# ---- ws281x_rx ----
ws281x_rx, cells colored by class:
Drawn at 2 px/um.
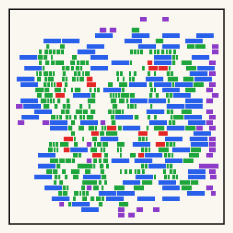
--- config.mk ---
export PLATFORM = sky130hd
export DESIGN_NAME = ws281x_rx
export DESIGN_NICKNAME = d
export VERILOG_FILES = /design/src/rtl/ws281x_pkg.sv /design/src/rtl/prim_flop_2sync.sv /design/src/rtl/ws281x_rx_obuf.sv /design/src/rtl/ws281x_rx.sv
export SDC_FILE = /design/constraint.sdc
export NUM_CORES = 1
export LEC_CHECK = 0
export ABC_CLOCK_PERIOD_IN_PS = 2900
export CAP_MARGIN = 5
export CORE_MARGIN = 2
export CORE_UTILIZATION = 40
export DETAILED_ROUTE_END_ITERATION = 16
export GPL_TIMING_DRIVEN = 0
export REMOVE_ABC_BUFFERS = 1
export SLEW_MARGIN = 15
export SYNTH_ARGS = -nofsm -noshare
export SYNTH_HDL_FRONTEND = slang
export SYNTH_HIERARCHICAL = 1
export SYNTH_SLANG_ARGS = --single-unit
--- constraint.sdc ---
create_clock -name clk_sys -period 2.9 [get_ports clk_sys]
set_input_delay 0.58 -clock clk_sys [delete_from_list [all_inputs] [get_ports clk_sys]]
set_output_delay 0.58 -clock clk_sys [all_outputs]
set_load 0.01 [all_outputs]
--- src/rtl/ws281x_pkg.sv ---
// Shared WS281x definitions for the LED drive and receive paths.
// Timing constants are clk_sys cycles at 50 MHz.
package ws281x_pkg;

   localparam int unsigned T0H    = 20;
   localparam int unsigned T1H    = 40;
   localparam int unsigned TBIT   = 63;
   localparam int unsigned TRESET = 2500;

   typedef enum logic [1:0] {
      WAIT_GAP,
      IDLE,
      HIGH,
      LOW
   } ws281x_rx_state_e;

endpackage

--- src/rtl/prim_flop_2sync.sv ---
// Two-flop synchroniser for asynchronous inputs.
// Ports: clk_sys/rst_sys_n clock and async low reset, i_d async in, o_q synced out.
module prim_flop_2sync #(
   parameter int unsigned Width      = 1,
   parameter logic        ResetValue = 1'b0
) (
   input  logic             clk_sys,
   input  logic             rst_sys_n,
   input  logic [Width-1:0] i_d,
   output logic [Width-1:0] o_q
);

   logic [Width-1:0] r_s1;
   logic [Width-1:0] r_s2;

   always_ff @(posedge clk_sys or negedge rst_sys_n) begin
      if (!rst_sys_n) begin
         r_s1 <= {Width{ResetValue}};
         r_s2 <= {Width{ResetValue}};
      end else begin
         r_s1 <= i_d;
         r_s2 <= r_s1;
      end
   end

   assign o_q = r_s2;

endmodule

--- src/rtl/ws281x_rx_obuf.sv ---
// One-entry valid/ready output register for decoded words, with drop detect.
// Ports: i_push/i_word new word, i_ready consumer, o_data/o_valid held word,
// o_drop pulse when a word is lost, o_overflow sticky loss flag.
module ws281x_rx_obuf #(
   parameter int unsigned DataWidth = 24
) (
   input  logic                 clk_sys,
   input  logic                 rst_sys_n,
   input  logic                 i_push,
   input  logic [DataWidth-1:0] i_word,
   input  logic                 i_ready,
   output logic [DataWidth-1:0] o_data,
   output logic                 o_valid,
   output logic                 o_drop,
   output logic                 o_overflow
);

   logic [DataWidth-1:0] r_data;
   logic                 r_valid;
   logic                 r_ovf;
   logic                 w_free;

   // Slot is usable if empty or being drained this cycle.
   assign w_free = !r_valid || i_ready;
   assign o_drop = i_push && !w_free;

   always_ff @(posedge clk_sys or negedge rst_sys_n) begin
      if (!rst_sys_n) begin
         r_data  <= '0;
         r_valid <= 1'b0;
         r_ovf   <= 1'b0;
      end else if (i_push) begin
         if (w_free) begin
            r_data  <= i_word;
            r_valid <= 1'b1;
         end else begin
            r_ovf <= 1'b1;
         end
      end else if (r_valid && i_ready) begin
         r_valid <= 1'b0;
      end
   end

   assign o_data     = r_data;
   assign o_valid    = r_valid;
   assign o_overflow = r_ovf;

endmodule

--- src/rtl/ws281x_rx.sv ---
// WS281x NRZ receiver: decodes high-time coded bits into GRB words.
// Ports: din_i pad in, en_i enable, data_o/data_valid_o/data_ready_i word port,
// latch_o frame gap pulse, err_o error pulse, overflow_o sticky, idle_o.
module ws281x_rx
   import ws281x_pkg::*;
#(
   parameter int unsigned DataWidth     = 24,
   parameter int unsigned ThreshCycles  = 30,
   parameter int unsigned MaxHighCycles = 75,
   parameter int unsigned ResetCycles   = TRESET
) (
   input  logic                 clk_sys,
   input  logic                 rst_sys_n,
   input  logic                 en_i,
   input  logic                 din_i,
   output logic [DataWidth-1:0] data_o,
   output logic                 data_valid_o,
   input  logic                 data_ready_i,
   output logic                 latch_o,
   output logic                 err_o,
   output logic                 overflow_o,
   output logic                 idle_o
);

   localparam int unsigned CW = $clog2(ResetCycles + 1);
   localparam int unsigned BW = $clog2(DataWidth + 1);

   localparam logic [CW-1:0] C_ONE  = CW'(1);
   localparam logic [CW-1:0] C_THR  = CW'(ThreshCycles);
   localparam logic [CW-1:0] C_MAXH = CW'(MaxHighCycles);
   localparam logic [CW-1:0] C_RST  = CW'(ResetCycles);
   localparam logic [BW-1:0] C_LAST = BW'(DataWidth - 1);

   ws281x_rx_state_e r_state, w_state_nxt;

   logic                 w_din_s;
   logic                 r_din_d;
   logic                 w_rise;
   logic                 w_fall;
   logic [CW-1:0]        r_high_cnt, w_high_nxt;
   logic [CW-1:0]        r_low_cnt, w_low_nxt;
   logic [BW-1:0]        r_bit_cnt, w_bit_nxt;
   logic [DataWidth-1:0] r_shift, w_shift_nxt;
   logic [DataWidth-1:0] w_word;
   logic                 w_push;
   logic                 w_drop;
   logic                 w_latch_nxt;
   logic                 w_err_nxt;
   logic                 r_latch;
   logic                 r_err;

   prim_flop_2sync #(
      .Width      (1),
      .ResetValue (1'b0)
   ) u_sync (
      .clk_sys   (clk_sys),
      .rst_sys_n (rst_sys_n),
      .i_d       (din_i),
      .o_q       (w_din_s)
   );

   assign w_rise = w_din_s && !r_din_d;
   assign w_fall = !w_din_s && r_din_d;

   always_comb begin
      w_state_nxt = r_state;
      w_high_nxt  = r_high_cnt;
      w_low_nxt   = r_low_cnt;
      w_bit_nxt   = r_bit_cnt;
      w_shift_nxt = r_shift;
      w_word      = {r_shift[DataWidth-2:0], (r_high_cnt >= C_THR)};
      w_push      = 1'b0;
      w_latch_nxt = 1'b0;
      w_err_nxt   = 1'b0;
      if (!en_i) begin
         w_state_nxt = WAIT_GAP;
         w_high_nxt  = '0;
         w_low_nxt   = '0;
         w_bit_nxt   = '0;
         w_shift_nxt = '0;
      end else begin
         unique case (r_state)
            WAIT_GAP: begin
               if (w_din_s) begin
                  w_low_nxt = '0;
               end else if (r_low_cnt == C_RST) begin
                  w_state_nxt = IDLE;
               end else begin
                  w_low_nxt = r_low_cnt + C_ONE;
               end
            end
            IDLE: begin
               if (w_rise) begin
                  w_state_nxt = HIGH;
                  w_high_nxt  = C_ONE;
               end
            end
            HIGH: begin
               if (r_high_cnt == C_MAXH) begin
                  w_err_nxt   = 1'b1;
                  w_state_nxt = WAIT_GAP;
                  w_low_nxt   = '0;
                  w_bit_nxt   = '0;
                  w_shift_nxt = '0;
               end else if (w_fall) begin
                  w_state_nxt = LOW;
                  w_low_nxt   = C_ONE;
                  if (r_bit_cnt == C_LAST) begin
                     w_push      = 1'b1;
                     w_bit_nxt   = '0;
                     w_shift_nxt = '0;
                  end else begin
                     w_bit_nxt   = r_bit_cnt + BW'(1);
                     w_shift_nxt = w_word;
                  end
               end else if (r_high_cnt != '1) begin
                  w_high_nxt = r_high_cnt + C_ONE;
               end
            end
            LOW: begin
               if (w_rise) begin
                  w_state_nxt = HIGH;
                  w_high_nxt  = C_ONE;
               end else if (r_low_cnt == C_RST) begin
                  w_state_nxt = IDLE;
                  // A gap inside a word is a truncated frame, not a latch.
                  if (r_bit_cnt == '0) begin
                     w_latch_nxt = 1'b1;
                  end else begin
                     w_err_nxt   = 1'b1;
                     w_bit_nxt   = '0;
                     w_shift_nxt = '0;
                  end
               end else begin
                  w_low_nxt = r_low_cnt + C_ONE;
               end
            end
         endcase
      end
   end

   always_ff @(posedge clk_sys or negedge rst_sys_n) begin
      if (!rst_sys_n) begin
         r_state    <= WAIT_GAP;
         r_din_d    <= 1'b0;
         r_high_cnt <= '0;
         r_low_cnt  <= '0;
         r_bit_cnt  <= '0;
         r_shift    <= '0;
         r_latch    <= 1'b0;
         r_err      <= 1'b0;
      end else begin
         r_state    <= w_state_nxt;
         r_din_d    <= w_din_s;
         r_high_cnt <= w_high_nxt;
         r_low_cnt  <= w_low_nxt;
         r_bit_cnt  <= w_bit_nxt;
         r_shift    <= w_shift_nxt;
         r_latch    <= w_latch_nxt;
         r_err      <= w_err_nxt || w_drop;
      end
   end

   ws281x_rx_obuf #(
      .DataWidth (DataWidth)
   ) u_obuf (
      .clk_sys    (clk_sys),
      .rst_sys_n  (rst_sys_n),
      .i_push     (w_push),
      .i_word     (w_word),
      .i_ready    (data_ready_i),
      .o_data     (data_o),
      .o_valid    (data_valid_o),
      .o_drop     (w_drop),
      .o_overflow (overflow_o)
   );

   assign latch_o = r_latch;
   assign err_o   = r_err;
   assign idle_o  = (r_state == WAIT_GAP) || (r_state == IDLE);

endmodule

==> impl_metrics.toml <==
# yosys + openroad results
[grt]
grt_most_used_layer = "met2"
gr-total-overflow = 0
track_usage_pct = 15.7

[job]
log.warning_count = 28

[setup_path]
critPathBufInv = 1
critical_path.startpoint_type = "input port"
timing.critical_path.from = "en_i"
worstReg2RegStart = "r_low_cnt[0]"
reg2reg_depth = 7
critPathArrivalTime_ps = 2840
timing.critical_path.slowest_stage_cell = "sky130_fd_sc_hd__clkdlybuf4s50_1"
timing.reg2reg.setup_slack_ps = 350
path_max_fanout = 24
critical-path-max-stage-delay_ps = 760

[yosys]
asyncSetResetFlopFracSynth_pct = 100
edf_count = 0
synth-warning-count = 6
syn_inst = 406
sequential_area_share_after_synthesis_pct = 50.5
post_synthesis_area_per_instance_sq_um = 10.4
post_synthesis_instance_area_sq_um = 4210
synth_flops = 85

[power]
p_comb_w = 0.000135
fin_total_pwr_w = 0.00216
total_leakage_power_nw = 2.13
power.sequential.fraction_pct = 56.4
power_leader = "sequential cells"

[route]
via_count = 3109
top_signal_layer_used = "met4"
post-route-drc-count = 0

[final_layout]
final_area_sq_um = 4810
drive_gt1_share_pct = 13.1
layout_top_cells = "sky130_fd_sc_hd__dfrtp_1 (85), sky130_fd_sc_hd__o21ai_0 (56), sky130_fd_sc_hd__nand2_1 (43)"
lay_top_count = "sky130_fd_sc_hd__dfrtp_1"
synthToLayoutAreaGrowth_pct = 14.1
finalNetCount = 441

[floorplanning]
io_pins = 34
die_area_sq_um = 11400

[timing]
setup_viol = 0
sum_of_negative_setup_slack_ps = 0

[clock_tree]
clock_sink_count = 85
cts.clk_slew.worst_paths_ps = 90
htreeDepth = 3
clkLatencyLatePin_ps = 350

[outcome]
outcome = "completed"

[place]
preCtsSetupSlack_ps = -577
About 'cells colored by class' of ws281x_rx:
| class | color | cells |
|---|---|---|
| clock drivers and dummy loads | red | 16 |
| all other logic | green | 295 |
| flip-flops | blue | 85 |
| other buffers and delay cells | purple | 39 |

## cell usage after synthesis, drive strengths merged, types with 2 or more instances
cell    instances  share of area (%)
clkbuf         13                1.2
o31ai          15                2.7
or3             3               0.45
nand3          13                1.5
and4            2               0.42
a31oi           2               0.30
inv            15                1.3
nand4           4               0.95
nand2b          7                1.2
nor2b           5               0.74
and2            4               0.65
a22o            2               0.42
dfrtp          85                 50
nand2          44                4.1
mux2           24                8.2
or2             3               0.45
and3            9                1.3
o21ai          76                9.0
a21oi           5               0.59
nor4b           2               0.42
buf            13                2.9
nor3            4               0.48
nor3b           2               0.36
and4bb          2               0.59
a21boi          2               0.36
nor2           18                1.6
ha              6                1.8
o21bai          2               0.36
and4b           2               0.48
a211oi          5               0.89
o32ai           2               0.42
## final cells by class
cell class	count	area, sq um
Inverter	15	56.3
Clock inverter	6	53.8
Fill cell	973	5470
Tap cell	136	170
Multi-Input combinational cell	280	1870
Timing Repair Buffer	39	393
Clock buffer	10	138
Sequential cell	85	2130
## repair_timing
item                                    in CTS  in global routing
hold endpoints to repair                     0                  0
pin swaps                                    0                  1
gates resized                                2                  2
endpoints found under the setup margin      28                 33
buffers inserted                             0                  5
gates cloned                                 0                  0

# ---- vend_controller ----
`config.mk`:
```
export PLATFORM = sky130hd
export DESIGN_NAME = vend_controller
export DESIGN_NICKNAME = d
export VERILOG_FILES = /design/src/rtl/vend_pkg.sv /design/src/rtl/change_selector.sv /design/src/rtl/vend_controller.sv
export SDC_FILE = /design/constraint.sdc
export NUM_CORES = 1
export LEC_CHECK = 0
export CORE_MARGIN = 3
export CORE_UTILIZATION = 55
export DETAILED_ROUTE_END_ITERATION = 8
export GPL_TIMING_DRIVEN = 0
export PLACE_DENSITY = 0.78
export SLEW_MARGIN = 20
export SYNTH_ARGS = -nofsm -noshare
export SYNTH_HDL_FRONTEND = slang
export SYNTH_SLANG_ARGS = --single-unit
```
`constraint.sdc`:
```
create_clock -name clock -period 3.7 [get_ports clock]
set_input_delay 0.555 -clock clock [delete_from_list [all_inputs] [get_ports clock]]
set_output_delay 0.555 -clock clock [all_outputs]
set_load 0.005 [all_outputs]
```
`src/rtl/vend_pkg.sv`:
```
// Shared types for the vending transaction sequencer: FSM states, coin and error codes.
// The optional inactivity timeout is enabled with VEND_TIMEOUT_EN (see vend_controller).
package vend_pkg;

    typedef enum logic [2:0] {
        ST_IDLE     = 3'd0,
        ST_COLLECT  = 3'd1,
        ST_PRICE    = 3'd2,
        ST_DISPENSE = 3'd3,
        ST_CHANGE   = 3'd4
    } state_t;

    localparam logic [1:0] COIN_5  = 2'b00;
    localparam logic [1:0] COIN_10 = 2'b01;
    localparam logic [1:0] COIN_20 = 2'b10;
    localparam logic [1:0] COIN_50 = 2'b11;

    localparam logic [1:0] ERR_NONE     = 2'b00;
    localparam logic [1:0] ERR_STOCK    = 2'b01;
    localparam logic [1:0] ERR_CREDIT   = 2'b10;
    localparam logic [1:0] ERR_OVERFLOW = 2'b11;

    // Credit units are multiples of 100 currency units (500 -> 5).
    function automatic logic [7:0] coin_value(input logic [1:0] code);
        case (code)
            COIN_5:  coin_value = 8'd5;
            COIN_10: coin_value = 8'd10;
            COIN_20: coin_value = 8'd20;
            default: coin_value = 8'd50;
        endcase
    endfunction

endpackage

```
`src/rtl/change_selector.sv`:
```
// Greedy change picker: largest coin not exceeding the remaining credit.
module change_selector
    import vend_pkg::*;
#(
    parameter int CREDIT_W = 16
) (
    input  logic [CREDIT_W-1:0] credit_i,
    output logic [1:0]          coin_o,
    output logic [CREDIT_W-1:0] value_o
);

    logic [1:0] pick;

    always_comb begin
        pick = COIN_5;
        if (credit_i >= CREDIT_W'(50))
            pick = COIN_50;
        else if (credit_i >= CREDIT_W'(20))
            pick = COIN_20;
        else if (credit_i >= CREDIT_W'(10))
            pick = COIN_10;
    end

    assign coin_o  = pick;
    assign value_o = CREDIT_W'(coin_value(pick));

endmodule

```
`src/rtl/vend_controller.sv`:
```
// Vending transaction sequencer: credit collection, price query, dispense and change return.
// Define VEND_TIMEOUT_EN to refund credit after TIMEOUT_CYCLES of inactivity in COLLECT.
module vend_controller
    import vend_pkg::*;
#(
    parameter int CREDIT_W       = 16,
    parameter int MAX_CREDIT     = 200,
    parameter int TIMEOUT_CYCLES = 255
) (
    input  logic                clock,
    input  logic                reset,
    input  logic                coin_valid,
    input  logic [1:0]          coin,
    input  logic                select_valid,
    input  logic [2:0]          product_id,
    input  logic                cancel,
    output logic                price_req,
    output logic [2:0]          price_id,
    input  logic                price_ack,
    input  logic [7:0]          price,
    input  logic                stock_ok,
    output logic                dispense,
    output logic                change_valid,
    output logic [1:0]          change_coin,
    input  logic                change_ready,
    output logic                coin_reject,
    output logic                err_valid,
    output logic [1:0]          err_code,
    output logic [CREDIT_W-1:0] credit,
    output logic [2:0]          state
);

    state_t              state_q;
    logic [CREDIT_W-1:0] credit_q;
    logic [2:0]          price_id_q;
    logic                price_req_q, dispense_q, change_valid_q;
    logic [1:0]          change_coin_q;
    logic                coin_reject_q, err_valid_q;
    logic [1:0]          err_code_q;

    logic [CREDIT_W-1:0] credit_plus_d, price_ext_d, chg_value_d, sel_value_d;
    logic [1:0]          sel_coin_d;

    assign credit_plus_d = credit_q + CREDIT_W'(coin_value(coin));
    assign price_ext_d   = CREDIT_W'(price);
    assign chg_value_d   = CREDIT_W'(coin_value(change_coin_q));

    change_selector #(.CREDIT_W(CREDIT_W)) u_change_selector (
        .credit_i (credit_q),
        .coin_o   (sel_coin_d),
        .value_o  (sel_value_d)
    );

`ifdef VEND_TIMEOUT_EN
    logic [15:0] idle_cnt_q;
    logic        timeout_d;
    assign timeout_d = (idle_cnt_q == 16'(TIMEOUT_CYCLES - 1)) && !coin_valid;
`else
    localparam int unused_timeout_cycles = TIMEOUT_CYCLES;
    logic [CREDIT_W-1:0] unused_sel_value;
    assign unused_sel_value = sel_value_d;
`endif

    always_ff @(posedge clock or posedge reset) begin
        if (reset) begin
            state_q        <= ST_IDLE;
            credit_q       <= '0;
            price_id_q     <= '0;
            price_req_q    <= 1'b0;
            dispense_q     <= 1'b0;
            change_valid_q <= 1'b0;
            change_coin_q  <= COIN_5;
            coin_reject_q  <= 1'b0;
            err_valid_q    <= 1'b0;
            err_code_q     <= ERR_NONE;
`ifdef VEND_TIMEOUT_EN
            idle_cnt_q     <= '0;
`endif
        end else begin
            dispense_q    <= 1'b0;
            coin_reject_q <= 1'b0;
            err_valid_q   <= 1'b0;
`ifdef VEND_TIMEOUT_EN
            // Counter idles at zero outside COLLECT, so entry always starts a fresh window.
            if (state_q == ST_COLLECT && !coin_valid && !select_valid)
                idle_cnt_q <= idle_cnt_q + 16'd1;
            else
                idle_cnt_q <= '0;
`endif
            case (state_q)
                ST_IDLE: begin
                    if (coin_valid) begin
                        credit_q <= credit_plus_d;
                        state_q  <= ST_COLLECT;
                    end
                end
                ST_COLLECT: begin
                    if (coin_valid) begin
                        if (credit_plus_d > CREDIT_W'(MAX_CREDIT)) begin
                            coin_reject_q <= 1'b1;
                            err_valid_q   <= 1'b1;
                            err_code_q    <= ERR_OVERFLOW;
                        end else begin
                            credit_q <= credit_plus_d;
                        end
                    end
                    if (cancel) begin
                        state_q <= ST_CHANGE;
                    end else if (select_valid) begin
                        price_id_q  <= product_id;
                        price_req_q <= 1'b1;
                        state_q     <= ST_PRICE;
                    end
`ifdef VEND_TIMEOUT_EN
                    else if (timeout_d) begin
                        state_q <= ST_CHANGE;
                    end
`endif
                end
                ST_PRICE: begin
                    coin_reject_q <= coin_valid;
                    if (price_req_q && price_ack) begin
                        price_req_q <= 1'b0;
                        if (!stock_ok) begin
                            err_valid_q <= 1'b1;
                            err_code_q  <= ERR_STOCK;
                            state_q     <= ST_COLLECT;
                        end else if (price_ext_d > credit_q) begin
                            err_valid_q <= 1'b1;
                            err_code_q  <= ERR_CREDIT;
                            state_q     <= ST_COLLECT;
                        end else begin
                            credit_q   <= credit_q - price_ext_d;
                            dispense_q <= 1'b1;
                            state_q    <= ST_DISPENSE;
                        end
                    end
                end
                ST_DISPENSE: begin
                    coin_reject_q <= coin_valid;
                    if (credit_q != '0) begin
                        change_valid_q <= 1'b1;
                        change_coin_q  <= sel_coin_d;
                        state_q        <= ST_CHANGE;
                    end else begin
                        state_q <= ST_IDLE;
                    end
                end
                ST_CHANGE: begin
                    coin_reject_q <= coin_valid;
                    // One idle cycle after each handshake before the next coin is offered.
                    if (change_valid_q) begin
                        if (change_ready) begin
                            change_valid_q <= 1'b0;
                            credit_q       <= credit_q - chg_value_d;
                            if (credit_q == chg_value_d)
                                state_q <= ST_IDLE;
                        end
                    end else if (credit_q == '0) begin
                        state_q <= ST_IDLE;
                    end else begin
                        change_valid_q <= 1'b1;
                        change_coin_q  <= sel_coin_d;
                    end
                end
                default: state_q <= ST_IDLE;
            endcase
        end
    end

    assign price_req    = price_req_q;
    assign price_id     = price_id_q;
    assign dispense     = dispense_q;
    assign change_valid = change_valid_q;
    assign change_coin  = change_coin_q;
    assign coin_reject  = coin_reject_q;
    assign err_valid    = err_valid_q;
    assign err_code     = err_code_q;
    assign credit       = credit_q;
    assign state        = state_q;

endmodule

```
vend_controller, port wiring:
Drawn at 6 px/um.
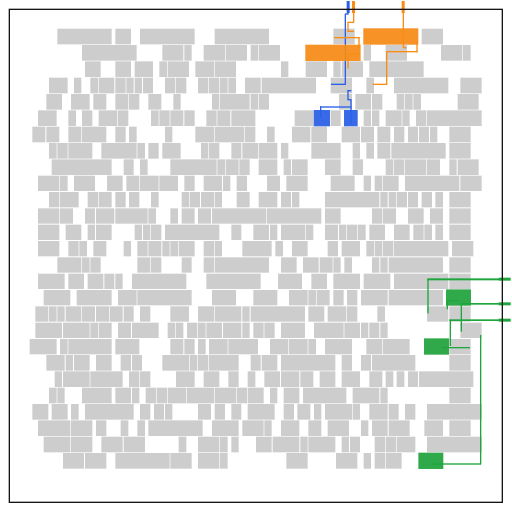
| port | color | bits | direction | end cells | wire |
|---|---|---|---|---|---|
| `stock_ok` | blue | 1 | input | 2 | 28.0 um |
| `err_code` | orange | 2 | output | 2 | 36.2 um |
| `product_id` | green | 3 | input | 3 | 77.9 um |

vend_controller, the clock network:
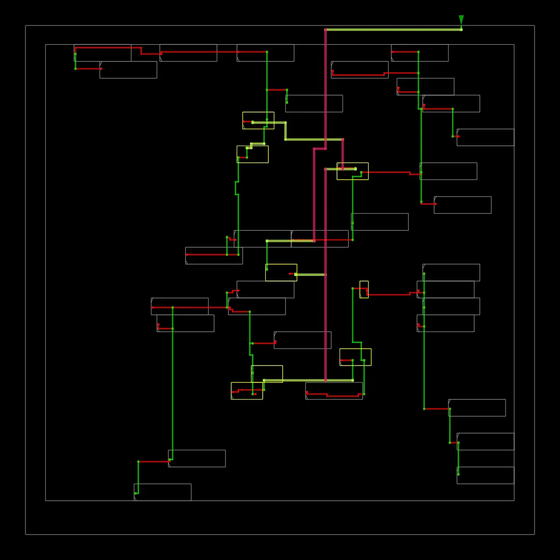
total of clock buffers placed in the layout: 8
sequential cell count: 31
TritonCTS Buffers: 5

==> impl_metrics.toml <==
# yosys + openroad results
[setup_path]
worstReg2RegStart = "credit[1]"
cp_top_family = "AND-OR/OR-AND gates"
timing.reg2reg.setup_slack_ps = 390
worst-setup-path-type = "input port to flip-flop"
endpoint_of_the_lowest_slack_register_to_register_path = "credit[4]"
crit_cells = 12
critPathArrivalTime_ps = 3510
path_max_fanout = 6
critical_path.startpoint_type = "input port"
critPathCapture = "credit[4]"

[clock_tree]
htreeDepth = 2
tritoncts = "done"
cts-resized-gates = 7
clock_sink_count = 31
postCtsHoldBufs = 0
ctsLongestPathBuffers = 2
number_of_post_cts_setup_repair_buffers = 6

[timing]
setup_viol = 0
final.setup.worst_slack_ps = 364
setup_skew_ps = 3.38
fmax_mhz = 300
slew_headroom_pct = 34.7
finalHoldViolCount = 0
period_minus_slack_ps = 3340
maxSlewViolCount = 0

[grt]
first_global_vias = 3270
grt_pass1_wl_mm = 15.6
groute.layer.met1.usage_pct = 39.4
grt_most_used_layer = "met2"

[final_layout]
layout_top_cells = "sky130_fd_sc_hd__clkdlybuf4s50_1 (49), sky130_fd_sc_hd__nor2_1 (45), sky130_fd_sc_hd__o21ai_0 (32)"
synthToLayoutAreaGrowth_pct = 26.5
combAreaFraction_pct = 57.1
largest_reg_flops = 16
ff_latch_area_sq_um = 776
diodes = 0
non_clock_buffer_area_share_pct = 16.4
lay_top_count = "sky130_fd_sc_hd__clkdlybuf4s50_1"

[route]
m1WireLength_mm = 4.07
top_signal_layer_used = "met4"
post_drt_via_cell_ratio = 6.38
drt-initial-drc-count = 213
post-route-drc-count = 0
route.detailed.wl_per_inst_um = 17.8

[yosys]
post_synthesis_instance_area_sq_um = 3170
edf_count = 0
postSynthNetCount = 453
synth-area-yosys_sq_um = 3170
ys_top_cells_by_area = "sky130_fd_sc_hd__dfrtp_1 (24%), sky130_fd_sc_hd__ha_1 (7.9%), sky130_fd_sc_hd__o21ai_0 (5.5%)"
synth.distinct_cells = 67

[floorplanning]
row_count = 27
tap_cells = 72
io_pins = 52
die_area_sq_um = 6710

[place]
preCtsSetupSlack_ps = -584
port_buf_inserts = 51
routabilityCongestion = 0.943

[worst_hold_path]
timing.hold.worst.class = "flip-flop to flip-flop"
min_delay_path_depth = 2

[outcome]
outcome = "completed"
==> worst reg2reg max path, stage by stage, from the launching register on <==
cell and delay [ps]:
sky130_fd_sc_hd__dfrtp_1 580, sky130_fd_sc_hd__ha_1 320, sky130_fd_sc_hd__a211oi_1 390, sky130_fd_sc_hd__nor4_2 130, sky130_fd_sc_hd__nor2_1 360, sky130_fd_sc_hd__mux2_2 390, sky130_fd_sc_hd__o21ai_1 210, sky130_fd_sc_hd__o31a_1 310
sky130_fd_sc_hd__buf_4 180, sky130_fd_sc_hd__mux2_2 320
==> stage by stage <==
stage	util (%)	setup TNS [ps]	cells	cell area, sq um
after CTS	71.5	0	546	3960
after detailed placement	68.1	-8500	532	3770
after global placement	68.1	-7340	532	3770
after floorplan	-	0	409	3170
after global routing	72.4	0	549	4010
final	72.4	0	549	4010
==> report_power, final <==
| part | switching [W] | internal (W) |
|---|---|---|
| clock | 0.000137 | 0.000170 |
| sequential | 0.000237 | 0.000486 |
| combinational | 0.00150 | 0.00120 |
==> kinds of logic after synthesis <==
kind of cell | synth area share, %
simple gates | 22.6
compound gates | 29.5
buf+inv | 5.36
flops | 24.5
fa+ha+maj | 9.78
xor+xnor | 4.42
mux | 3.83

# ---- terminal_write_ctrl ----
terminal_write_ctrl, port wiring:
Drawn at 6 px/um.
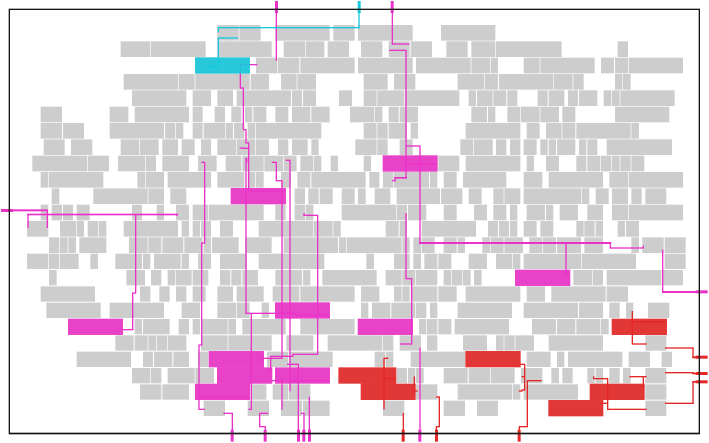
terminal_write_ctrl, clock distribution:
Drawn at 6 px/um.
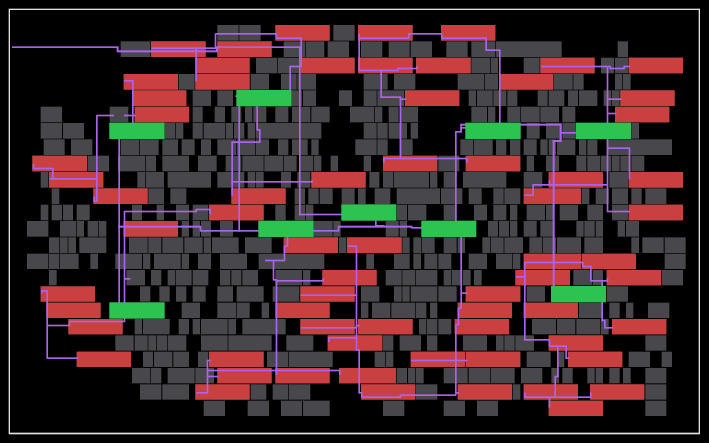
### src/rtl/vt_pkg.sv
// Shared constants, state encoding and row-address helper for the
// Apple 1 video terminal write path.
package vt_pkg;

    localparam int COLS         = 40;
    localparam int ROWS         = 24;
    localparam int SCREEN_CELLS = COLS * ROWS;

    localparam logic [6:0] CHAR_CR    = 7'h0D;
    localparam logic [5:0] CHAR_SPACE = 6'h20;
    localparam logic [6:0] PRINT_LO   = 7'h20;
    localparam logic [6:0] PRINT_HI   = 7'h5F;

    typedef enum logic [2:0] {
        IDLE,
        DECODE,
        WRITE,
        NEWLINE,
        CLEAR_LINE,
        CLEAR_SCREEN,
        WAIT_DA_LOW
    } state_t;

    // r*40 built from two shifts so no multiplier is inferred
    function automatic logic [9:0] row_base(input logic [4:0] r);
        return ({5'd0, r} << 5) + ({5'd0, r} << 3);
    endfunction

endpackage

### src/rtl/sync_edge.sv
// Two-flop synchroniser for an asynchronous pin, with a registered
// rising-edge pulse aligned to the first cycle the synchronised level is high.
module sync_edge (
    input  logic clk,
    input  logic rst_n,
    input  logic async_in,
    output logic level,
    output logic rise
);

    logic meta;

    // metastability stage, stable level, and edge pulse
    always_ff @(posedge clk or negedge rst_n) begin
        if (!rst_n) begin
            meta  <= 1'b0;
            level <= 1'b0;
            rise  <= 1'b0;
        end else begin
            meta  <= async_in;
            level <= meta;
            rise  <= meta & ~level;
        end
    end

endmodule

### src/rtl/terminal_write_ctrl.sv
// Write-side controller for the video terminal: takes characters over the
// DA/RDA handshake, handles CR, wrap, scroll and clear-screen, and issues
// screen RAM writes only in cycles granted by wr_slot.
module terminal_write_ctrl #(
    parameter int COLS = 40,
    parameter int ROWS = 24
) (
    input  logic       clk,
    input  logic       rst_n,
    input  logic [7:1] rd,
    input  logic       da,
    output logic       rda_n,
    input  logic       clr_btn,
    input  logic       wr_slot,
    output logic       ram_we,
    output logic [9:0] ram_addr,
    output logic [5:0] ram_wdata,
    output logic [4:0] top_row,
    output logic [9:0] cur_addr,
    output logic       busy
);
    import vt_pkg::*;

    localparam logic [5:0] LAST_COL  = 6'(COLS - 1);
    localparam logic [4:0] LAST_ROW  = 5'(ROWS - 1);
    localparam logic [9:0] LAST_CELL = 10'(COLS * ROWS - 1);
    localparam logic [5:0] ROWS6     = 6'(ROWS);

    state_t     state, next_state;
    logic       da_sync, da_rise_unused;
    logic       clr_sync_unused, clr_rise;
    logic [6:0] char_q;
    logic [4:0] row;
    logic [5:0] col;
    logic [9:0] fill_cnt;
    logic       fill_last;
    logic       printable;
    logic [5:0] phys_sum;
    logic [4:0] phys_row;

    sync_edge u_da_sync (
        .clk      (clk),
        .rst_n    (rst_n),
        .async_in (da),
        .level    (da_sync),
        .rise     (da_rise_unused)
    );

    sync_edge u_clr_sync (
        .clk      (clk),
        .rst_n    (rst_n),
        .async_in (clr_btn),
        .level    (clr_sync_unused),
        .rise     (clr_rise)
    );

    // the row index into the circular screen buffer, plus fill-end detect
    always_comb begin
        phys_sum  = {1'b0, top_row} + {1'b0, row};
        phys_row  = (phys_sum >= ROWS6) ? 5'(phys_sum - ROWS6) : phys_sum[4:0];
        printable = (char_q >= PRINT_LO) && (char_q <= PRINT_HI);
        fill_last = (state == CLEAR_LINE) ? (fill_cnt == {4'd0, LAST_COL})
                                          : (fill_cnt == LAST_CELL);
    end

    // state register; reset lands in the screen fill
    always_ff @(posedge clk or negedge rst_n) begin
        if (!rst_n) state <= CLEAR_SCREEN;
        else        state <= next_state;
    end

    // next-state and handshake / write-enable outputs
    always_comb begin
        next_state = state;
        rda_n      = (state != IDLE);
        busy       = (state != IDLE);
        ram_we     = wr_slot & ((state == WRITE) || (state == CLEAR_LINE) ||
                                (state == CLEAR_SCREEN));
        case (state)
            IDLE:         if (da_sync) next_state = DECODE;
            DECODE: begin
                if (char_q == CHAR_CR) next_state = NEWLINE;
                else if (printable)    next_state = WRITE;
                else                   next_state = WAIT_DA_LOW;
            end
            WRITE:        if (wr_slot) next_state = (col == LAST_COL) ? NEWLINE : WAIT_DA_LOW;
            NEWLINE:      next_state = (row == LAST_ROW) ? CLEAR_LINE : WAIT_DA_LOW;
            CLEAR_LINE,
            CLEAR_SCREEN: if (wr_slot && fill_last) next_state = WAIT_DA_LOW;
            WAIT_DA_LOW:  if (!da_sync) next_state = IDLE;
            default:      next_state = CLEAR_SCREEN;
        endcase
        // clear button wins over everything, including a restart mid-fill
        if (clr_rise) next_state = CLEAR_SCREEN;
    end

    // cursor, scroll origin, fill counter and registered RAM address/data
    always_ff @(posedge clk or negedge rst_n) begin
        if (!rst_n) begin
            row       <= '0;
            col       <= '0;
            top_row   <= '0;
            fill_cnt  <= '0;
            char_q    <= '0;
            ram_addr  <= '0;
            ram_wdata <= CHAR_SPACE;
        end else if (clr_rise) begin
            row       <= '0;
            col       <= '0;
            top_row   <= '0;
            fill_cnt  <= '0;
            ram_addr  <= '0;
            ram_wdata <= CHAR_SPACE;
        end else begin
            case (state)
                IDLE: if (da_sync) char_q <= rd;
                DECODE: begin
                    ram_addr  <= cur_addr;
                    ram_wdata <= char_q[5:0];
                end
                WRITE: if (wr_slot && col != LAST_COL) col <= col + 6'd1;
                NEWLINE: begin
                    col <= '0;
                    if (row != LAST_ROW) begin
                        row <= row + 5'd1;
                    end else begin
                        // old top line becomes the new bottom line: blank it
                        top_row   <= (top_row == LAST_ROW) ? 5'd0 : top_row + 5'd1;
                        fill_cnt  <= '0;
                        ram_addr  <= row_base(top_row);
                        ram_wdata <= CHAR_SPACE;
                    end
                end
                CLEAR_LINE, CLEAR_SCREEN: begin
                    if (wr_slot && !fill_last) begin
                        fill_cnt <= fill_cnt + 10'd1;
                        ram_addr <= ram_addr + 10'd1;
                    end
                end
                default: ;
            endcase
        end
    end

    // cursor cell address, one cycle behind the cursor registers
    always_ff @(posedge clk or negedge rst_n) begin
        if (!rst_n) cur_addr <= '0;
        else        cur_addr <= row_base(phys_row) + {4'd0, col};
    end

endmodule

### config.mk
export PLATFORM = sky130hd
export DESIGN_NAME = terminal_write_ctrl
export DESIGN_NICKNAME = d
export VERILOG_FILES = /design/src/rtl/vt_pkg.sv /design/src/rtl/sync_edge.sv /design/src/rtl/terminal_write_ctrl.sv
export SDC_FILE = /design/constraint.sdc
export NUM_CORES = 1
export LEC_CHECK = 0
export CORE_ASPECT_RATIO = 0.6
export CORE_MARGIN = 2
export CORE_UTILIZATION = 55
export CTS_CLUSTER_DIAMETER = 120
export DETAILED_ROUTE_END_ITERATION = 7
export GPL_ROUTABILITY_DRIVEN = 1
export MAX_ROUTING_LAYER = met4
export PLACE_DENSITY = 0.79
export SYNTH_ARGS = -nofsm -noshare
export SYNTH_HDL_FRONTEND = slang
export SYNTH_HIERARCHICAL = 1
export SYNTH_SLANG_ARGS = --single-unit
export TNS_END_PERCENT = 5
### constraint.sdc
create_clock -name clk -period 4.2 [get_ports clk]
set_input_delay 0.84 -clock clk [delete_from_list [all_inputs] [get_ports clk]]
set_output_delay 0.84 -clock clk [all_outputs]
set_load 0.02 [all_outputs]
==> impl_metrics.toml <==
# yosys + openroad results
[outcome]
outcome = "completed"

[power]
power_per_unit_of_standard_cell_area_nw_per_um2 = 560
p_clk_share_pct = 33.6
comb_power_share_pct = 31.5
cell_internal_pwr_w = 0.00180
power_leader = "sequential cells"
p_comb_w = 0.000865

[floorplanning]
die-height_um = 70.5
io_pins = 46
die_area_sq_um = 8090
floorplanUtilization_pct = 56.2
die_w_um = 115

[job]
log.warning_count = 26

[timing]
timing_worst_slew_pin_value_ps = 819
finalHoldViolCount = 0
sum_of_negative_setup_slack_ps = 0
fin_hold_ws_ps = 362
setup_viol = 0

[setup_path]
worstPathRequired_ps = 3360
timing.reg2reg.setup_slack_ps = 1060
critPathArrivalTime_ps = 2460
critical-path-max-stage-delay_ps = 760
critPathBufInv = 1
endpoint_of_the_lowest_slack_register_to_register_path = "cur_addr[9]"
crit_top_cell = "sky130_fd_sc_hd__nor2b_1"
cp_top_family = "flip-flops"

[worst_hold_path]
min_delay_path_depth = 0
min-delay-start = "u_da_sync/meta"

[grt]
track_usage_pct = 26.9
grt_most_used_layer = "met2"
grt_antenna_before_repair = 0
gr-total-overflow = 0

[final_layout]
finalNetCount = 498
fill_cells = 561
layout.area.comb_sq_um = 2210
drive_gt1_share_pct = 9.68
ff_latch_area_sq_um = 1680
biggestRegsByFlops = "cur_addr: 10 flops, fill_cnt: 10 flops, ram_addr: 10 flops"
clk_share_pct = 7.49
num-multi-input-gates = 320
seqAreaFraction_pct = 34.3

[clock_tree]
cts.clk_slew.worst_paths_ps = 50
ctsLongestPathBuffers = 2
cts-resized-gates = 0
clock_sink_count = 67

[route]
via_count = 3425
m1WireLength_mm = 4.52
met3RoutedLength_um = 705
post_drt_via_cell_ratio = 6.16
Notes on 'port wiring' of terminal_write_ctrl above:
| port | color | bits | direction | end cells | wire |
|---|---|---|---|---|---|
| `ram_wdata` | red | 6 | output | 6 | 96.6 um |
| `cur_addr` | magenta | 10 | output | 10 | 519 um |
| `clr_btn` | cyan | 1 | input | 1 | 37.1 um |

Notes on 'clock distribution' of terminal_write_ctrl above:
[clock wires] purple | length: 891 um
[cells driving clock nets] green | count: 9
[flip-flops] red | count: 67
routed clock nets: 10
flops lie: widely spread
Clk Latency, worst-skew pair: 330 ps
Setup Skew: 9.59 ps

## metrics by stage
stage | utilization, % | setup WS, ps | instance area (sq um) | std cells
5_1_grt | 67.9 | 762 | 4900 | 556
6_report | 67.9 | 900 | 4900 | 556
3_5_place_dp | 62.8 | 1010 | 4530 | 540
3_3_place_gp | 62.8 | 1070 | 4530 | 540
2_1_floorplan | - | 1280 | 4050 | 418
4_1_cts | 67.9 | 922 | 4900 | 556
## placed cells by master, fill, tap and decap left out, types with 9 or more instances in the layout
cell and count:
sky130_fd_sc_hd__o21ai_0 22, sky130_fd_sc_hd__clkbuf_16 9, sky130_fd_sc_hd__a21oi_1 24, sky130_fd_sc_hd__dfrtp_1 64, sky130_fd_sc_hd__nand3_1 11, sky130_fd_sc_hd__mux2_2 12
sky130_fd_sc_hd__ha_1 22, sky130_fd_sc_hd__nand2_1 38, sky130_fd_sc_hd__a21o_1 9, sky130_fd_sc_hd__inv_1 13, sky130_fd_sc_hd__nor2_1 36, sky130_fd_sc_hd__clkdlybuf4s50_1 44
sky130_fd_sc_hd__xnor2_1 14, sky130_fd_sc_hd__a31oi_1 9

# ---- movegen_stack_ctrl ----
## src/rtl/movegen_stack_ctrl.sv

```systemverilog
// Control sequencer for the move generator's piece stack: drives slot load/shift/clear,
// handles push/pop handshakes, and tracks occupancy and the high-water mark.
module movegen_stack_ctrl #(
    parameter int DEPTH = 16,
    parameter int CW    = $clog2(DEPTH + 1)
) (
    input  logic             clk,
    input  logic             rst_n,
    input  logic             flush,
    input  logic             push_valid,
    output logic             push_ready,
    output logic             pop_valid,
    input  logic             pop_ready,
    output logic [DEPTH-1:0] stack_load,
    output logic             stack_shift_up,
    output logic             stack_clear,
    output logic [CW-1:0]    count,
    output logic             full,
    output logic             empty,
    output logic [CW-1:0]    high_water
);

    typedef enum logic {
        CLR,
        RUN
    } state_t;

    state_t        state;
    state_t        state_next;
    logic [CW-1:0] count_next;
    logic          push_hs;
    logic          pop_hs;

    assign full  = (count == CW'(DEPTH));
    assign empty = (count == '0);

    always_ff @(posedge clk or negedge rst_n) begin
        if (!rst_n) begin
            state      <= CLR;
            count      <= '0;
            high_water <= '0;
        end else begin
            state <= state_next;
            if (state == CLR) begin
                count      <= '0;
                high_water <= '0;
            end else begin
                count <= count_next;
                if (count_next > high_water)
                    high_water <= count_next;
            end
        end
    end

    // Readiness never looks at pop_ready, so a replace-head can't happen while full.
    always_comb begin
        state_next     = state;
        push_ready     = 1'b0;
        pop_valid      = 1'b0;
        stack_load     = '0;
        stack_shift_up = 1'b0;
        stack_clear    = 1'b0;
        count_next     = count;
        push_hs        = 1'b0;
        pop_hs         = 1'b0;

        case (state)
            CLR: begin
                stack_clear = 1'b1;
                state_next  = RUN;
            end
            RUN: begin
                if (flush) begin
                    state_next = CLR;
                end else begin
                    push_ready = !full;
                    pop_valid  = !empty;
                    push_hs    = push_valid && push_ready;
                    pop_hs     = pop_valid && pop_ready;

                    if (push_hs && pop_hs) begin
                        stack_load[0] = 1'b1;
                    end else if (push_hs) begin
                        for (int i = 0; i < DEPTH; i++)
                            stack_load[i] = (CW'(i) <= count);
                        count_next = count + CW'(1);
                    end else if (pop_hs) begin
                        stack_shift_up = 1'b1;
                        for (int i = 0; i < DEPTH; i++)
                            stack_load[i] = (CW'(i) < count);
                        count_next = count - CW'(1);
                    end
                end
            end
            default: state_next = CLR;
        endcase
    end

    assert property (@(posedge clk) disable iff (!rst_n) count <= CW'(DEPTH));
    assert property (@(posedge clk) disable iff (!rst_n) !(pop_hs && empty));

endmodule
```

## config.mk

```make
export PLATFORM = sky130hd
export DESIGN_NAME = movegen_stack_ctrl
export DESIGN_NICKNAME = d
export VERILOG_FILES = /design/src/rtl/movegen_stack_ctrl.sv
export SDC_FILE = /design/constraint.sdc
export NUM_CORES = 1
export LEC_CHECK = 0
export CAP_MARGIN = 20
export CORE_MARGIN = 4
export CORE_UTILIZATION = 46
export CTS_CLUSTER_SIZE = 28
export DETAILED_ROUTE_END_ITERATION = 10
export PLACE_DENSITY = 0.79
export RECOVER_POWER = 25
export SLEW_MARGIN = 25
export SYNTH_ARGS = -nofsm -noshare
export SYNTH_HDL_FRONTEND = slang
export SYNTH_SLANG_ARGS = --single-unit
```

## constraint.sdc

```tcl
create_clock -name clk -period 3.95 [get_ports clk]
set_input_delay 0.395 -clock clk [delete_from_list [all_inputs] [get_ports clk]]
set_output_delay 0.395 -clock clk [all_outputs]
set_load 0.005 [all_outputs]
```

movegen_stack_ctrl, met3 routing:
Drawn at 6 px/um.
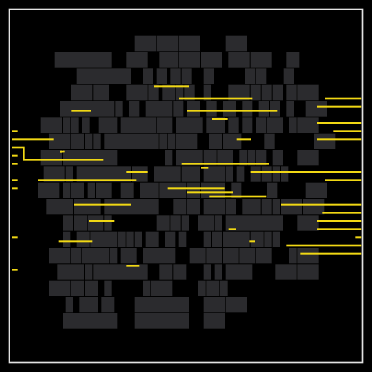
share of all routed wire: 7.7%
wire length on this layer: 262 um
met3 usage: 2.63%
wirelength, routed: 3.39 mm
via count: 1,278

movegen_stack_ctrl, port wiring:
Drawn at 8 px/um.
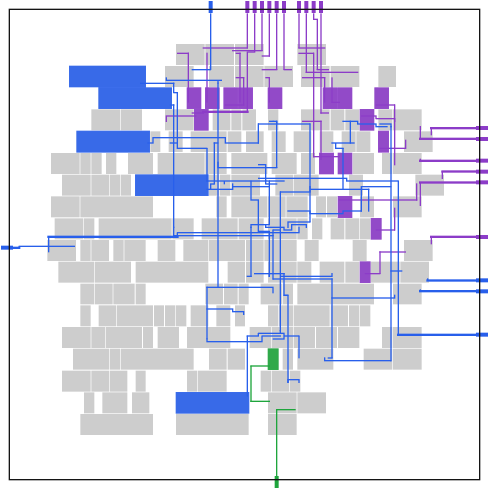
| port | color | bits | direction | end cells | wire |
|---|---|---|---|---|---|
| `stack_shift_up` | green | 1 | output | 1 | 19.6 um |
| `count` | blue | 5 | output | 5 | 534 um |
| `stack_load` | purple | 16 | output | 16 | 262 um |
Port Buf Inserts: 36
number of ports placed on the die boundary: 37

movegen_stack_ctrl, clock distribution:
Drawn at 8 px/um.
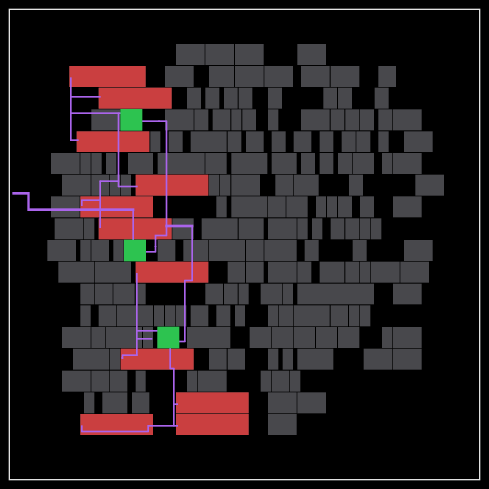
[clock wires] purple | length: 156 um
[flip-flops] red | count: 11
[cells driving clock nets] green | count: 3
routed clock nets: 4
Setup Skew: 2.53 ps
power attributed to the clock group: 0.0000775 W
part of the power in the clock network: 6.6%
Clk Latency, worst-skew pair: 270 ps

==> impl_metrics.toml <==
# yosys + openroad results
[yosys]
asyncSetResetFlopFracSynth_pct = 100
synth-area-yosys_sq_um = 1180
comb_area_leader = "AND-OR/OR-AND gates"
netlist.top_cell.by_area = "sky130_fd_sc_hd__dfrtp_1"
edf_count = 0
post_synthesis_area_per_instance_sq_um = 7.56
synth_xor_xnor_area_share_pct = 2.87
sequential_area_share_after_synthesis_pct = 23.4
synth.distinct_cells = 43
synth-warning-count = 0
ys_dominant_reg_cell = "sky130_fd_sc_hd__dfrtp_1"
synth_simple_gate_area_share_pct = 25.3
synthAoiAreaFrac_pct = 28.5
synth-adder-area-share_pct = 10.6
syn_inst = 156
synth_flops = 11

[grt]
first_global_vias = 1333
groute.layer.met1.usage_pct = 26.2
gr-total-overflow = 0
grt_pass1_wl_mm = 5.71
track_usage_pct = 21.0

[final_layout]
synthToLayoutAreaGrowth_pct = 34.3
lay_top_count = "sky130_fd_sc_hd__clkdlybuf4s50_1"
layout_top_cells = "sky130_fd_sc_hd__clkdlybuf4s50_1 (33), sky130_fd_sc_hd__nor2_1 (18), sky130_fd_sc_hd__a21oi_1 (18)"
drive_gt1_share_pct = 7.85

[clock_tree]
ctsLongestPathBuffers = 2
postCtsHoldBufs = 0
cts_inserted_buffers = 3
clock_sink_count = 11
cts-resized-gates = 0
number_of_post_cts_setup_repair_buffers = 0
htreeDepth = 1
cts.root.buffer_cell = "sky130_fd_sc_hd__clkbuf_4"

[outcome]
outcome = "completed"

[setup_path]
critPathBufInv = 3
reg2reg_depth = 14
critical_path.endpoint_type = "flip-flop"
critPathArrivalTime_ps = 3760
critical_path.startpoint_type = "flip-flop"
worstReg2RegStart = "count[0]"
worstPathRequired_ps = 4090
timing.critical_path.slowest_stage_cell = "sky130_fd_sc_hd__dfrtp_1"
path_max_fanout = 8
cp_top_family = "simple AND/OR/NAND/NOR gates"
critical-path-max-stage-delay_ps = 470

[timing]
sum_of_negative_setup_slack_ps = 0
slew_headroom_pct = 66.8
maxSlewViolCount = 0
finalHoldViolCount = 0
fmax_mhz = 276

[route]
detail_route.first_pass.iterations = 4
route.detailed.wl_per_inst_um = 15.3
post_drt_via_cell_ratio = 5.78
met3RoutedLength_um = 261
antenna_left = 0
top_signal_layer_used = "met4"

[place]
dpl-instance-area_sq_um = 1560
routabilityCongestion = 0.982

[worst_hold_path]
timing.hold.worst.class = "input port to async pin"

[floorplanning]
floorplanUtilization_pct = 48.0
die_area_sq_um = 3440
die-height_um = 58.6
die_w_um = 58.6

[job]
drv_cap = 0
==> cells by family after synthesis <==
kind of cell / count (synthesis)
buf+inv: 25
flops: 11
simple gates: 56
fa+ha+maj: 10
compound gates: 51
xor+xnor: 3
==> registers in the layout (all words and copies together), names as in the netlist <==
signal and flops:
state 1, count 5, high_water 5
==> cell type report <==
| cell class | instances | area, sq um | share of cell area [%] |
|---|---|---|---|
| clock buffer | 4 | 26.3 | 1.66 |
| inverter | 16 | 60.1 | 3.79 |
| multi-input combinational | 120 | 792 | 50.0 |
| sequential | 11 | 277 | 17.5 |
| tap | 30 | 37.5 | 2.37 |
| timing repair buffer | 40 | 390 | 24.7 |
==> per-stage QoR <==
step / util (%) / hold slack, ps / std cells / setup WS, ps
floorplan: - / 99.4 / 156 / 640
CTS: 64.4 / 463 / 221 / 272
detailed placement: 63.4 / 543 / 217 / 282
global placement: 63.4 / 526 / 217 / 508
finish: 64.5 / 523 / 221 / 333
global route: 64.5 / 574 / 221 / 75.5
==> report_power, final <==
group	leakage [nW]	total (W)	internal, W	switching (W)
combinational	0.518	0.000895	0.000413	0.000482
clock	0.0150	0.0000775	0.0000391	0.0000383
sequential	0.145	0.000210	0.000148	0.0000622

# ---- mem_port_arbiter_flat ----
mem_port_arbiter_flat, clock distribution:
Drawn at 4 px/um.
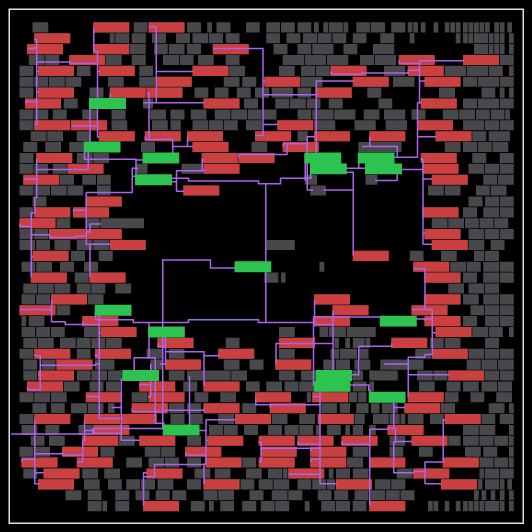
### config.mk
export PLATFORM = sky130hd
export DESIGN_NAME = mem_port_arbiter_flat
export DESIGN_NICKNAME = d
export VERILOG_FILES = /design/src/rtl/mem_port_arbiter_pkg.sv /design/src/rtl/mem_port_arbiter_if.sv /design/src/rtl/mem_port_arbiter_lat_counter.sv /design/src/rtl/mem_port_arbiter.sv /design/src/flat_wrapper.sv
export SDC_FILE = /design/constraint.sdc
export NUM_CORES = 1
export LEC_CHECK = 0
export CORE_MARGIN = 2
export CORE_UTILIZATION = 39
export CTS_CLUSTER_DIAMETER = 200
export DETAILED_ROUTE_END_ITERATION = 10
export PLACE_DENSITY = 0.81
export SETUP_SLACK_MARGIN = 0.3
export SYNTH_ARGS = -nofsm -noshare
export SYNTH_HDL_FRONTEND = slang
export SYNTH_SLANG_ARGS = --single-unit
export TNS_END_PERCENT = 50
### constraint.sdc
create_clock -name clk -period 2.5 [get_ports clk]
set_input_delay 0.375 -clock clk [delete_from_list [all_inputs] [get_ports clk]]
set_output_delay 0.375 -clock clk [all_outputs]
set_load 0.005 [all_outputs]
### src/rtl/mem_port_arbiter_pkg.sv
// Shared definitions for the IF/MEM memory-port arbiter.
//   arb_state_e : arbiter FSM encoding (IDLE, BUSY_I, BUSY_D)
//   req_id_e    : requester identifiers (REQ_I = fetch, REQ_D = load/store)
//   DEF_MEM_LAT : default memory latency in cycles
package mips_arb_pkg;

    typedef enum logic [1:0] {
        IDLE   = 2'd0,
        BUSY_I = 2'd1,
        BUSY_D = 2'd2
    } arb_state_e;

    typedef enum logic {
        REQ_I = 1'b0,
        REQ_D = 1'b1
    } req_id_e;

    localparam int DEF_MEM_LAT = 2;

endpackage

### src/rtl/mem_port_arbiter_if.sv
// Bus bundle between the pipeline requesters, the arbiter and the shared
// single-port memory.
//   Fetch port : if_req, if_addr -> if_rdata, if_valid, if_stall
//   Data port  : d_req, d_we, d_addr, d_wdata -> d_rdata, d_valid, d_stall
//   Memory     : mem_en, mem_we, mem_addr, mem_wdata -> mem_rdata
// Modports: slave = arbiter side, master = requesters + memory side.
interface mem_port_arbiter_if #(
    parameter int AW = 32,
    parameter int DW = 32
);
    logic          if_req;
    logic [AW-1:0] if_addr;
    logic [DW-1:0] if_rdata;
    logic          if_valid;
    logic          if_stall;

    logic          d_req;
    logic          d_we;
    logic [AW-1:0] d_addr;
    logic [DW-1:0] d_wdata;
    logic [DW-1:0] d_rdata;
    logic          d_valid;
    logic          d_stall;

    logic          mem_en;
    logic          mem_we;
    logic [AW-1:0] mem_addr;
    logic [DW-1:0] mem_wdata;
    logic [DW-1:0] mem_rdata;

    modport slave (
        input  if_req, if_addr, d_req, d_we, d_addr, d_wdata, mem_rdata,
        output if_rdata, if_valid, if_stall, d_rdata, d_valid, d_stall,
               mem_en, mem_we, mem_addr, mem_wdata
    );

    modport master (
        output if_req, if_addr, d_req, d_we, d_addr, d_wdata, mem_rdata,
        input  if_rdata, if_valid, if_stall, d_rdata, d_valid, d_stall,
               mem_en, mem_we, mem_addr, mem_wdata
    );
endinterface

### src/rtl/mem_port_arbiter_lat_counter.sv
// arb_lat_counter: fixed-latency down-counter for multi-cycle units.
//   clk, reset : clock, asynchronous active-low reset
//   load       : restart the count at MEM_LAT
//   done       : high while the count equals 1 (the next edge ends the access)
// Counts down to 0 and parks there when not reloaded.
module arb_lat_counter #(
    parameter int MEM_LAT = 2,
    parameter int CW      = $clog2(MEM_LAT + 1)
) (
    input  logic clk,
    input  logic reset,
    input  logic load,
    output logic done
);
    logic [CW-1:0] cnt;

    always_ff @(posedge clk or negedge reset) begin
        if (!reset)             cnt <= '0;
        else if (load)          cnt <= CW'(MEM_LAT);
        else if (cnt != '0)     cnt <= cnt - 1'b1;
    end

    assign done = (cnt == CW'(1));
endmodule

### src/rtl/mem_port_arbiter.sv
// mem_port_arbiter: shares one single-port memory between instruction fetch
// and load/store, sequencing each access over MEM_LAT cycles.
//   clk, reset          : clock, asynchronous active-low reset
//   bus (slave modport) : fetch port, data port and memory port
//   perf_conf, perf_acc : conflict-cycle / completed-access counters
// Optional feature: define ARB_PERF_CNT_EN to build the perf counters;
// otherwise both outputs are tied to zero.
module mem_port_arbiter
    import mips_arb_pkg::*;
#(
    parameter int AW      = 32,
    parameter int DW      = 32,
    parameter int MEM_LAT = DEF_MEM_LAT
) (
    input  logic                clk,
    input  logic                reset,
    mem_port_arbiter_if.slave   bus,
    output logic [31:0]         perf_conf,
    output logic [31:0]         perf_acc
);
    arb_state_e    state;
    req_id_e       served;
    logic          cnt_done, cmp, can_grant;
    logic          i_pend, d_pend, grant_i, grant_d;
    logic          cur_we;
    logic          mem_en_q, mem_we_q, if_valid_q, d_valid_q;
    logic [AW-1:0] mem_addr_q;
    logic [DW-1:0] mem_wdata_q, if_rdata_q, d_rdata_q;
    logic          if_stall, d_stall;
    logic          unused_lsb;

    arb_lat_counter #(.MEM_LAT(MEM_LAT)) u_lat (
        .clk   (clk),
        .reset (reset),
        .load  (grant_i | grant_d),
        .done  (cnt_done)
    );

    assign served    = (state == BUSY_D) ? REQ_D : REQ_I;
    assign cmp       = (state != IDLE) && cnt_done;
    assign can_grant = (state == IDLE) || cmp;

    // A requester whose valid is high now, or is about to go high, still shows
    // the old request on its lines; it must not be granted again.
    assign i_pend = bus.if_req && !if_valid_q && !(cmp && served == REQ_I);
    assign d_pend = bus.d_req  && !d_valid_q  && !(cmp && served == REQ_D);

    // Data wins in IDLE. On a completion edge the served side is never
    // pending, so the other side wins automatically (alternation).
    assign grant_d = can_grant && d_pend;
    assign grant_i = can_grant && i_pend && !d_pend;

    always_ff @(posedge clk or negedge reset) begin
        if (!reset) begin
            state       <= IDLE;
            cur_we      <= 1'b0;
            mem_en_q    <= 1'b0;
            mem_we_q    <= 1'b0;
            mem_addr_q  <= '0;
            mem_wdata_q <= '0;
            if_rdata_q  <= '0;
            d_rdata_q   <= '0;
            if_valid_q  <= 1'b0;
            d_valid_q   <= 1'b0;
        end else begin
            mem_en_q   <= 1'b0;
            mem_we_q   <= 1'b0;
            if_valid_q <= cmp && (served == REQ_I);
            d_valid_q  <= cmp && (served == REQ_D);

            if (cmp && served == REQ_I)            if_rdata_q <= bus.mem_rdata;
            if (cmp && served == REQ_D && !cur_we) d_rdata_q  <= bus.mem_rdata;

            if (grant_d) begin
                state       <= BUSY_D;
                cur_we      <= bus.d_we;
                mem_en_q    <= 1'b1;
                mem_we_q    <= bus.d_we;
                mem_addr_q  <= {2'b00, bus.d_addr[AW-1:2]};
                mem_wdata_q <= bus.d_wdata;
            end else if (grant_i) begin
                state       <= BUSY_I;
                cur_we      <= 1'b0;
                mem_en_q    <= 1'b1;
                mem_addr_q  <= {2'b00, bus.if_addr[AW-1:2]};
            end else if (cmp) begin
                state       <= IDLE;
            end
        end
    end

    assign if_stall = bus.if_req & ~if_valid_q;
    assign d_stall  = bus.d_req  & ~d_valid_q;

    assign bus.if_rdata  = if_rdata_q;
    assign bus.if_valid  = if_valid_q;
    assign bus.if_stall  = if_stall;
    assign bus.d_rdata   = d_rdata_q;
    assign bus.d_valid   = d_valid_q;
    assign bus.d_stall   = d_stall;
    assign bus.mem_en    = mem_en_q;
    assign bus.mem_we    = mem_we_q;
    assign bus.mem_addr  = mem_addr_q;
    assign bus.mem_wdata = mem_wdata_q;

    // Word access only: byte-offset bits are dropped.
    assign unused_lsb = &{1'b0, bus.if_addr[1:0], bus.d_addr[1:0]};

`ifdef ARB_PERF_CNT_EN
    logic [31:0] conf_q, acc_q;

    always_ff @(posedge clk or negedge reset) begin
        if (!reset) begin
            conf_q <= '0;
            acc_q  <= '0;
        end else begin
            if (bus.if_req && bus.d_req && (if_stall || d_stall)) conf_q <= conf_q + 32'd1;
            if (cmp)                                                acc_q  <= acc_q + 32'd1;
        end
    end

    assign perf_conf = conf_q;
    assign perf_acc  = acc_q;
`else
    assign perf_conf = '0;
    assign perf_acc  = '0;
`endif
endmodule

### src/flat_wrapper.sv
// flat-port wrapper written by rule: the top's interface ports become plain ports
module mem_port_arbiter_flat import mips_arb_pkg::*;
#(
    parameter int AW      = 32,
    parameter int DW      = 32,
    parameter int MEM_LAT = DEF_MEM_LAT
)
  (clk, reset, perf_conf, perf_acc, bus_if_req, bus_if_addr, bus_d_req, bus_d_we, bus_d_addr, bus_d_wdata, bus_mem_rdata, bus_if_rdata, bus_if_valid, bus_if_stall, bus_d_rdata, bus_d_valid, bus_d_stall, bus_mem_en, bus_mem_we, bus_mem_addr, bus_mem_wdata);
  mem_port_arbiter_if #(.AW(AW), .DW(DW)) bus_i ();
  input  logic clk;
  input  logic reset;
  output logic [31:0] perf_conf;
  output logic [31:0] perf_acc;
  input wire logic [$bits(bus_i.if_req)-1:0] bus_if_req;
  input wire logic [$bits(bus_i.if_addr)-1:0] bus_if_addr;
  input wire logic [$bits(bus_i.d_req)-1:0] bus_d_req;
  input wire logic [$bits(bus_i.d_we)-1:0] bus_d_we;
  input wire logic [$bits(bus_i.d_addr)-1:0] bus_d_addr;
  input wire logic [$bits(bus_i.d_wdata)-1:0] bus_d_wdata;
  input wire logic [$bits(bus_i.mem_rdata)-1:0] bus_mem_rdata;
  output wire logic [$bits(bus_i.if_rdata)-1:0] bus_if_rdata;
  output wire logic [$bits(bus_i.if_valid)-1:0] bus_if_valid;
  output wire logic [$bits(bus_i.if_stall)-1:0] bus_if_stall;
  output wire logic [$bits(bus_i.d_rdata)-1:0] bus_d_rdata;
  output wire logic [$bits(bus_i.d_valid)-1:0] bus_d_valid;
  output wire logic [$bits(bus_i.d_stall)-1:0] bus_d_stall;
  output wire logic [$bits(bus_i.mem_en)-1:0] bus_mem_en;
  output wire logic [$bits(bus_i.mem_we)-1:0] bus_mem_we;
  output wire logic [$bits(bus_i.mem_addr)-1:0] bus_mem_addr;
  output wire logic [$bits(bus_i.mem_wdata)-1:0] bus_mem_wdata;
  assign bus_i.if_req = bus_if_req;
  assign bus_i.if_addr = bus_if_addr;
  assign bus_i.d_req = bus_d_req;
  assign bus_i.d_we = bus_d_we;
  assign bus_i.d_addr = bus_d_addr;
  assign bus_i.d_wdata = bus_d_wdata;
  assign bus_i.mem_rdata = bus_mem_rdata;
  assign bus_if_rdata = bus_i.if_rdata;
  assign bus_if_valid = bus_i.if_valid;
  assign bus_if_stall = bus_i.if_stall;
  assign bus_d_rdata = bus_i.d_rdata;
  assign bus_d_valid = bus_i.d_valid;
  assign bus_d_stall = bus_i.d_stall;
  assign bus_mem_en = bus_i.mem_en;
  assign bus_mem_we = bus_i.mem_we;
  assign bus_mem_addr = bus_i.mem_addr;
  assign bus_mem_wdata = bus_i.mem_wdata;
  mem_port_arbiter #(.AW(AW), .DW(DW), .MEM_LAT(MEM_LAT)) u_core (.clk(clk), .reset(reset), .bus(bus_i), .perf_conf(perf_conf), .perf_acc(perf_acc));
endmodule
==> impl_metrics.toml <==
# yosys + openroad results
[grt]
track_usage_pct = 17.2
gr-total-overflow = 0
grt_pass1_wl_mm = 21.7
grt_antenna_before_repair = 1
pin_count_of_the_biggest_net_entering_global_routing = 57
groute.layer.met1.usage_pct = 17.4
groute.layer.met2.usage_pct = 31.4

[timing]
period_minus_slack_ps = 2160
maxSlewViolCount = 0
fin_hold_ws_ps = 479
final.period_utilization_pct = 86.6
fmax_mhz = 462
setup_skew_ps = 8.52
grt_setup_unrepaired = "true"

[setup_path]
endpoint_of_the_lowest_slack_register_to_register_path = "u_core.bus.mem_addr[6]"
critical_path.endpoint_type = "flip-flop"
critPathArrivalTime_ps = 2450
path_max_fanout = 8
timing.reg2reg.setup_slack_ps = 340
timing.critical_path.cells = "inv_1 > ha_1 > nor2b_2 > or3_2 > mux2_2 > mux2_2"
critPathCapture = "u_core.bus.mem_addr[6]"
worst-setup-path-type = "flip-flop to flip-flop"
critical_path.startpoint_type = "flip-flop"

[route]
via_count = 4032
post_drt_via_cell_ratio = 4.59
m1WireLength_mm = 5.21
top_signal_layer_used = "met5"
met3RoutedLength_mm = 1.34
post-route-drc-count = 0
finalWirelength_mm = 14.6
route.detailed.wl_per_inst_um = 16.6

[yosys]
synth.distinct_cells = 26
ys_cells = 406
synth_flops = 135
comb_area_leader = "multiplexers"
synthAoiAreaFrac_pct = 0.604
synth_xor_xnor_area_share_pct = 0.146
post_synthesis_area_per_instance_sq_um = 14.8
sequential_area_share_after_synthesis_pct = 56.2
synth-area-yosys_sq_um = 6010
mux_area_share_pct = 31.0
synth_simple_gate_area_share_pct = 1.19

[outcome]
outcome = "completed"

[final_layout]
non_clock_inverter_count = 7
num-multi-input-gates = 247
clk_share_pct = 6.85
fill_cells = 1140
synthToLayoutAreaGrowth_pct = 54.4
combAreaFraction_pct = 24.6
area_dominant_class = "flip-flops and latches"
sequential_cell_count = 135
ff_latch_area_sq_um = 3380
finalNetCount = 812

[clock_tree]
postCtsHoldBufs = 1
htreeDepth = 4
cts.root.buffer_cell = "sky130_fd_sc_hd__clkbuf_16"
number_of_post_cts_setup_repair_buffers = 0
clock_sink_count = 135

[power]
max_rail_drop_vdd_mv = 0.662
fin_total_pwr_w = 0.0116
total_leakage_power_nw = 4.07
power_per_unit_of_standard_cell_area_nw_per_um2 = 1250

[floorplanning]
floorplanUtilization_pct = 39.7
row_count = 45
tap_cells = 188
design.core.area_sq_um = 15100
die_w_um = 128

[place]
port_buf_inserts = 260
dpl-instance-area_sq_um = 8600

[job]
log.warning_count = 33
## Picture notes: 'clock distribution' of mem_port_arbiter_flat
[clock wires] purple | length: 1,660 um
[flip-flops] red | count: 135
[cells driving clock nets] green | count: 17
routed clock nets: 18

cell usage after synthesis (2+ instances only):
master / count / share of area [%]
sky130_fd_sc_hd__buf_2: 10 / 0.83
sky130_fd_sc_hd__buf_4: 66 / 8.2
sky130_fd_sc_hd__buf_6: 3 / 0.56
sky130_fd_sc_hd__clkbuf_1: 5 / 0.31
sky130_fd_sc_hd__dfrtp_1: 135 / 56
sky130_fd_sc_hd__ha_1: 2 / 0.42
sky130_fd_sc_hd__inv_1: 7 / 0.44
sky130_fd_sc_hd__mux2_1: 4 / 0.75
sky130_fd_sc_hd__mux2_2: 130 / 24
sky130_fd_sc_hd__mux2_4: 22 / 5.5
sky130_fd_sc_hd__mux2i_1: 2 / 0.33
sky130_fd_sc_hd__nand2_1: 2 / 0.13
sky130_fd_sc_hd__nand2b_1: 3 / 0.31
sky130_fd_sc_hd__nor2_1: 2 / 0.13
sky130_fd_sc_hd__nor2b_1: 2 / 0.21
power breakdown:
group | total [W] | internal, W | switching (W)
logic | 0.00508 | 0.00345 | 0.00163
registers | 0.00388 | 0.00330 | 0.000580
clock network | 0.00267 | 0.00171 | 0.000953

# ---- sc_mem_access_unit ----
sc_mem_access_unit, port wiring:
Drawn at 4 px/um.
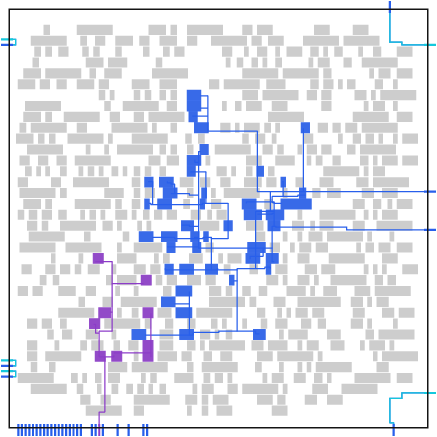
sc_mem_access_unit, cells colored by class:
Drawn at 3 px/um.
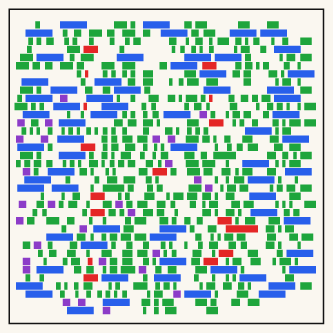
sc_mem_access_unit, clock distribution:
Drawn at 4 px/um.
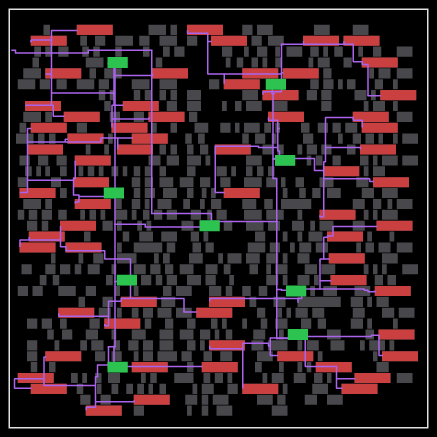
===== config.mk =====
export PLATFORM = sky130hd
export DESIGN_NAME = sc_mem_access_unit
export DESIGN_NICKNAME = d
export VERILOG_FILES = /design/src/rtl/sc_mem_pkg.sv /design/src/rtl/sc_mem_lane.sv /design/src/rtl/sc_mem_access_unit.sv
export SDC_FILE = /design/constraint.sdc
export NUM_CORES = 1
export LEC_CHECK = 0
export CAP_MARGIN = 20
export CELL_PAD_IN_SITES_DETAIL_PLACEMENT = 1
export CELL_PAD_IN_SITES_GLOBAL_PLACEMENT = 1
export CORE_UTILIZATION = 47
export DETAILED_ROUTE_END_ITERATION = 6
export DONT_BUFFER_PORTS = 1
export GPL_ROUTABILITY_DRIVEN = 0
export HOLD_SLACK_MARGIN = 0.05
export PLACE_DENSITY_LB_ADDON = 0.1
export RECOVER_POWER = 25
export SKIP_LAST_GASP = 1
export SYNTH_ARGS = -nofsm -noshare
export SYNTH_HDL_FRONTEND = slang
export SYNTH_SLANG_ARGS = --single-unit

===== constraint.sdc =====
create_clock -name clock -period 3.7 [get_ports clock]
set_input_delay 0.74 -clock clock [delete_from_list [all_inputs] [get_ports clock]]
set_output_delay 0.74 -clock clock [all_outputs]
set_load 0.02 [all_outputs]

===== src/rtl/sc_mem_pkg.sv =====
// ---------------------------------------------------------------------------
// sc_mem_pkg
// Shared definitions for the load/store sequencer: access-size codes, the
// sequencer state encoding and the alignment rule used to reject requests.
// ---------------------------------------------------------------------------
package sc_mem_pkg;

    // Access size codes; 2'b11 is reserved and always rejected.
    localparam logic [1:0] SZ_BYTE = 2'b00;
    localparam logic [1:0] SZ_HALF = 2'b01;
    localparam logic [1:0] SZ_WORD = 2'b10;

    typedef enum logic [1:0] {
        IDLE      = 2'b00,
        LOAD_WAIT = 2'b01,
        RMW_READ  = 2'b10,
        RMW_WRITE = 2'b11
    } state_t;

    // A request is rejected when the address is not naturally aligned for its
    // size, or when the size code is the reserved one.
    function automatic logic is_misaligned(input logic [1:0] size,
                                           input logic [1:0] offset);
        case (size)
            SZ_BYTE: return 1'b0;
            SZ_HALF: return offset[0];
            SZ_WORD: return offset != 2'b00;
            default: return 1'b1;
        endcase
    endfunction

endpackage


===== src/rtl/sc_mem_lane.sv =====
// ---------------------------------------------------------------------------
// sc_mem_lane
// Combinational lane logic for whole-word RAM traffic (little-endian lanes).
// Extracts the addressed byte/half/word from a RAM word and extends it, and
// builds the store word by replacing the addressed lane(s) with store data.
//
// Ports:
//   word      in   32  RAM word being read
//   offset    in   2   byte offset within the word (addr[1:0])
//   size      in   2   access size code
//   sign_ext  in   1   1 = sign-extend the loaded lane, 0 = zero-extend
//   wdata     in   32  store data; only its low byte/half is used for sub-words
//   load_val  out  32  extended load value
//   merged    out  32  word with the store lane(s) replaced
// ---------------------------------------------------------------------------
module sc_mem_lane
    import sc_mem_pkg::*;
(
    input  logic [31:0] word,
    input  logic [1:0]  offset,
    input  logic [1:0]  size,
    input  logic        sign_ext,
    input  logic [31:0] wdata,
    output logic [31:0] load_val,
    output logic [31:0] merged
);

    logic [7:0]  lane_b;
    logic [15:0] lane_h;

    always_comb begin
        // NOTE: every output gets a default before the case so no path leaves
        // a value unassigned, which would otherwise infer a latch.
        lane_b   = word[{offset, 3'b000} +: 8];
        lane_h   = offset[1] ? word[31:16] : word[15:0];
        load_val = '0;
        merged   = word;
        case (size)
            SZ_BYTE: begin
                load_val = {{24{sign_ext & lane_b[7]}}, lane_b};
                merged[{offset, 3'b000} +: 8] = wdata[7:0];
            end
            SZ_HALF: begin
                load_val = {{16{sign_ext & lane_h[15]}}, lane_h};
                if (offset[1]) begin
                    merged[31:16] = wdata[15:0];
                end else begin
                    merged[15:0] = wdata[15:0];
                end
            end
            SZ_WORD: begin
                load_val = word;
                merged   = wdata;
            end
            default: ;
        endcase
    end

endmodule


===== src/rtl/sc_mem_access_unit.sv =====
// ---------------------------------------------------------------------------
// sc_mem_access_unit
// Load/store sequencer between the single-cycle datapath and a word-wide,
// synchronous-read data RAM. Word stores complete in the request cycle,
// loads take one extra cycle for the RAM read, and byte/half stores are done
// as read-modify-write over two extra cycles. The CPU is stalled while an
// access is in flight; misaligned or reserved-size requests are rejected
// with a one-cycle misalign_err pulse and cause no RAM traffic.
//
// Ports:
//   clock         in   1       system clock, rising edge
//   resetn        in   1       asynchronous active-low reset
//   req           in   1       access request (held stable while stall=1)
//   wr            in   1       1 = store, 0 = load
//   size          in   2       SZ_BYTE / SZ_HALF / SZ_WORD
//   sign_ext      in   1       load extension select
//   addr          in   32      byte address
//   wdata         in   32      store data
//   rdata         out  32      extended load result, valid when stall falls
//   stall         out  1       hold the PC / pipeline inputs
//   misalign_err  out  1       rejected-request pulse
//   mem_addr      out  ADDR_W  RAM word index (addr[ADDR_W+1:2])
//   mem_wdata     out  32      RAM write word
//   mem_we        out  1       RAM write enable
//   mem_rdata     in   32      RAM read word, valid the cycle after mem_addr
// ---------------------------------------------------------------------------
module sc_mem_access_unit
    import sc_mem_pkg::*;
#(
    parameter int ADDR_W = 5
) (
    input  logic              clock,
    input  logic              resetn,
    input  logic              req,
    input  logic              wr,
    input  logic [1:0]        size,
    input  logic              sign_ext,
    input  logic [31:0]       addr,
    input  logic [31:0]       wdata,
    output logic [31:0]       rdata,
    output logic              stall,
    output logic              misalign_err,
    output logic [ADDR_W-1:0] mem_addr,
    output logic [31:0]       mem_wdata,
    output logic              mem_we,
    input  logic [31:0]       mem_rdata
);

    state_t      state;
    logic [31:0] rdata_q;
    logic [31:0] merge_q;
    logic [31:0] load_val;
    logic [31:0] merged_word;

    logic idle_req;
    logic bad_req;
    logic good_req;
    logic is_word_store;

    // Upper address bits are deliberately ignored: the RAM index wraps.
    logic unused_addr_bits;
    assign unused_addr_bits = ^addr[31:ADDR_W+2];

    // Gating with resetn keeps stall/mem_we low for the whole reset window,
    // even if the CPU still holds a request.
    assign idle_req      = resetn && (state == IDLE) && req;
    assign bad_req       = idle_req && is_misaligned(size, addr[1:0]);
    assign good_req      = idle_req && !is_misaligned(size, addr[1:0]);
    assign is_word_store = wr && (size == SZ_WORD);

    // The same lane block serves both load extraction (LOAD_WAIT) and store
    // merging (RMW_READ); inputs are held stable by the CPU while stalled.
    sc_mem_lane u_lane (
        .word     (mem_rdata),
        .offset   (addr[1:0]),
        .size     (size),
        .sign_ext (sign_ext),
        .wdata    (wdata),
        .load_val (load_val),
        .merged   (merged_word)
    );

    always_ff @(posedge clock or negedge resetn) begin
        if (!resetn) begin
            state   <= IDLE;
            rdata_q <= '0;
            // NOTE: the merge buffer is a plain register, so it is reset like
            // any other state; only true RAM arrays are left unreset.
            merge_q <= '0;
        end else begin
            // NOTE: non-blocking assignments here so every register samples
            // the pre-edge values regardless of statement order.
            case (state)
                IDLE: begin
                    if (good_req) begin
                        if (!wr) begin
                            state <= LOAD_WAIT;
                        end else if (!is_word_store) begin
                            state <= RMW_READ;
                        end
                    end
                end
                LOAD_WAIT: begin
                    rdata_q <= load_val;
                    state   <= IDLE;
                end
                RMW_READ: begin
                    merge_q <= merged_word;
                    state   <= RMW_WRITE;
                end
                RMW_WRITE: begin
                    state <= IDLE;
                end
                default: state <= IDLE;
            endcase
        end
    end

    assign mem_addr     = addr[ADDR_W+1:2];
    assign misalign_err = bad_req;
    assign stall        = (good_req && !is_word_store) || (state == RMW_READ);
    assign mem_we       = (good_req && is_word_store) || (state == RMW_WRITE);
    assign mem_wdata    = (state == RMW_WRITE) ? merge_q : wdata;

    // The load result is presented straight from the RAM in the completion
    // cycle and then held in rdata_q; a rejected request shows zero.
    always_comb begin
        rdata = rdata_q;
        if (bad_req) begin
            rdata = '0;
        end else if (state == LOAD_WAIT) begin
            rdata = load_val;
        end
    end

endmodule


==> impl_metrics.toml <==
# yosys + openroad results
[outcome]
outcome = "completed"

[floorplanning]
die_area_sq_um = 10900
die_w_um = 104

[yosys]
synth.distinct_cells = 49
ys_dominant_reg_cell = "sky130_fd_sc_hd__dfrtp_1"
netlist.area_leader.share_pct = 33.6
edf_count = 0
ys_top_cells_by_area = "sky130_fd_sc_hd__dfrtp_1 (34%), sky130_fd_sc_hd__mux2_2 (8.3%), sky130_fd_sc_hd__a22oi_1 (5.0%)"
synth-area-yosys_sq_um = 4910
netlist_top_cells_count = "sky130_fd_sc_hd__dfrtp_1 (66), sky130_fd_sc_hd__nand2_1 (60), sky130_fd_sc_hd__o21ai_0 (43), sky130_fd_sc_hd__nor2_1 (42), sky130_fd_sc_hd__mux2_2 (36)"
synth_flops = 66
syn_inst = 563
netlist.top_cell.by_area = "sky130_fd_sc_hd__dfrtp_1"
ys_cells = 563
post_synthesis_instance_area_sq_um = 4910

[route]
post_drt_via_cell_ratio = 6.88
route.detailed.wl_per_inst_um = 26.1
drt-initial-drc-count = 267
antenna_left = 0
via_count = 4704
detail_route.first_pass.iterations = 5

[grt]
grt_pass1_wl_mm = 27.8
first_global_vias = 4850
pin_count_of_the_biggest_net_entering_global_routing = 68
grt_antenna_before_repair = 0
gr-total-overflow = 0

[setup_path]
endpoint_of_the_lowest_slack_register_to_register_path = "merge_q[12]"
path_max_fanout = 29
critical_path.endpoint_type = "primary output"
worst-setup-path-type = "input port to primary output"
timing.critical_path.slowest_stage_cell = "sky130_fd_sc_hd__a211oi_2"
worstPathRequired_ps = 2960
critPathBufInv = 2
critPathCapture = "rdata[25]"
critical_path.startpoint_type = "input port"
crit_cells = 7

[clock_tree]
postCtsHoldBufs = 0
number_of_post_cts_setup_repair_buffers = 0
clock_sink_count = 66
cts.root.buffer_cell = "sky130_fd_sc_hd__clkbuf_8"
cts.clk_slew.worst_paths_ps = 80
tritoncts = "done"
ctsLongestPathBuffers = 2
htreeDepth = 3
cts_inserted_buffers = 9

[final_layout]
finalNetCount = 654
synthToLayoutAreaGrowth_pct = 6.75
layout_top_cells = "sky130_fd_sc_hd__dfrtp_1 (66), sky130_fd_sc_hd__nand2_1 (60), sky130_fd_sc_hd__o21ai_0 (43)"
biggestRegsByFlops = "merge_q: 32 flops, rdata_q: 32 flops, state: 2 flops"
drive_gt1_share_pct = 19.4

[power]
max_rail_drop_vdd_mv = 0.267
power_per_unit_of_standard_cell_area_nw_per_um2 = 590

[timing]
finalHoldViolCount = 0
final.period_utilization_pct = 87.0
timing_worst_slew_pin_value_ps = 888
setup_viol = 0
fin_hold_ws_ps = 68.9

[place]
preCtsSetupSlack_ps = 482
dpl-instance-area_sq_um = 5050
place_inst = 668
## Picture notes: 'port wiring' of sc_mem_access_unit
| port | color | bits | direction | end cells | wire |
|---|---|---|---|---|---|
| `addr` | blue | 32 | input | 45 | 493 um |
| `sign_ext` | purple | 1 | input | 9 | 85.7 um |
| `mem_addr` | cyan | 5 | output | 0 | 44.2 um |
Port Buf Inserts: 0
number of ports placed on the die boundary: 175

## Picture notes: 'cells colored by class' of sc_mem_access_unit
| class | color | cells |
|---|---|---|
| other buffers and delay cells | purple | 28 |
| clock drivers and dummy loads | red | 16 |
| all other logic | green | 441 |
| flip-flops | blue | 66 |
area of the core region: 9950 sq um
post-route design area: 5250 sq um
num rows: 36
utilization of the core after routing: 52.7%
sequential portion of the cell area: 31.5%

## Picture notes: 'clock distribution' of sc_mem_access_unit
[flip-flops] red | count: 66
[clock wires] purple | length: 1,060 um
[cells driving clock nets] green | count: 9
flops lie: widely spread
routed clock nets: 10
Setup Skew: 8.80 ps
part of the power in the clock network: 20.9%
power attributed to the clock group: 0.000648 W
Clk Latency, worst-skew pair: 360 ps

## power by group
part	internal (W)	total [W]	leakage (nW)	switching, W
combinational	0.000493	0.00132	1.15	0.000826
clock	0.000349	0.000648	0.101	0.000299
sequential	0.000982	0.00113	0.838	0.000146
total	0.00182	0.00309	2.09	0.00127
## layout make-up
type / count / area share [%]
clock buffer: 14 / 3.10
clock inverter: 2 / 0.668
inverter: 5 / 0.358
multi-input combinational: 436 / 57.2
sequential: 66 / 31.5
tap: 133 / 3.17
timing repair buffer: 28 / 4.01
## per-layer routing
layer / up-vias / share of wire (%) / global-route usage, %
li1: 2106 / - / -
met3: 30 / 7.1 / 6.20
met1: 2377 / 42 / 43.2
met4: 0 / 2.4 / 13.1
met5: - / 0 / 0
met2: 191 / 48 / 54.4
## cells by family (layout without fill, tap and decap cells)
| family | Yosys count | in the layout | share of synthesized area (%) |
|---|---|---|---|
| AOI/OAI and AO/OA | 215 | 215 | 32.5 |
| adders and majority gates | 5 | 5 | 1.27 |
| buffers and inverters | 61 | 49 | 5.68 |
| DFF | 66 | 66 | 33.6 |
| muxes | 47 | 47 | 10.5 |
| and+or+nand+nor | 169 | 169 | 16.5 |

# ---- pad_serial_reader ----
pad_serial_reader, met3 routing:
Drawn at 3 px/um.
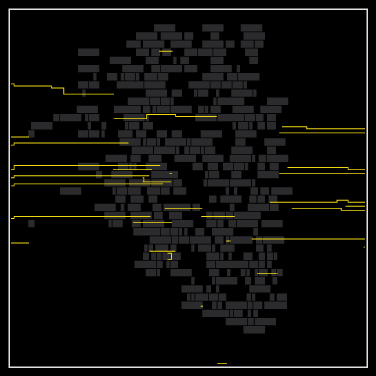
pad_serial_reader, clock distribution:
Drawn at 4 px/um.
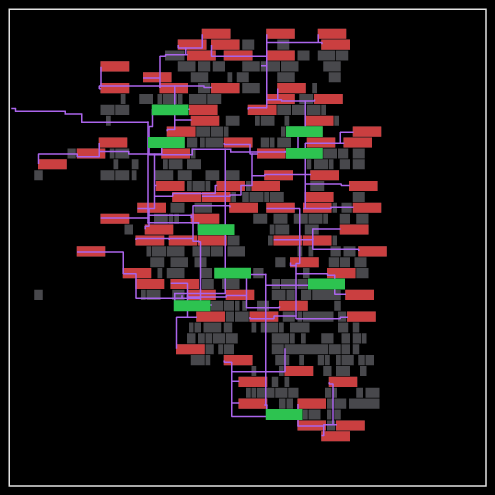
<file path="config.mk">
export PLATFORM = sky130hd
export DESIGN_NAME = pad_serial_reader
export DESIGN_NICKNAME = d
export VERILOG_FILES = /design/src/rtl/pad_serial_reader.sv
export SDC_FILE = /design/constraint.sdc
export NUM_CORES = 1
export LEC_CHECK = 0
export CAP_MARGIN = 20
export CORE_MARGIN = 2
export CORE_UTILIZATION = 25
export DETAILED_ROUTE_END_ITERATION = 12
export DONT_BUFFER_PORTS = 1
export SYNTH_ARGS = -nofsm -noshare
export SYNTH_HDL_FRONTEND = slang
export SYNTH_SLANG_ARGS = --single-unit
</file>
<file path="constraint.sdc">
create_clock -name clk -period 2.25 [get_ports clk]
set_input_delay 0.3375 -clock clk [delete_from_list [all_inputs] [get_ports clk]]
set_output_delay 0.3375 -clock clk [all_outputs]
set_load 0.01 [all_outputs]
</file>
<file path="src/rtl/pad_serial_reader.sv">
// pad_serial_reader: SFC controller port master that polls both pads and publishes decoded buttons.
module pad_serial_reader #(
  parameter int HALF_CYCLES = 128
) (
  input  logic        clk,
  input  logic        reset,
  input  logic        start,
  input  logic [1:0]  pad_data,
  output logic        pad_latch,
  output logic        pad_clk,
  output logic [11:0] joy1,
  output logic [11:0] joy2,
  output logic [1:0]  connect,
  output logic        busy,
  output logic        done
);
  localparam int PW = $clog2(2 * HALF_CYCLES);
  typedef enum logic [2:0] {IDLE, LATCH, CLK_LO, CLK_HI, DONE} state_t;
  state_t state_q, state_d;
  logic [PW-1:0] phase_q, phase_d;
  logic [4:0] bit_q, bit_d;
  logic [1:0] sync1_q, sync2_q;
  logic [15:0] raw1_q, raw1_d, raw2_q, raw2_d;
  logic [11:0] joy1_q, joy1_d, joy2_q, joy2_d;
  logic [1:0] conn_q, conn_d;
  logic [16:0] new1, new2;
  logic [11:0] dec1, dec2;
  logic last_latch, last_half;
  // new* is the stored history plus the bit being sampled this cycle; after the final sample it holds raw bits 16..0
  assign new1 = {sync2_q[0], raw1_q};
  assign new2 = {sync2_q[1], raw2_q};
  assign last_latch = phase_q == PW'(2 * HALF_CYCLES - 1);
  assign last_half = phase_q == PW'(HALF_CYCLES - 1);
  always_comb begin
    dec1 = '0;
    dec2 = '0;
    for (int i = 0; i < 12; i++) begin
      dec1[11-i] = ~new1[i];
      dec2[11-i] = ~new2[i];
    end
  end
  always_comb begin
    state_d = state_q;
    phase_d = phase_q + 1'b1;
    bit_d = bit_q;
    raw1_d = raw1_q;
    raw2_d = raw2_q;
    joy1_d = joy1_q;
    joy2_d = joy2_q;
    conn_d = conn_q;
    case (state_q)
      IDLE: begin
        phase_d = '0;
        if (start) begin
          state_d = LATCH;
          bit_d = '0;
        end
      end
      LATCH: if (last_latch) begin
        state_d = CLK_LO;
        phase_d = '0;
        raw1_d = new1[16:1];
        raw2_d = new2[16:1];
      end
      CLK_LO: if (last_half) begin
        state_d = CLK_HI;
        phase_d = '0;
      end
      CLK_HI: if (last_half) begin
        phase_d = '0;
        bit_d = bit_q + 1'b1;
        raw1_d = new1[16:1];
        raw2_d = new2[16:1];
        state_d = (bit_q == 5'd15) ? DONE : CLK_LO;
        if (bit_q == 5'd15) begin
          joy1_d = dec1;
          joy2_d = dec2;
          conn_d = {~new2[16] & (&new2[15:12]), ~new1[16] & (&new1[15:12])};
        end
      end
      DONE: begin
        state_d = IDLE;
        phase_d = '0;
      end
      default: state_d = IDLE;
    endcase
  end
  always_ff @(posedge clk) begin
    if (!reset) begin
      state_q <= IDLE;
      phase_q <= '0;
      bit_q <= '0;
      sync1_q <= '1;
      sync2_q <= '1;
      raw1_q <= '0;
      raw2_q <= '0;
      joy1_q <= '0;
      joy2_q <= '0;
      conn_q <= '0;
    end else begin
      state_q <= state_d;
      phase_q <= phase_d;
      bit_q <= bit_d;
      sync1_q <= pad_data;
      sync2_q <= sync1_q;
      raw1_q <= raw1_d;
      raw2_q <= raw2_d;
      joy1_q <= joy1_d;
      joy2_q <= joy2_d;
      conn_q <= conn_d;
    end
  end
  assign pad_latch = state_q == LATCH;
  assign pad_clk = state_q != CLK_LO;
  assign busy = state_q != IDLE;
  assign done = state_q == DONE;
  assign joy1 = joy1_q;
  assign joy2 = joy2_q;
  assign connect = conn_q;
endmodule

</file>
==> impl_metrics.toml <==
# yosys + openroad results
[setup_path]
timing.critical_path.from = "bit_q[0]"
timing.critical_path.slowest_stage_cell = "sky130_fd_sc_hd__and4_4"
critical_path.startpoint_type = "flip-flop"
worstPathRequired_ps = 2510
worstReg2RegStart = "bit_q[0]"

[power]
comb_power_share_pct = 1.9
power.share.switching_pct = 20.4
cell_internal_pwr_w = 0.00236
total_leakage_power_nw = 1.17
power_per_unit_of_standard_cell_area_nw_per_um2 = 796
power.sequential.fraction_pct = 47.1

[clock_tree]
tritoncts = "done"
cts.clk_slew.worst_paths_ps = 60
clkLatencyLatePin_ps = 330
htreeDepth = 3
cts.root.buffer_cell = "sky130_fd_sc_hd__clkbuf_16"
number_of_post_cts_setup_repair_buffers = 0

[timing]
fmax_mhz = 526
timing_worst_slew_pin_value_ps = 595
final.setup.worst_slack_ps = 348
slew_headroom_pct = 60.3
fin_hold_ws_ps = 101
maxSlewViolCount = 0
setup_skew_ps = 7.58

[final_layout]
biggestRegsByFlops = "raw1_q: 16 flops, raw2_q: 16 flops"
combAreaFraction_pct = 41.6
non_clock_inverter_count = 5
layout.area.comb_sq_um = 1550
non_clock_buffer_count = 6
drive_gt1_share_pct = 15.2
num-multi-input-gates = 204
layout.cells.non_filler = 481
seqAreaFraction_pct = 41.9
ff_latch_area_sq_um = 1560

[floorplanning]
floorplanUtilization_pct = 25.9
io_pins = 35
die_area_sq_um = 14100

[route]
antenna_left = 0
drt-initial-drc-count = 158
post-route-drc-count = 0
post_drt_via_cell_ratio = 4.89

[grt]
track_usage_pct = 10.4
grt_pass1_wl_mm = 11.7
first_global_vias = 2203
grt_antenna_before_repair = 0

[yosys]
synth.distinct_cells = 45
edf_count = 0
synthAoiAreaFrac_pct = 17.2
comb_area_leader = "AND-OR/OR-AND gates"
synth_xor_xnor_area_share_pct = 1.33
synth-adder-area-share_pct = 1.14
asyncSetResetFlopFracSynth_pct = 0

[outcome]
outcome = "completed"

[job]
log.warning_count = 26

[place]
dpl-instance-area_sq_um = 3400
port_buf_inserts = 0

[worst_hold_path]
min-delay-start = "reset"
Notes on 'met3 routing' of pad_serial_reader above:
longest straight run: 49.5 um
share of all routed wire: 8.6%
wire length on this layer: 619 um
nets with wire on the layer: 24
via count: 2,354
met3 usage: 4.93%
wirelength, routed: 7.18 mm

Notes on 'clock distribution' of pad_serial_reader above:
[clock wires] purple | length: 988 um
[cells driving clock nets] green | count: 9
[flip-flops] red | count: 78
routed clock nets: 10

-- cell usage after synthesis, drive strengths merged, types with 4 or more instances --
library cell / count / area [sq um]
dfxtp: 78 / 1560
nand2: 48 / 180
mux2i: 37 / 370
a41oi: 24 / 210
a211oi: 23 / 253
buf: 15 / 116
clkbuf: 13 / 48.8
nand3: 8 / 40.0
nor2: 7 / 26.3
nand2b: 6 / 45.0
inv: 5 / 18.8
o21ai: 5 / 25.0
nand4: 4 / 40.0
-- layer usage --
| layer | wire length, um | up-vias | track usage [%] |
|---|---|---|---|
| li1 | - | 1142 | - |
| met2 | 3300 | 38 | 16.1 |
| met1 | 3130 | 1163 | 12.5 |
| met5 | 0 | - | 0 |
| met3 | 619 | 11 | 4.93 |
| met4 | 134 | 0 | 4.09 |
-- worst max-delay path, delay by kind of cell (launching register included) --
family / cells / cell delay (ps)
fa+ha+maj: 2 / 500
simple gates: 2 / 720
mux: 1 / 220
flops: 1 / 380
-- path summary, 6_finish.rpt --
| kind | slack, ps | cells after the start | to |
|---|---|---|---|
| worst max-delay path | 350 | 5 | joy2[11] |
| worst min-delay path | 100 | 1 | sync1_q[0] |
| worst max register to register | 350 | 5 | joy2[11] |
| worst min register to register | 410 | 1 | sync2_q[0] |

# ---- sobel_stream_arb ----
sobel_stream_arb, port wiring:
Drawn at 6 px/um.
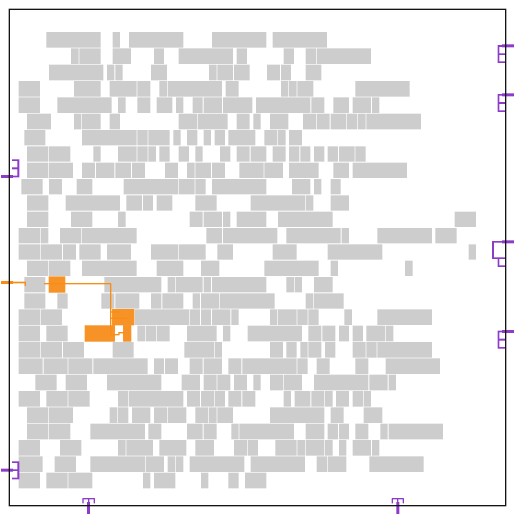
sobel_stream_arb, met3 routing:
Drawn at 4 px/um.
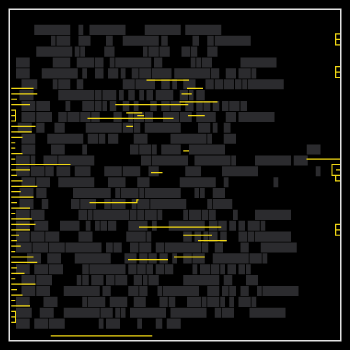
`config.mk`:
```
export PLATFORM = sky130hd
export DESIGN_NAME = sobel_stream_arb
export DESIGN_NICKNAME = d
export VERILOG_FILES = /design/src/rtl/sobel_pkg.sv /design/src/rtl/frame_counter.sv /design/src/rtl/sobel_stream_arb.sv
export SDC_FILE = /design/constraint.sdc
export NUM_CORES = 1
export LEC_CHECK = 0
export CAP_MARGIN = 20
export CORE_UTILIZATION = 45
export DETAILED_ROUTE_END_ITERATION = 8
export PLACE_DENSITY = 0.73
export RECOVER_POWER = 25
export SYNTH_ARGS = -nofsm -noshare
export SYNTH_HDL_FRONTEND = slang
export SYNTH_SLANG_ARGS = --single-unit
```
`constraint.sdc`:
```
create_clock -name clock -period 4.5 [get_ports clock]
set_clock_uncertainty 0.05 [all_clocks]
set_input_delay 0.675 -clock clock [delete_from_list [all_inputs] [get_ports clock]]
set_output_delay 0.675 -clock clock [all_outputs]
set_load 0.01 [all_outputs]
```
`src/rtl/sobel_pkg.sv`:
```
// Shared definitions for the two-stream sobel arbiter: state codes, frame size
// helpers and the pixel-counter width check.
package sobel_pkg;

    localparam logic [1:0] ST_IDLE   = 2'd0;
    localparam logic [1:0] ST_STREAM = 2'd1;
    localparam logic [1:0] ST_DRAIN  = 2'd2;

    function automatic int clog2(input longint value);
        int r;
        r = 0;
        for (longint v = value - 1; v > 0; v = v >>> 1) begin
            r = r + 1;
        end
        return r;
    endfunction

    function automatic longint frame_pix(input int w, input int h);
        return longint'(w) * longint'(h);
    endfunction

    // 2^cw > pix  <=>  cw >= clog2(pix + 1)
    function automatic bit cnt_width_ok(input int cw, input longint pix);
        return clog2(pix + 1) <= cw;
    endfunction

endpackage

```
`src/rtl/frame_counter.sv`:
```
// Pixel counter for one frame: counts enabled events up to FRAME_PIX and holds there.
// `last` flags the event that reaches FRAME_PIX; `done` is the terminal-count flag.
module frame_counter #(
    parameter int CNT_WIDTH = 20,
    parameter int FRAME_PIX = 388800
) (
    input  logic clock,
    input  logic reset,
    input  logic clear,
    input  logic en,
    output logic last,
    output logic done
);

    localparam logic [CNT_WIDTH-1:0] TERM     = CNT_WIDTH'(FRAME_PIX);
    localparam logic [CNT_WIDTH-1:0] TERM_M1  = CNT_WIDTH'(FRAME_PIX - 1);

    logic [CNT_WIDTH-1:0] cnt;

    assign done = (cnt == TERM);
    assign last = en && (cnt == TERM_M1);

    always_ff @(posedge clock or posedge reset) begin
        if (reset) begin
            cnt <= '0;
        end else if (clear) begin
            cnt <= '0;
        end else if (en && !done) begin
            cnt <= cnt + 1'b1;
        end
    end

endmodule

```
`src/rtl/sobel_stream_arb.sv`:
```
// Frame-granular round-robin arbiter sharing one sobel filter between two streams.
// Data/strobe paths are combinational muxes on registered src/state; frame_done is registered.
module sobel_stream_arb
    import sobel_pkg::*;
#(
    parameter int DWIDTH_IN  = 8,
    parameter int DWIDTH_OUT = 8,
    parameter int IMG_WIDTH  = 720,
    parameter int IMG_HEIGHT = 540,
    parameter int CNT_WIDTH  = 20
) (
    input  logic                  clock,
    input  logic                  reset,
    output logic                  in0_rd_en,
    input  logic [DWIDTH_IN-1:0]  in0_dout,
    input  logic                  in0_empty,
    output logic                  in1_rd_en,
    input  logic [DWIDTH_IN-1:0]  in1_dout,
    input  logic                  in1_empty,
    input  logic                  filt_in_rd_en,
    output logic [DWIDTH_IN-1:0]  filt_in_dout,
    output logic                  filt_in_empty,
    input  logic                  filt_out_wr_en,
    input  logic [DWIDTH_OUT-1:0] filt_out_din,
    output logic                  filt_out_full,
    output logic                  out0_wr_en,
    output logic [DWIDTH_OUT-1:0] out0_din,
    input  logic                  out0_full,
    output logic                  out1_wr_en,
    output logic [DWIDTH_OUT-1:0] out1_din,
    input  logic                  out1_full,
    output logic                  src,
    output logic                  busy,
    output logic                  frame_done,
    output logic                  frame_src,
    output logic                  err
);

    localparam int FRAME_PIX = int'(frame_pix(IMG_WIDTH, IMG_HEIGHT));

    generate
        if (!cnt_width_ok(CNT_WIDTH, longint'(FRAME_PIX))) begin : g_cnt_width_check
            $error("CNT_WIDTH too small for IMG_WIDTH*IMG_HEIGHT");
        end
    endgenerate

    logic [1:0] state;
    logic [1:0] state_nxt;
    logic       src_nxt;
    logic       last_src;
    logic       streaming;
    logic       in_acc;
    logic       out_acc;
    logic       in_last;
    logic       in_done;
    logic       out_last;
    logic       out_done;
    logic       finish;

    // in_done guards against over-reading should the frame already be fully consumed.
    assign streaming = (state == ST_STREAM) && !in_done;
    assign busy      = (state == ST_STREAM) || (state == ST_DRAIN);

    assign filt_in_dout  = src ? in1_dout : in0_dout;
    assign filt_in_empty = streaming ? (src ? in1_empty : in0_empty) : 1'b1;
    assign in0_rd_en     = streaming && !src && filt_in_rd_en && !in0_empty;
    assign in1_rd_en     = streaming &&  src && filt_in_rd_en && !in1_empty;
    assign in_acc        = filt_in_rd_en && !filt_in_empty;

    assign out0_wr_en    = busy && !src && filt_out_wr_en;
    assign out1_wr_en    = busy &&  src && filt_out_wr_en;
    assign out0_din      = filt_out_din;
    assign out1_din      = filt_out_din;
    assign filt_out_full = busy ? (src ? out1_full : out0_full) : 1'b1;
    assign out_acc       = busy && filt_out_wr_en;

    frame_counter #(.CNT_WIDTH(CNT_WIDTH), .FRAME_PIX(FRAME_PIX)) u_in_cnt (
        .clock (clock),
        .reset (reset),
        .clear (state == ST_IDLE),
        .en    (in_acc),
        .last  (in_last),
        .done  (in_done)
    );

    frame_counter #(.CNT_WIDTH(CNT_WIDTH), .FRAME_PIX(FRAME_PIX)) u_out_cnt (
        .clock (clock),
        .reset (reset),
        .clear (state == ST_IDLE),
        .en    (out_acc),
        .last  (out_last),
        .done  (out_done)
    );

    // A filter that finishes writing early keeps us in STREAM until the input side completes.
    assign finish = ((state == ST_STREAM) && in_last && (out_done || out_last)) ||
                    ((state == ST_DRAIN) && out_last);

    always_comb begin
        state_nxt = state;
        src_nxt   = src;
        case (state)
            ST_IDLE: begin
                if (!in0_empty || !in1_empty) begin
                    state_nxt = ST_STREAM;
                    src_nxt   = (!in0_empty && !in1_empty) ? !last_src : in0_empty;
                end
            end
            ST_STREAM: begin
                if (in_last) begin
                    state_nxt = (out_done || out_last) ? ST_IDLE : ST_DRAIN;
                end
            end
            ST_DRAIN: begin
                if (out_last) begin
                    state_nxt = ST_IDLE;
                end
            end
            default: state_nxt = ST_IDLE;
        endcase
    end

    always_ff @(posedge clock or posedge reset) begin
        if (reset) begin
            state      <= ST_IDLE;
            src        <= 1'b0;
            last_src   <= 1'b1;
            frame_done <= 1'b0;
            frame_src  <= 1'b0;
            err        <= 1'b0;
        end else begin
            state      <= state_nxt;
            src        <= src_nxt;
            frame_done <= finish;
            if (finish) begin
                last_src  <= src;
                frame_src <= src;
            end
            if ((state == ST_IDLE) && filt_out_wr_en) begin
                err <= 1'b1;
            end
        end
    end

endmodule

```
==> impl_metrics.toml <==
# yosys + openroad results
[timing]
grt_setup_unrepaired = "false"
setup_viol = 0
timing_worst_slew_pin_value_ps = 1970
maxSlewViolCount = 38
fmax_mhz = 296
slew_headroom_pct = -31.2

[final_layout]
final_area_sq_um = 3340
layout_top_cells = "sky130_fd_sc_hd__dfrtp_1 (46), sky130_fd_sc_hd__clkdlybuf4s50_1 (41), sky130_fd_sc_hd__nor2_1 (35)"
layout.cells.non_filler = 413
biggestRegsByFlops = "u_in_cnt.cnt: 20 flops, u_out_cnt.cnt: 20 flops, state: 2 flops"
lay_top_count = "sky130_fd_sc_hd__dfrtp_1"
diodes = 0
synthToLayoutAreaGrowth_pct = 14.6

[setup_path]
critPathArrivalTime_ps = 2660
critical_path.endpoint_type = "primary output"
critical_path.startpoint_type = "flip-flop"
path_max_fanout = 7
critical-path-max-stage-delay_ps = 570
worst-setup-path-type = "flip-flop to primary output"
timing.critical_path.slowest_stage_cell = "sky130_fd_sc_hd__or4_1"
cp_top_family = "simple AND/OR/NAND/NOR gates"

[yosys]
ys_cells = 316
synth-adder-area-share_pct = 3.00
synth-area-yosys_sq_um = 2920
mux_area_share_pct = 6.09
synthAoiAreaFrac_pct = 8.80
post_synthesis_instance_area_sq_um = 2920
comb_area_leader = "simple AND/OR/NAND/NOR gates"
ys_dominant_reg_cell = "sky130_fd_sc_hd__dfrtp_1"
synth-warning-count = 0
synth_xor_xnor_area_share_pct = 7.21
sequential_area_share_after_synthesis_pct = 40.4
most_frequent_cell_after_synthesis = "sky130_fd_sc_hd__dfrtp_1"
asyncSetResetFlopFracSynth_pct = 100
netlist.area_leader.share_pct = 39.5
postSynthNetCount = 355
post_synthesis_area_per_instance_sq_um = 9.23
synth.distinct_cells = 50

[worst_hold_path]
timing.hold.worst.class = "flip-flop to flip-flop"

[clock_tree]
htreeDepth = 2
cts.root.buffer_cell = "sky130_fd_sc_hd__clkbuf_8"
cts_inserted_buffers = 5
cts.clk_slew.worst_paths_ps = 90
number_of_post_cts_setup_repair_buffers = 0
clkLatencyLatePin_ps = 300
ctsLongestPathBuffers = 2

[job]
log.warning_count = 30
drv_cap = 1

[power]
max_rail_drop_vdd_mv = 0.179
total_leakage_power_nw = 1.36
power_per_unit_of_standard_cell_area_nw_per_um2 = 312

[floorplanning]
die_w_um = 82.5
row_count = 28
design.core.area_sq_um = 6100
die-height_um = 82.5

[grt]
pin_count_of_the_biggest_net_entering_global_routing = 48
first_global_vias = 2246
track_usage_pct = 20.0
gr-total-overflow = 0

[outcome]
violations = "capacitance limit, slew limit"
outcome = "complete, but fails checks"

[route]
post_drt_via_cell_ratio = 5.78
post-route-drc-count = 0
route.detailed.wl_per_inst_um = 14.7
antenna_left = 0
drt-initial-drc-count = 169

[place]
place_inst = 405
dpl-instance-area_sq_um = 3250
## Picture notes: 'port wiring' of sobel_stream_arb
| port | color | bits | direction | end cells | wire |
|---|---|---|---|---|---|
| `in1_empty` | orange | 1 | input | 5 | 28.9 um |
| `out0_din` | purple | 8 | output | 0 | 43.8 um |
number of ports placed on the die boundary: 67
Port Buf Inserts: 42

## Picture notes: 'met3 routing' of sobel_stream_arb
longest straight run: 25.1 um
share of all routed wire: 5.6%
wire length on this layer: 341 um
main direction: horizontal
via count: 2,387
wirelength, routed: 6.07 mm
met3 usage: 3.52%

path summary, 6_finish.rpt:
kind / startpoint / cells past startpoint / slack [ps] / to
max in group asynchronous: reset / 3 / 1480 / frame_src
max: u_in_cnt.cnt[8] / 5 / 1120 / in0_rd_en
min: err / 1 / 420 / err
min reg2reg: err / 1 / 420 / err
max reg2reg: u_out_cnt.cnt[8] / 5 / 1820 / u_out_cnt.cnt[1]
min in group asynchronous: reset / 2 / 740 / u_in_cnt.cnt[14]
report_power, final:
group          internal (W)  leakage (nW)  switching, W
clock              0.000121        0.0470      0.000145
combinational      0.000119         0.700      0.000114
sequential         0.000476         0.615     0.0000687
total              0.000716          1.36      0.000328
area by class of cell:
cell class | count | area (sq um)
clock inverter | 1 | 5.00
timing repair buffer | 44 | 432
fill | 572 | 2760
sequential | 47 | 1180
multi-input combinational | 226 | 1500
clock buffer | 6 | 82.6
inverter | 14 | 52.6
tap | 75 | 93.8
routing by layer:
layer,GRT usage [%],routed length [um]
met3,3.52,340
met4,7.41,77
met2,32.2,2880
met1,26.8,2770
met5,0,0

# ---- calc_key_conditioner ----
===== config.mk =====
export PLATFORM = sky130hd
export DESIGN_NAME = calc_key_conditioner
export DESIGN_NICKNAME = d
export VERILOG_FILES = /design/src/rtl/calc_key_conditioner.sv
export SDC_FILE = /design/constraint.sdc
export NUM_CORES = 1
export LEC_CHECK = 0
export ABC_CLOCK_PERIOD_IN_PS = 1800
export CAP_MARGIN = 10
export CORE_MARGIN = 2
export CORE_UTILIZATION = 45
export CTS_CLUSTER_SIZE = 16
export DETAILED_ROUTE_END_ITERATION = 8
export GPL_ROUTABILITY_DRIVEN = 0
export GPL_TIMING_DRIVEN = 1
export PLACE_DENSITY = 0.82
export RECOVER_POWER = 50
export SETUP_SLACK_MARGIN = 0.15
export SLEW_MARGIN = 20
export SYNTH_ARGS = -nofsm -noshare
export SYNTH_HDL_FRONTEND = slang
export SYNTH_SLANG_ARGS = --single-unit

===== constraint.sdc =====
create_clock -name clk -period 1.8 [get_ports clk]
set_clock_uncertainty 0.15 [all_clocks]
set_input_delay 0.18 -clock clk [delete_from_list [all_inputs] [get_ports clk]]
set_output_delay 0.18 -clock clk [all_outputs]
set_load 0.05 [all_outputs]

===== src/rtl/calc_key_conditioner.sv =====
// Button front-end for the calculator core: synchronise, debounce and arbitrate three
// active-low buttons into one-cycle press pulses with a captured operand. Auto-repeat on
// plus/minus is compiled in when CALC_KEY_AUTO_REPEAT_EN is defined.
module calc_key_conditioner #(
    parameter int unsigned DEBOUNCE_CYCLES = 4,
    parameter int unsigned CNT_W           = 8,
    parameter int unsigned REPEAT_CYCLES   = 16
) (
    input  logic       clk,
    input  logic       rst,
    input  logic       plus_n,
    input  logic       minus_n,
    input  logic       equal_n,
    input  logic [7:0] data_in,
    output logic       plus_p,
    output logic       minus_p,
    output logic       equal_p,
    output logic [7:0] data_q,
    output logic [1:0] last_op
);

    localparam int unsigned NCH      = 3;
    localparam int unsigned CH_PLUS  = 0;
    localparam int unsigned CH_MINUS = 1;
    localparam int unsigned CH_EQUAL = 2;
    localparam logic [CNT_W-1:0] CNT_LAST = CNT_W'(DEBOUNCE_CYCLES - 1);

    typedef enum logic [1:0] {
        OP_NONE  = 2'b00,
        OP_PLUS  = 2'b01,
        OP_MINUS = 2'b10
    } op_e;

    if (DEBOUNCE_CYCLES == 0 || DEBOUNCE_CYCLES > 255) begin : g_bad_debounce
        $error("DEBOUNCE_CYCLES must lie in 1..255");
    end
    if (((64'(DEBOUNCE_CYCLES) - 64'd1) >> CNT_W) != 64'd0) begin : g_bad_cnt_w
        $error("CNT_W too narrow to hold DEBOUNCE_CYCLES-1");
    end
    if (REPEAT_CYCLES == 0) begin : g_bad_repeat
        $error("REPEAT_CYCLES must be at least 1");
    end

    logic             btn_n    [NCH];
    logic             s1_q     [NCH];
    logic             s2_q     [NCH];
    logic             db_q     [NCH];
    logic             db_d     [NCH];
    logic [CNT_W-1:0] cnt_q    [NCH];
    logic [CNT_W-1:0] cnt_d    [NCH];
    logic             press_ev [NCH];
    logic             raw_ev   [NCH];

    logic [NCH-1:0] pulse_q, pulse_d;
    logic [7:0]     data_reg_q, data_d;
    op_e            op_q, op_d;

    assign btn_n[CH_PLUS]  = plus_n;
    assign btn_n[CH_MINUS] = minus_n;
    assign btn_n[CH_EQUAL] = equal_n;

    for (genvar ch = 0; ch < NCH; ch++) begin : g_ch
        always_comb begin
            db_d[ch]     = db_q[ch];
            cnt_d[ch]    = '0;
            press_ev[ch] = 1'b0;
            if (s2_q[ch] != db_q[ch]) begin
                if (cnt_q[ch] == CNT_LAST) begin
                    db_d[ch]     = s2_q[ch];
                    press_ev[ch] = ~s2_q[ch];
                end else begin
                    cnt_d[ch] = cnt_q[ch] + 1'b1;
                end
            end
        end

        always_ff @(posedge clk) begin
            if (rst) begin
                s1_q[ch]  <= 1'b1;
                s2_q[ch]  <= 1'b1;
                db_q[ch]  <= 1'b1;
                cnt_q[ch] <= '0;
            end else begin
                s1_q[ch]  <= btn_n[ch];
                s2_q[ch]  <= s1_q[ch];
                db_q[ch]  <= db_d[ch];
                cnt_q[ch] <= cnt_d[ch];
            end
        end
    end

`ifdef CALC_KEY_AUTO_REPEAT_EN
    localparam int unsigned RPT_W = (REPEAT_CYCLES > 1) ? $clog2(REPEAT_CYCLES) : 1;
    localparam logic [RPT_W-1:0] RPT_LAST = RPT_W'(REPEAT_CYCLES - 1);

    logic [RPT_W-1:0] rpt_q  [2];
    logic [RPT_W-1:0] rpt_d  [2];
    logic             rpt_ev [2];

    // db_q is still released on the press edge, so the count starts from 0 right after it
    for (genvar ch = 0; ch < 2; ch++) begin : g_rpt
        always_comb begin
            rpt_d[ch]  = '0;
            rpt_ev[ch] = 1'b0;
            if (!db_q[ch]) begin
                if (rpt_q[ch] == RPT_LAST) begin
                    rpt_ev[ch] = 1'b1;
                end else begin
                    rpt_d[ch] = rpt_q[ch] + 1'b1;
                end
            end
        end

        always_ff @(posedge clk) begin
            if (rst) begin
                rpt_q[ch] <= '0;
            end else begin
                rpt_q[ch] <= rpt_d[ch];
            end
        end
    end

    assign raw_ev[CH_PLUS]  = press_ev[CH_PLUS] | rpt_ev[CH_PLUS];
    assign raw_ev[CH_MINUS] = press_ev[CH_MINUS] | rpt_ev[CH_MINUS];
    assign raw_ev[CH_EQUAL] = press_ev[CH_EQUAL];
`else
    assign raw_ev[CH_PLUS]  = press_ev[CH_PLUS];
    assign raw_ev[CH_MINUS] = press_ev[CH_MINUS];
    assign raw_ev[CH_EQUAL] = press_ev[CH_EQUAL];
`endif

    // Fixed priority equal > minus > plus; losing events are dropped
    always_comb begin
        pulse_d = '0;
        data_d  = data_reg_q;
        op_d    = op_q;
        if (raw_ev[CH_EQUAL]) begin
            pulse_d[CH_EQUAL] = 1'b1;
            data_d            = data_in;
        end else if (raw_ev[CH_MINUS]) begin
            pulse_d[CH_MINUS] = 1'b1;
            data_d            = data_in;
            op_d              = OP_MINUS;
        end else if (raw_ev[CH_PLUS]) begin
            pulse_d[CH_PLUS] = 1'b1;
            data_d           = data_in;
            op_d             = OP_PLUS;
        end
    end

    always_ff @(posedge clk) begin
        if (rst) begin
            pulse_q    <= '0;
            data_reg_q <= '0;
            op_q       <= OP_NONE;
        end else begin
            pulse_q    <= pulse_d;
            data_reg_q <= data_d;
            op_q       <= op_d;
        end
    end

    assign plus_p  = pulse_q[CH_PLUS];
    assign minus_p = pulse_q[CH_MINUS];
    assign equal_p = pulse_q[CH_EQUAL];
    assign data_q  = data_reg_q;
    assign last_op = op_q;

endmodule

calc_key_conditioner, port wiring:
Drawn at 6 px/um.
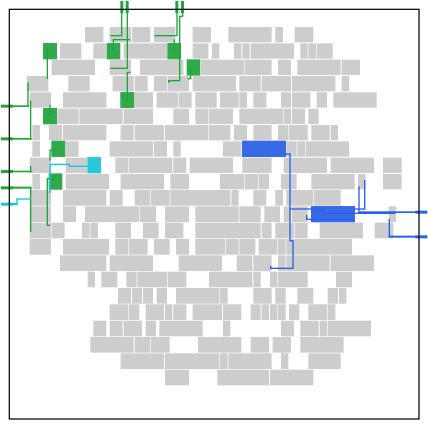
| port | color | bits | direction | end cells | wire |
|---|---|---|---|---|---|
| `last_op` | blue | 2 | output | 2 | 78.6 um |
| `data_in` | green | 8 | input | 8 | 103 um |
| `minus_n` | cyan | 1 | input | 1 | 15.4 um |

==> impl_metrics.toml <==
# yosys + openroad results
[outcome]
outcome = "complete, but fails checks"
violations = "setup timing"

[setup_path]
crit_cells = 5
critical-path-max-stage-delay_ps = 460
cp_top_family = "simple AND/OR/NAND/NOR gates"

[final_layout]
combAreaFraction_pct = 39.8

[timing]
final.setup.worst_slack_ps = -20.0
setup_viol = 2

[yosys]
asyncSetResetFlopFracSynth_pct = 0
synth_simple_gate_area_share_pct = 28.5
postSynthNetCount = 203
synth-warning-count = 0

[grt]
gr-total-overflow = 0
track_usage_pct = 15.7

[floorplanning]
die_w_um = 68.0

[place]
place_inst = 270

[route]
via_count = 1389
route.detailed.wl_per_inst_um = 12.2
calc_key_conditioner, the clock network:
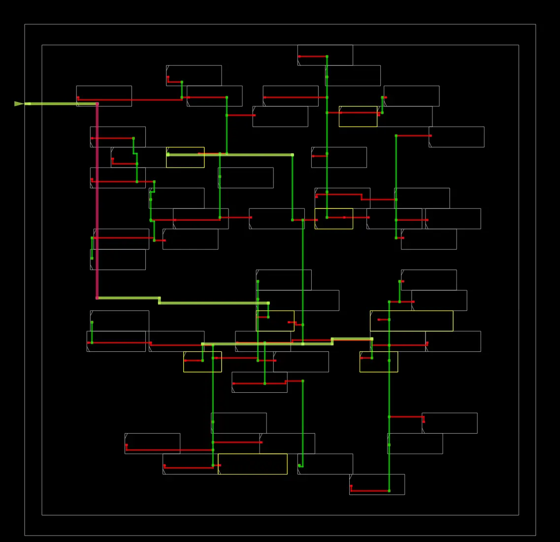
CTS Sinks: 46
power attributed to the clock group: 0.000875 W
Clk Latency, worst-skew pair: 290 ps

[placed cells by master (no fill, tap or decap), types with 4 or more instances in the layout]
cell type                         synthesis  routed
sky130_fd_sc_hd__and3_1                   7       6
sky130_fd_sc_hd__buf_4                    0      14
sky130_fd_sc_hd__clkbuf_1                 5       9
sky130_fd_sc_hd__clkbuf_8                 0       6
sky130_fd_sc_hd__clkdlybuf4s50_1          0      11
sky130_fd_sc_hd__dfxtp_1                 45      43
sky130_fd_sc_hd__dlygate4sd2_1            0       7
sky130_fd_sc_hd__mux2i_1                  9       8
sky130_fd_sc_hd__nand2_1                  5       5
sky130_fd_sc_hd__nand2b_1                17      17
sky130_fd_sc_hd__nand3_1                 11      11
sky130_fd_sc_hd__nor2_1                  28      22
sky130_fd_sc_hd__nor2_2                   0       5
sky130_fd_sc_hd__nor3_1                   4       4
sky130_fd_sc_hd__or2_2                    7       7
sky130_fd_sc_hd__xnor2_1                 10      10
sky130_fd_sc_hd__xor2_1                  11      11
[report_power, final]
part	switching (W)	internal, W
Clock	0.000339	0.000536
Sequential	0.00000552	0.00103
Combinational	0.0000274	0.0000464
Total	0.000372	0.00161

# ---- ram_port_arbiter ----
ram_port_arbiter, met3 routing:
Drawn at 3 px/um.
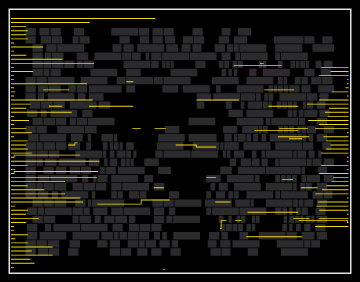
ram_port_arbiter, clock distribution:
Drawn at 4 px/um.
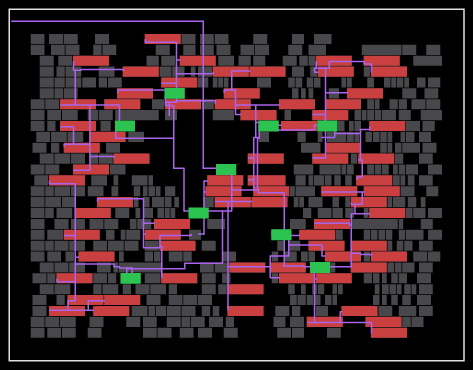
ram_port_arbiter, port wiring:
Drawn at 4 px/um.
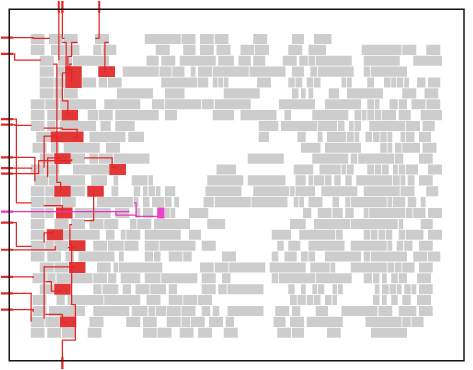
==> config.mk <==
export PLATFORM = sky130hd
export DESIGN_NAME = ram_port_arbiter
export DESIGN_NICKNAME = d
export VERILOG_FILES = /design/src/rtl/ram_port_arbiter.sv
export SDC_FILE = /design/constraint.sdc
export NUM_CORES = 1
export LEC_CHECK = 0
export CORE_ASPECT_RATIO = 0.75
export CORE_MARGIN = 5
export CORE_UTILIZATION = 40
export DETAILED_ROUTE_END_ITERATION = 7
export GPL_TIMING_DRIVEN = 0
export PLACE_DENSITY = 0.89
export SYNTH_ARGS = -nofsm -noshare
export SYNTH_HDL_FRONTEND = slang
export SYNTH_SLANG_ARGS = --single-unit
==> constraint.sdc <==
create_clock -name clk -period 2.5 [get_ports clk]
set_input_delay 0.5 -clock clk [delete_from_list [all_inputs] [get_ports clk]]
set_output_delay 0.5 -clock clk [all_outputs]
set_load 0.005 [all_outputs]
==> src/rtl/ram_port_arbiter.sv <==
// Two-port round-robin arbiter in front of one single_port_RAM, with registered RAM
// commands, fixed-latency read return and out-of-range address trapping.
module ram_port_arbiter #(
  parameter int unsigned memoryDepth     = 27,
  parameter int unsigned addressBitWidth = 16,
  parameter int unsigned dataBitWidth    = 16
) (
  input  logic                              clk,
  input  logic                              rst_n,
  input  logic                              req_a,
  input  logic                              we_a,
  input  logic        [addressBitWidth-1:0] addr_a,
  input  logic signed [dataBitWidth-1:0]    wdata_a,
  output logic                              gnt_a,
  output logic                              rvalid_a,
  output logic signed [dataBitWidth-1:0]    rdata_a,
  output logic                              err_a,
  input  logic                              req_b,
  input  logic                              we_b,
  input  logic        [addressBitWidth-1:0] addr_b,
  input  logic signed [dataBitWidth-1:0]    wdata_b,
  output logic                              gnt_b,
  output logic                              rvalid_b,
  output logic signed [dataBitWidth-1:0]    rdata_b,
  output logic                              err_b,
  output logic                              ram_read_enable,
  output logic                              ram_write_enable,
  output logic        [addressBitWidth-1:0] ram_address,
  output logic        [dataBitWidth-1:0]    ram_data_in,
  input  logic        [dataBitWidth-1:0]    ram_data_out
);

  typedef struct packed {
    logic valid;
    logic port;      // 0 = A, 1 = B
    logic is_write;
    logic err;
  } ret_t;

  logic                              prio_q;
  ret_t                              ret1_q, ret2_q;
  logic signed [dataBitWidth-1:0]    rdata_a_q, rdata_b_q;

  logic                              accept;
  logic                              acc_we;
  logic        [addressBitWidth-1:0] acc_addr;
  logic        [dataBitWidth-1:0]    acc_wdata;
  logic                              in_range;

  // Grant depends only on requests, prio and reset, never on RAM data.
  always_comb begin
    gnt_a = rst_n & req_a & (~req_b | ~prio_q);
    gnt_b = rst_n & req_b & (~req_a | prio_q);
  end

  always_comb begin
    accept    = gnt_a | gnt_b;
    acc_we    = gnt_b ? we_b : we_a;
    acc_addr  = gnt_b ? addr_b : addr_a;
    acc_wdata = gnt_b ? wdata_b : wdata_a;
    in_range  = (32'(acc_addr) < memoryDepth);
  end

  always_ff @(posedge clk or negedge rst_n) begin
    if (!rst_n) begin
      prio_q           <= 1'b0;
      ram_read_enable  <= 1'b0;
      ram_write_enable <= 1'b0;
      ram_address      <= '0;
      ram_data_in      <= '0;
      ret1_q           <= '0;
      ret2_q           <= '0;
      rdata_a_q        <= '0;
      rdata_b_q        <= '0;
    end else begin
      // After a grant, the other port gets first pick.
      if (accept) prio_q <= gnt_a;
      ram_read_enable  <= accept & ~acc_we & in_range;
      ram_write_enable <= accept & acc_we & in_range;
      if (accept && in_range) begin
        ram_address <= acc_addr;
        ram_data_in <= acc_wdata;
      end
      ret1_q <= '{valid: accept, port: gnt_b, is_write: acc_we, err: ~in_range};
      ret2_q <= ret1_q;
      if (rvalid_a) rdata_a_q <= rdata_a;
      if (rvalid_b) rdata_b_q <= rdata_b;
    end
  end

  always_comb begin
    rvalid_a = ret2_q.valid & ~ret2_q.port & ~ret2_q.is_write;
    rvalid_b = ret2_q.valid &  ret2_q.port & ~ret2_q.is_write;
    err_a    = ret2_q.valid & ~ret2_q.port & ret2_q.err;
    err_b    = ret2_q.valid &  ret2_q.port & ret2_q.err;
    // Trapped reads return zero instead of whatever the RAM output holds.
    rdata_a  = rdata_a_q;
    rdata_b  = rdata_b_q;
    if (rvalid_a) rdata_a = ret2_q.err ? '0 : $signed(ram_data_out);
    if (rvalid_b) rdata_b = ret2_q.err ? '0 : $signed(ram_data_out);
  end

endmodule

==> impl_metrics.toml <==
# yosys + openroad results
[clock_tree]
clkLatencyLatePin_ps = 340
clock_sink_count = 75
tritoncts = "done"
ctsLongestPathBuffers = 2
htreeDepth = 3
cts_inserted_buffers = 9
number_of_post_cts_setup_repair_buffers = 1

[yosys]
synth_simple_gate_area_share_pct = 17.5
netlist.area_leader.share_pct = 58.6
edf_count = 0
ys_cells = 299
synth-adder-area-share_pct = 0
synthAoiAreaFrac_pct = 19.9
netlist.top_cell.by_area = "sky130_fd_sc_hd__dfrtp_1"
comb_area_leader = "AND-OR/OR-AND gates"
mux_area_share_pct = 0.352
postSynthNetCount = 385
post_synthesis_instance_area_sq_um = 3200

[timing]
final.period_utilization_pct = 96.3
timing_worst_slew_pin_value_ps = 469
setup_skew_ps = 6.40
period_minus_slack_ps = 2410
setup_viol = 0
finalHoldViolCount = 0
slew_headroom_pct = 68.7

[place]
port_buf_inserts = 157
dpl-instance-area_sq_um = 4930
routabilityCongestion = 0.782

[route]
m1WireLength_mm = 3.92
detail_route.first_pass.iterations = 4
top_signal_layer_used = "met4"
met3RoutedLength_mm = 1.09
met2RoutedLength_mm = 4.85
drt-initial-drc-count = 158

[setup_path]
endpoint_of_the_lowest_slack_register_to_register_path = "ram_address[9]"
worst-setup-path-type = "flip-flop to primary output"
worstReg2RegStart = "prio_q"
critPathArrivalTime_ps = 1910

[final_layout]
diodes = 0
n_clock_buffer = 10
non_clock_inverter_count = 5
sequential_cell_count = 75
layout_top_cells = "sky130_fd_sc_hd__clkdlybuf4s50_1 (133), sky130_fd_sc_hd__dfrtp_1 (74), sky130_fd_sc_hd__o21ai_0 (56)"
area_dominant_class = "flip-flops and latches"
final_area_sq_um = 5300
lay_top_count = "sky130_fd_sc_hd__clkdlybuf4s50_1"
num-multi-input-gates = 201
combAreaFraction_pct = 23.1

[floorplanning]
row_count = 28
io_pins = 158
tap_cells = 105
design.core.area_sq_um = 7850
die_area_sq_um = 9910

[power]
comb_power_share_pct = 17.0
fin_total_pwr_w = 0.00279
power_switching_w = 0.000653
power_per_unit_of_standard_cell_area_nw_per_um2 = 528
total_leakage_power_nw = 2.50
power.share.switching_pct = 23.4
cell_internal_pwr_w = 0.00214
p_clk_share_pct = 36.1

[job]
drv_cap = 0
log.warning_count = 27

[worst_hold_path]
timing.hold.worst.class = "input port to async pin"

[grt]
gr-total-overflow = 0
grt_pass1_wl_mm = 16.2
track_usage_pct = 21.1
grt_antenna_before_repair = 0

[outcome]
outcome = "completed"
Notes on 'met3 routing' of ram_port_arbiter above:
longest straight run: 47.8 um
nets with wire on the layer: 121
main direction: horizontal
via count: 3,006
wirelength, routed: 9.97 mm
met3 usage: 9.03%

Notes on 'clock distribution' of ram_port_arbiter above:
[cells driving clock nets] green | count: 9
[flip-flops] red | count: 75
[clock wires] purple | length: 917 um
flops lie: widely spread
routed clock nets: 10

Notes on 'port wiring' of ram_port_arbiter above:
| port | color | bits | direction | end cells | wire |
|---|---|---|---|---|---|
| `gnt_a` | magenta | 1 | output | 1 | 44.8 um |
| `wdata_b` | red | 16 | input | 16 | 373 um |

-- critical path: stages, from the launching register on --
cell	delay, ps
sky130_fd_sc_hd__dfrtp_1	380
sky130_fd_sc_hd__nand3b_1	230
sky130_fd_sc_hd__buf_2	230
sky130_fd_sc_hd__o21ai_0	190
sky130_fd_sc_hd__clkdlybuf4s50_1	530
-- layer usage --
metal,GRT usage (%),vias to the layer above
met5,0,-
met4,6.00,0
met3,9.03,12
met2,36.0,155
met1,24.4,1440
li1,-,1399
-- stage by stage --
stage	setup WS [ps]	utilization, %	std cells	hold WS [ps]	TNS, ps
after global routing	-26.7	67.5	582	74.2	-59.9
final	91.7	67.5	582	86.3	0
after floorplan	427	-	299	204	0
after detailed placement	-287	62.8	562	335	-3310
after global placement	-2690	62.5	561	336	-214380
after CTS	5.48	66.6	580	11.8	0
-- registers in the layout (all words and copies together) (netlist names) --
signal,flops
prio_q,1
ram_address,16
ram_data_in,16
ram_read_enable,1
ram_write_enable,1
rdata_a_q,16
rdata_b_q,16
ret1_q,4
ret2_q,4


==> layout pictures side by side <==
Port wiring.
Drawn at 4 px/um.
picture 1
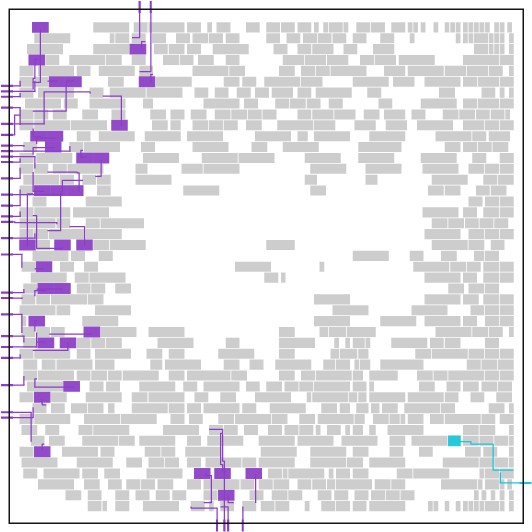
picture 2
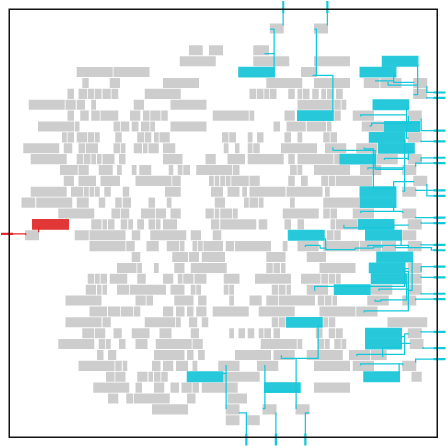
picture 3
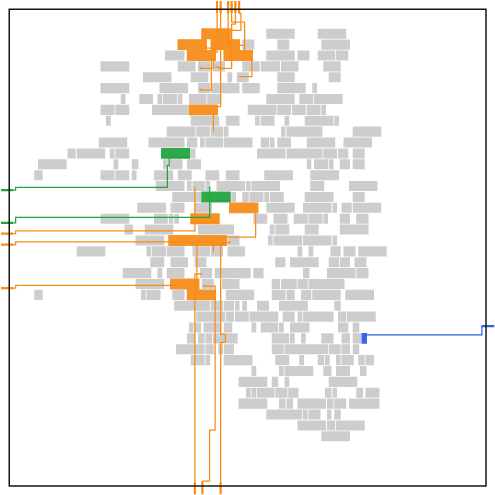
- ws281x_rx = picture 2
- pad_serial_reader = picture 3
- mem_port_arbiter_flat = picture 1


==> gallery <==
The clock network.
(a)
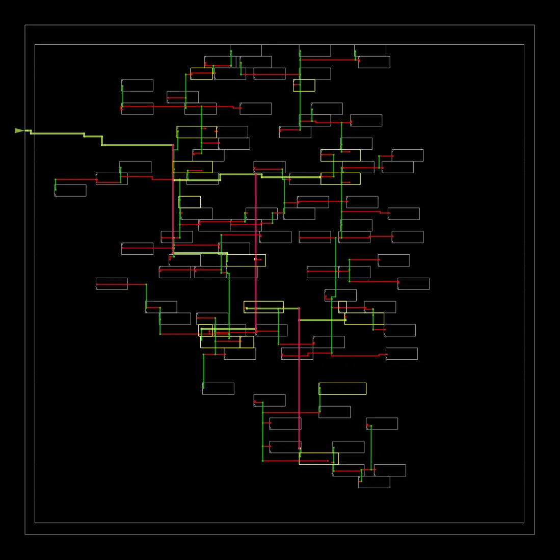
(b)
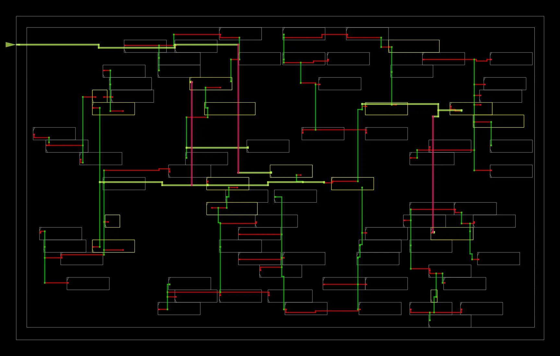
(c)
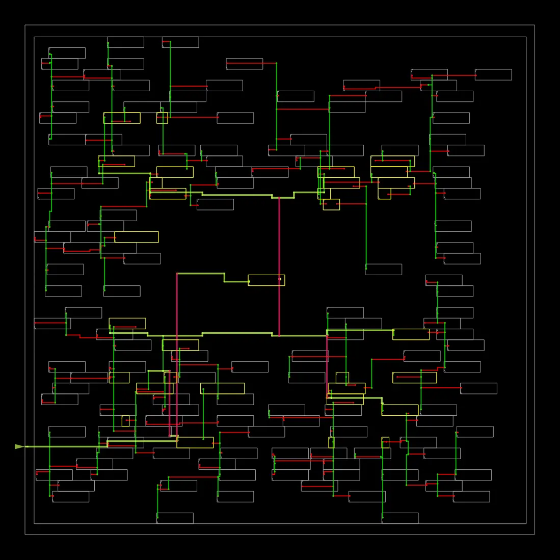
(d)
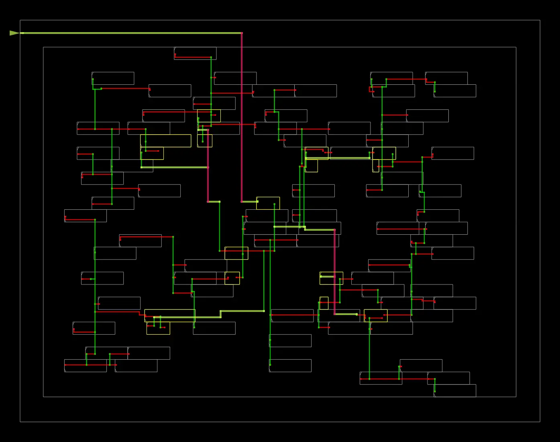
(e)
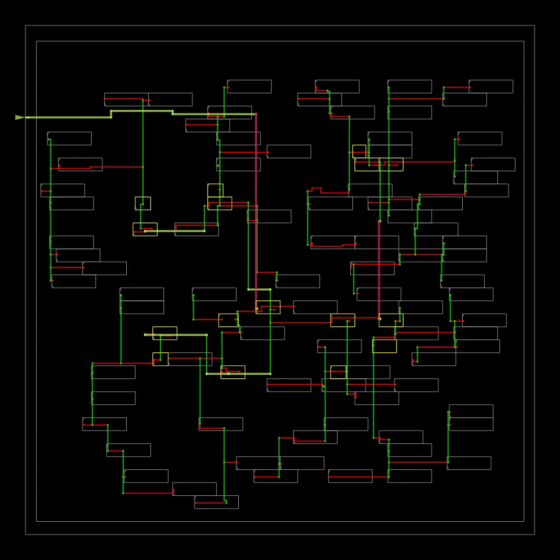
(f)
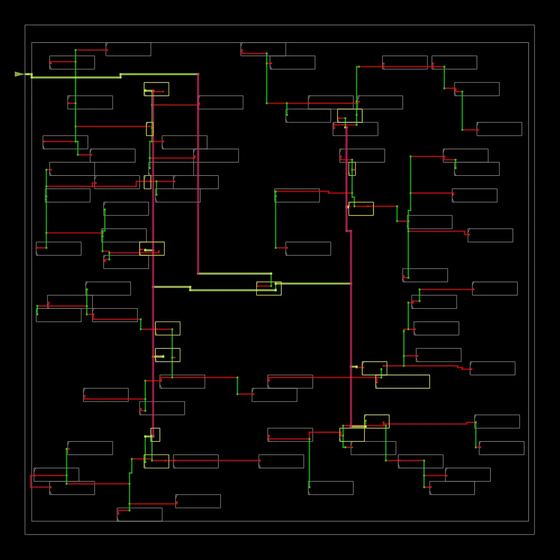
(b): terminal_write_ctrl
(e): ws281x_rx
(d): ram_port_arbiter
(a): pad_serial_reader
(c): mem_port_arbiter_flat
(f): sc_mem_access_unit

Power figures rest on the tool's default switching activity, not on a simulated workload.
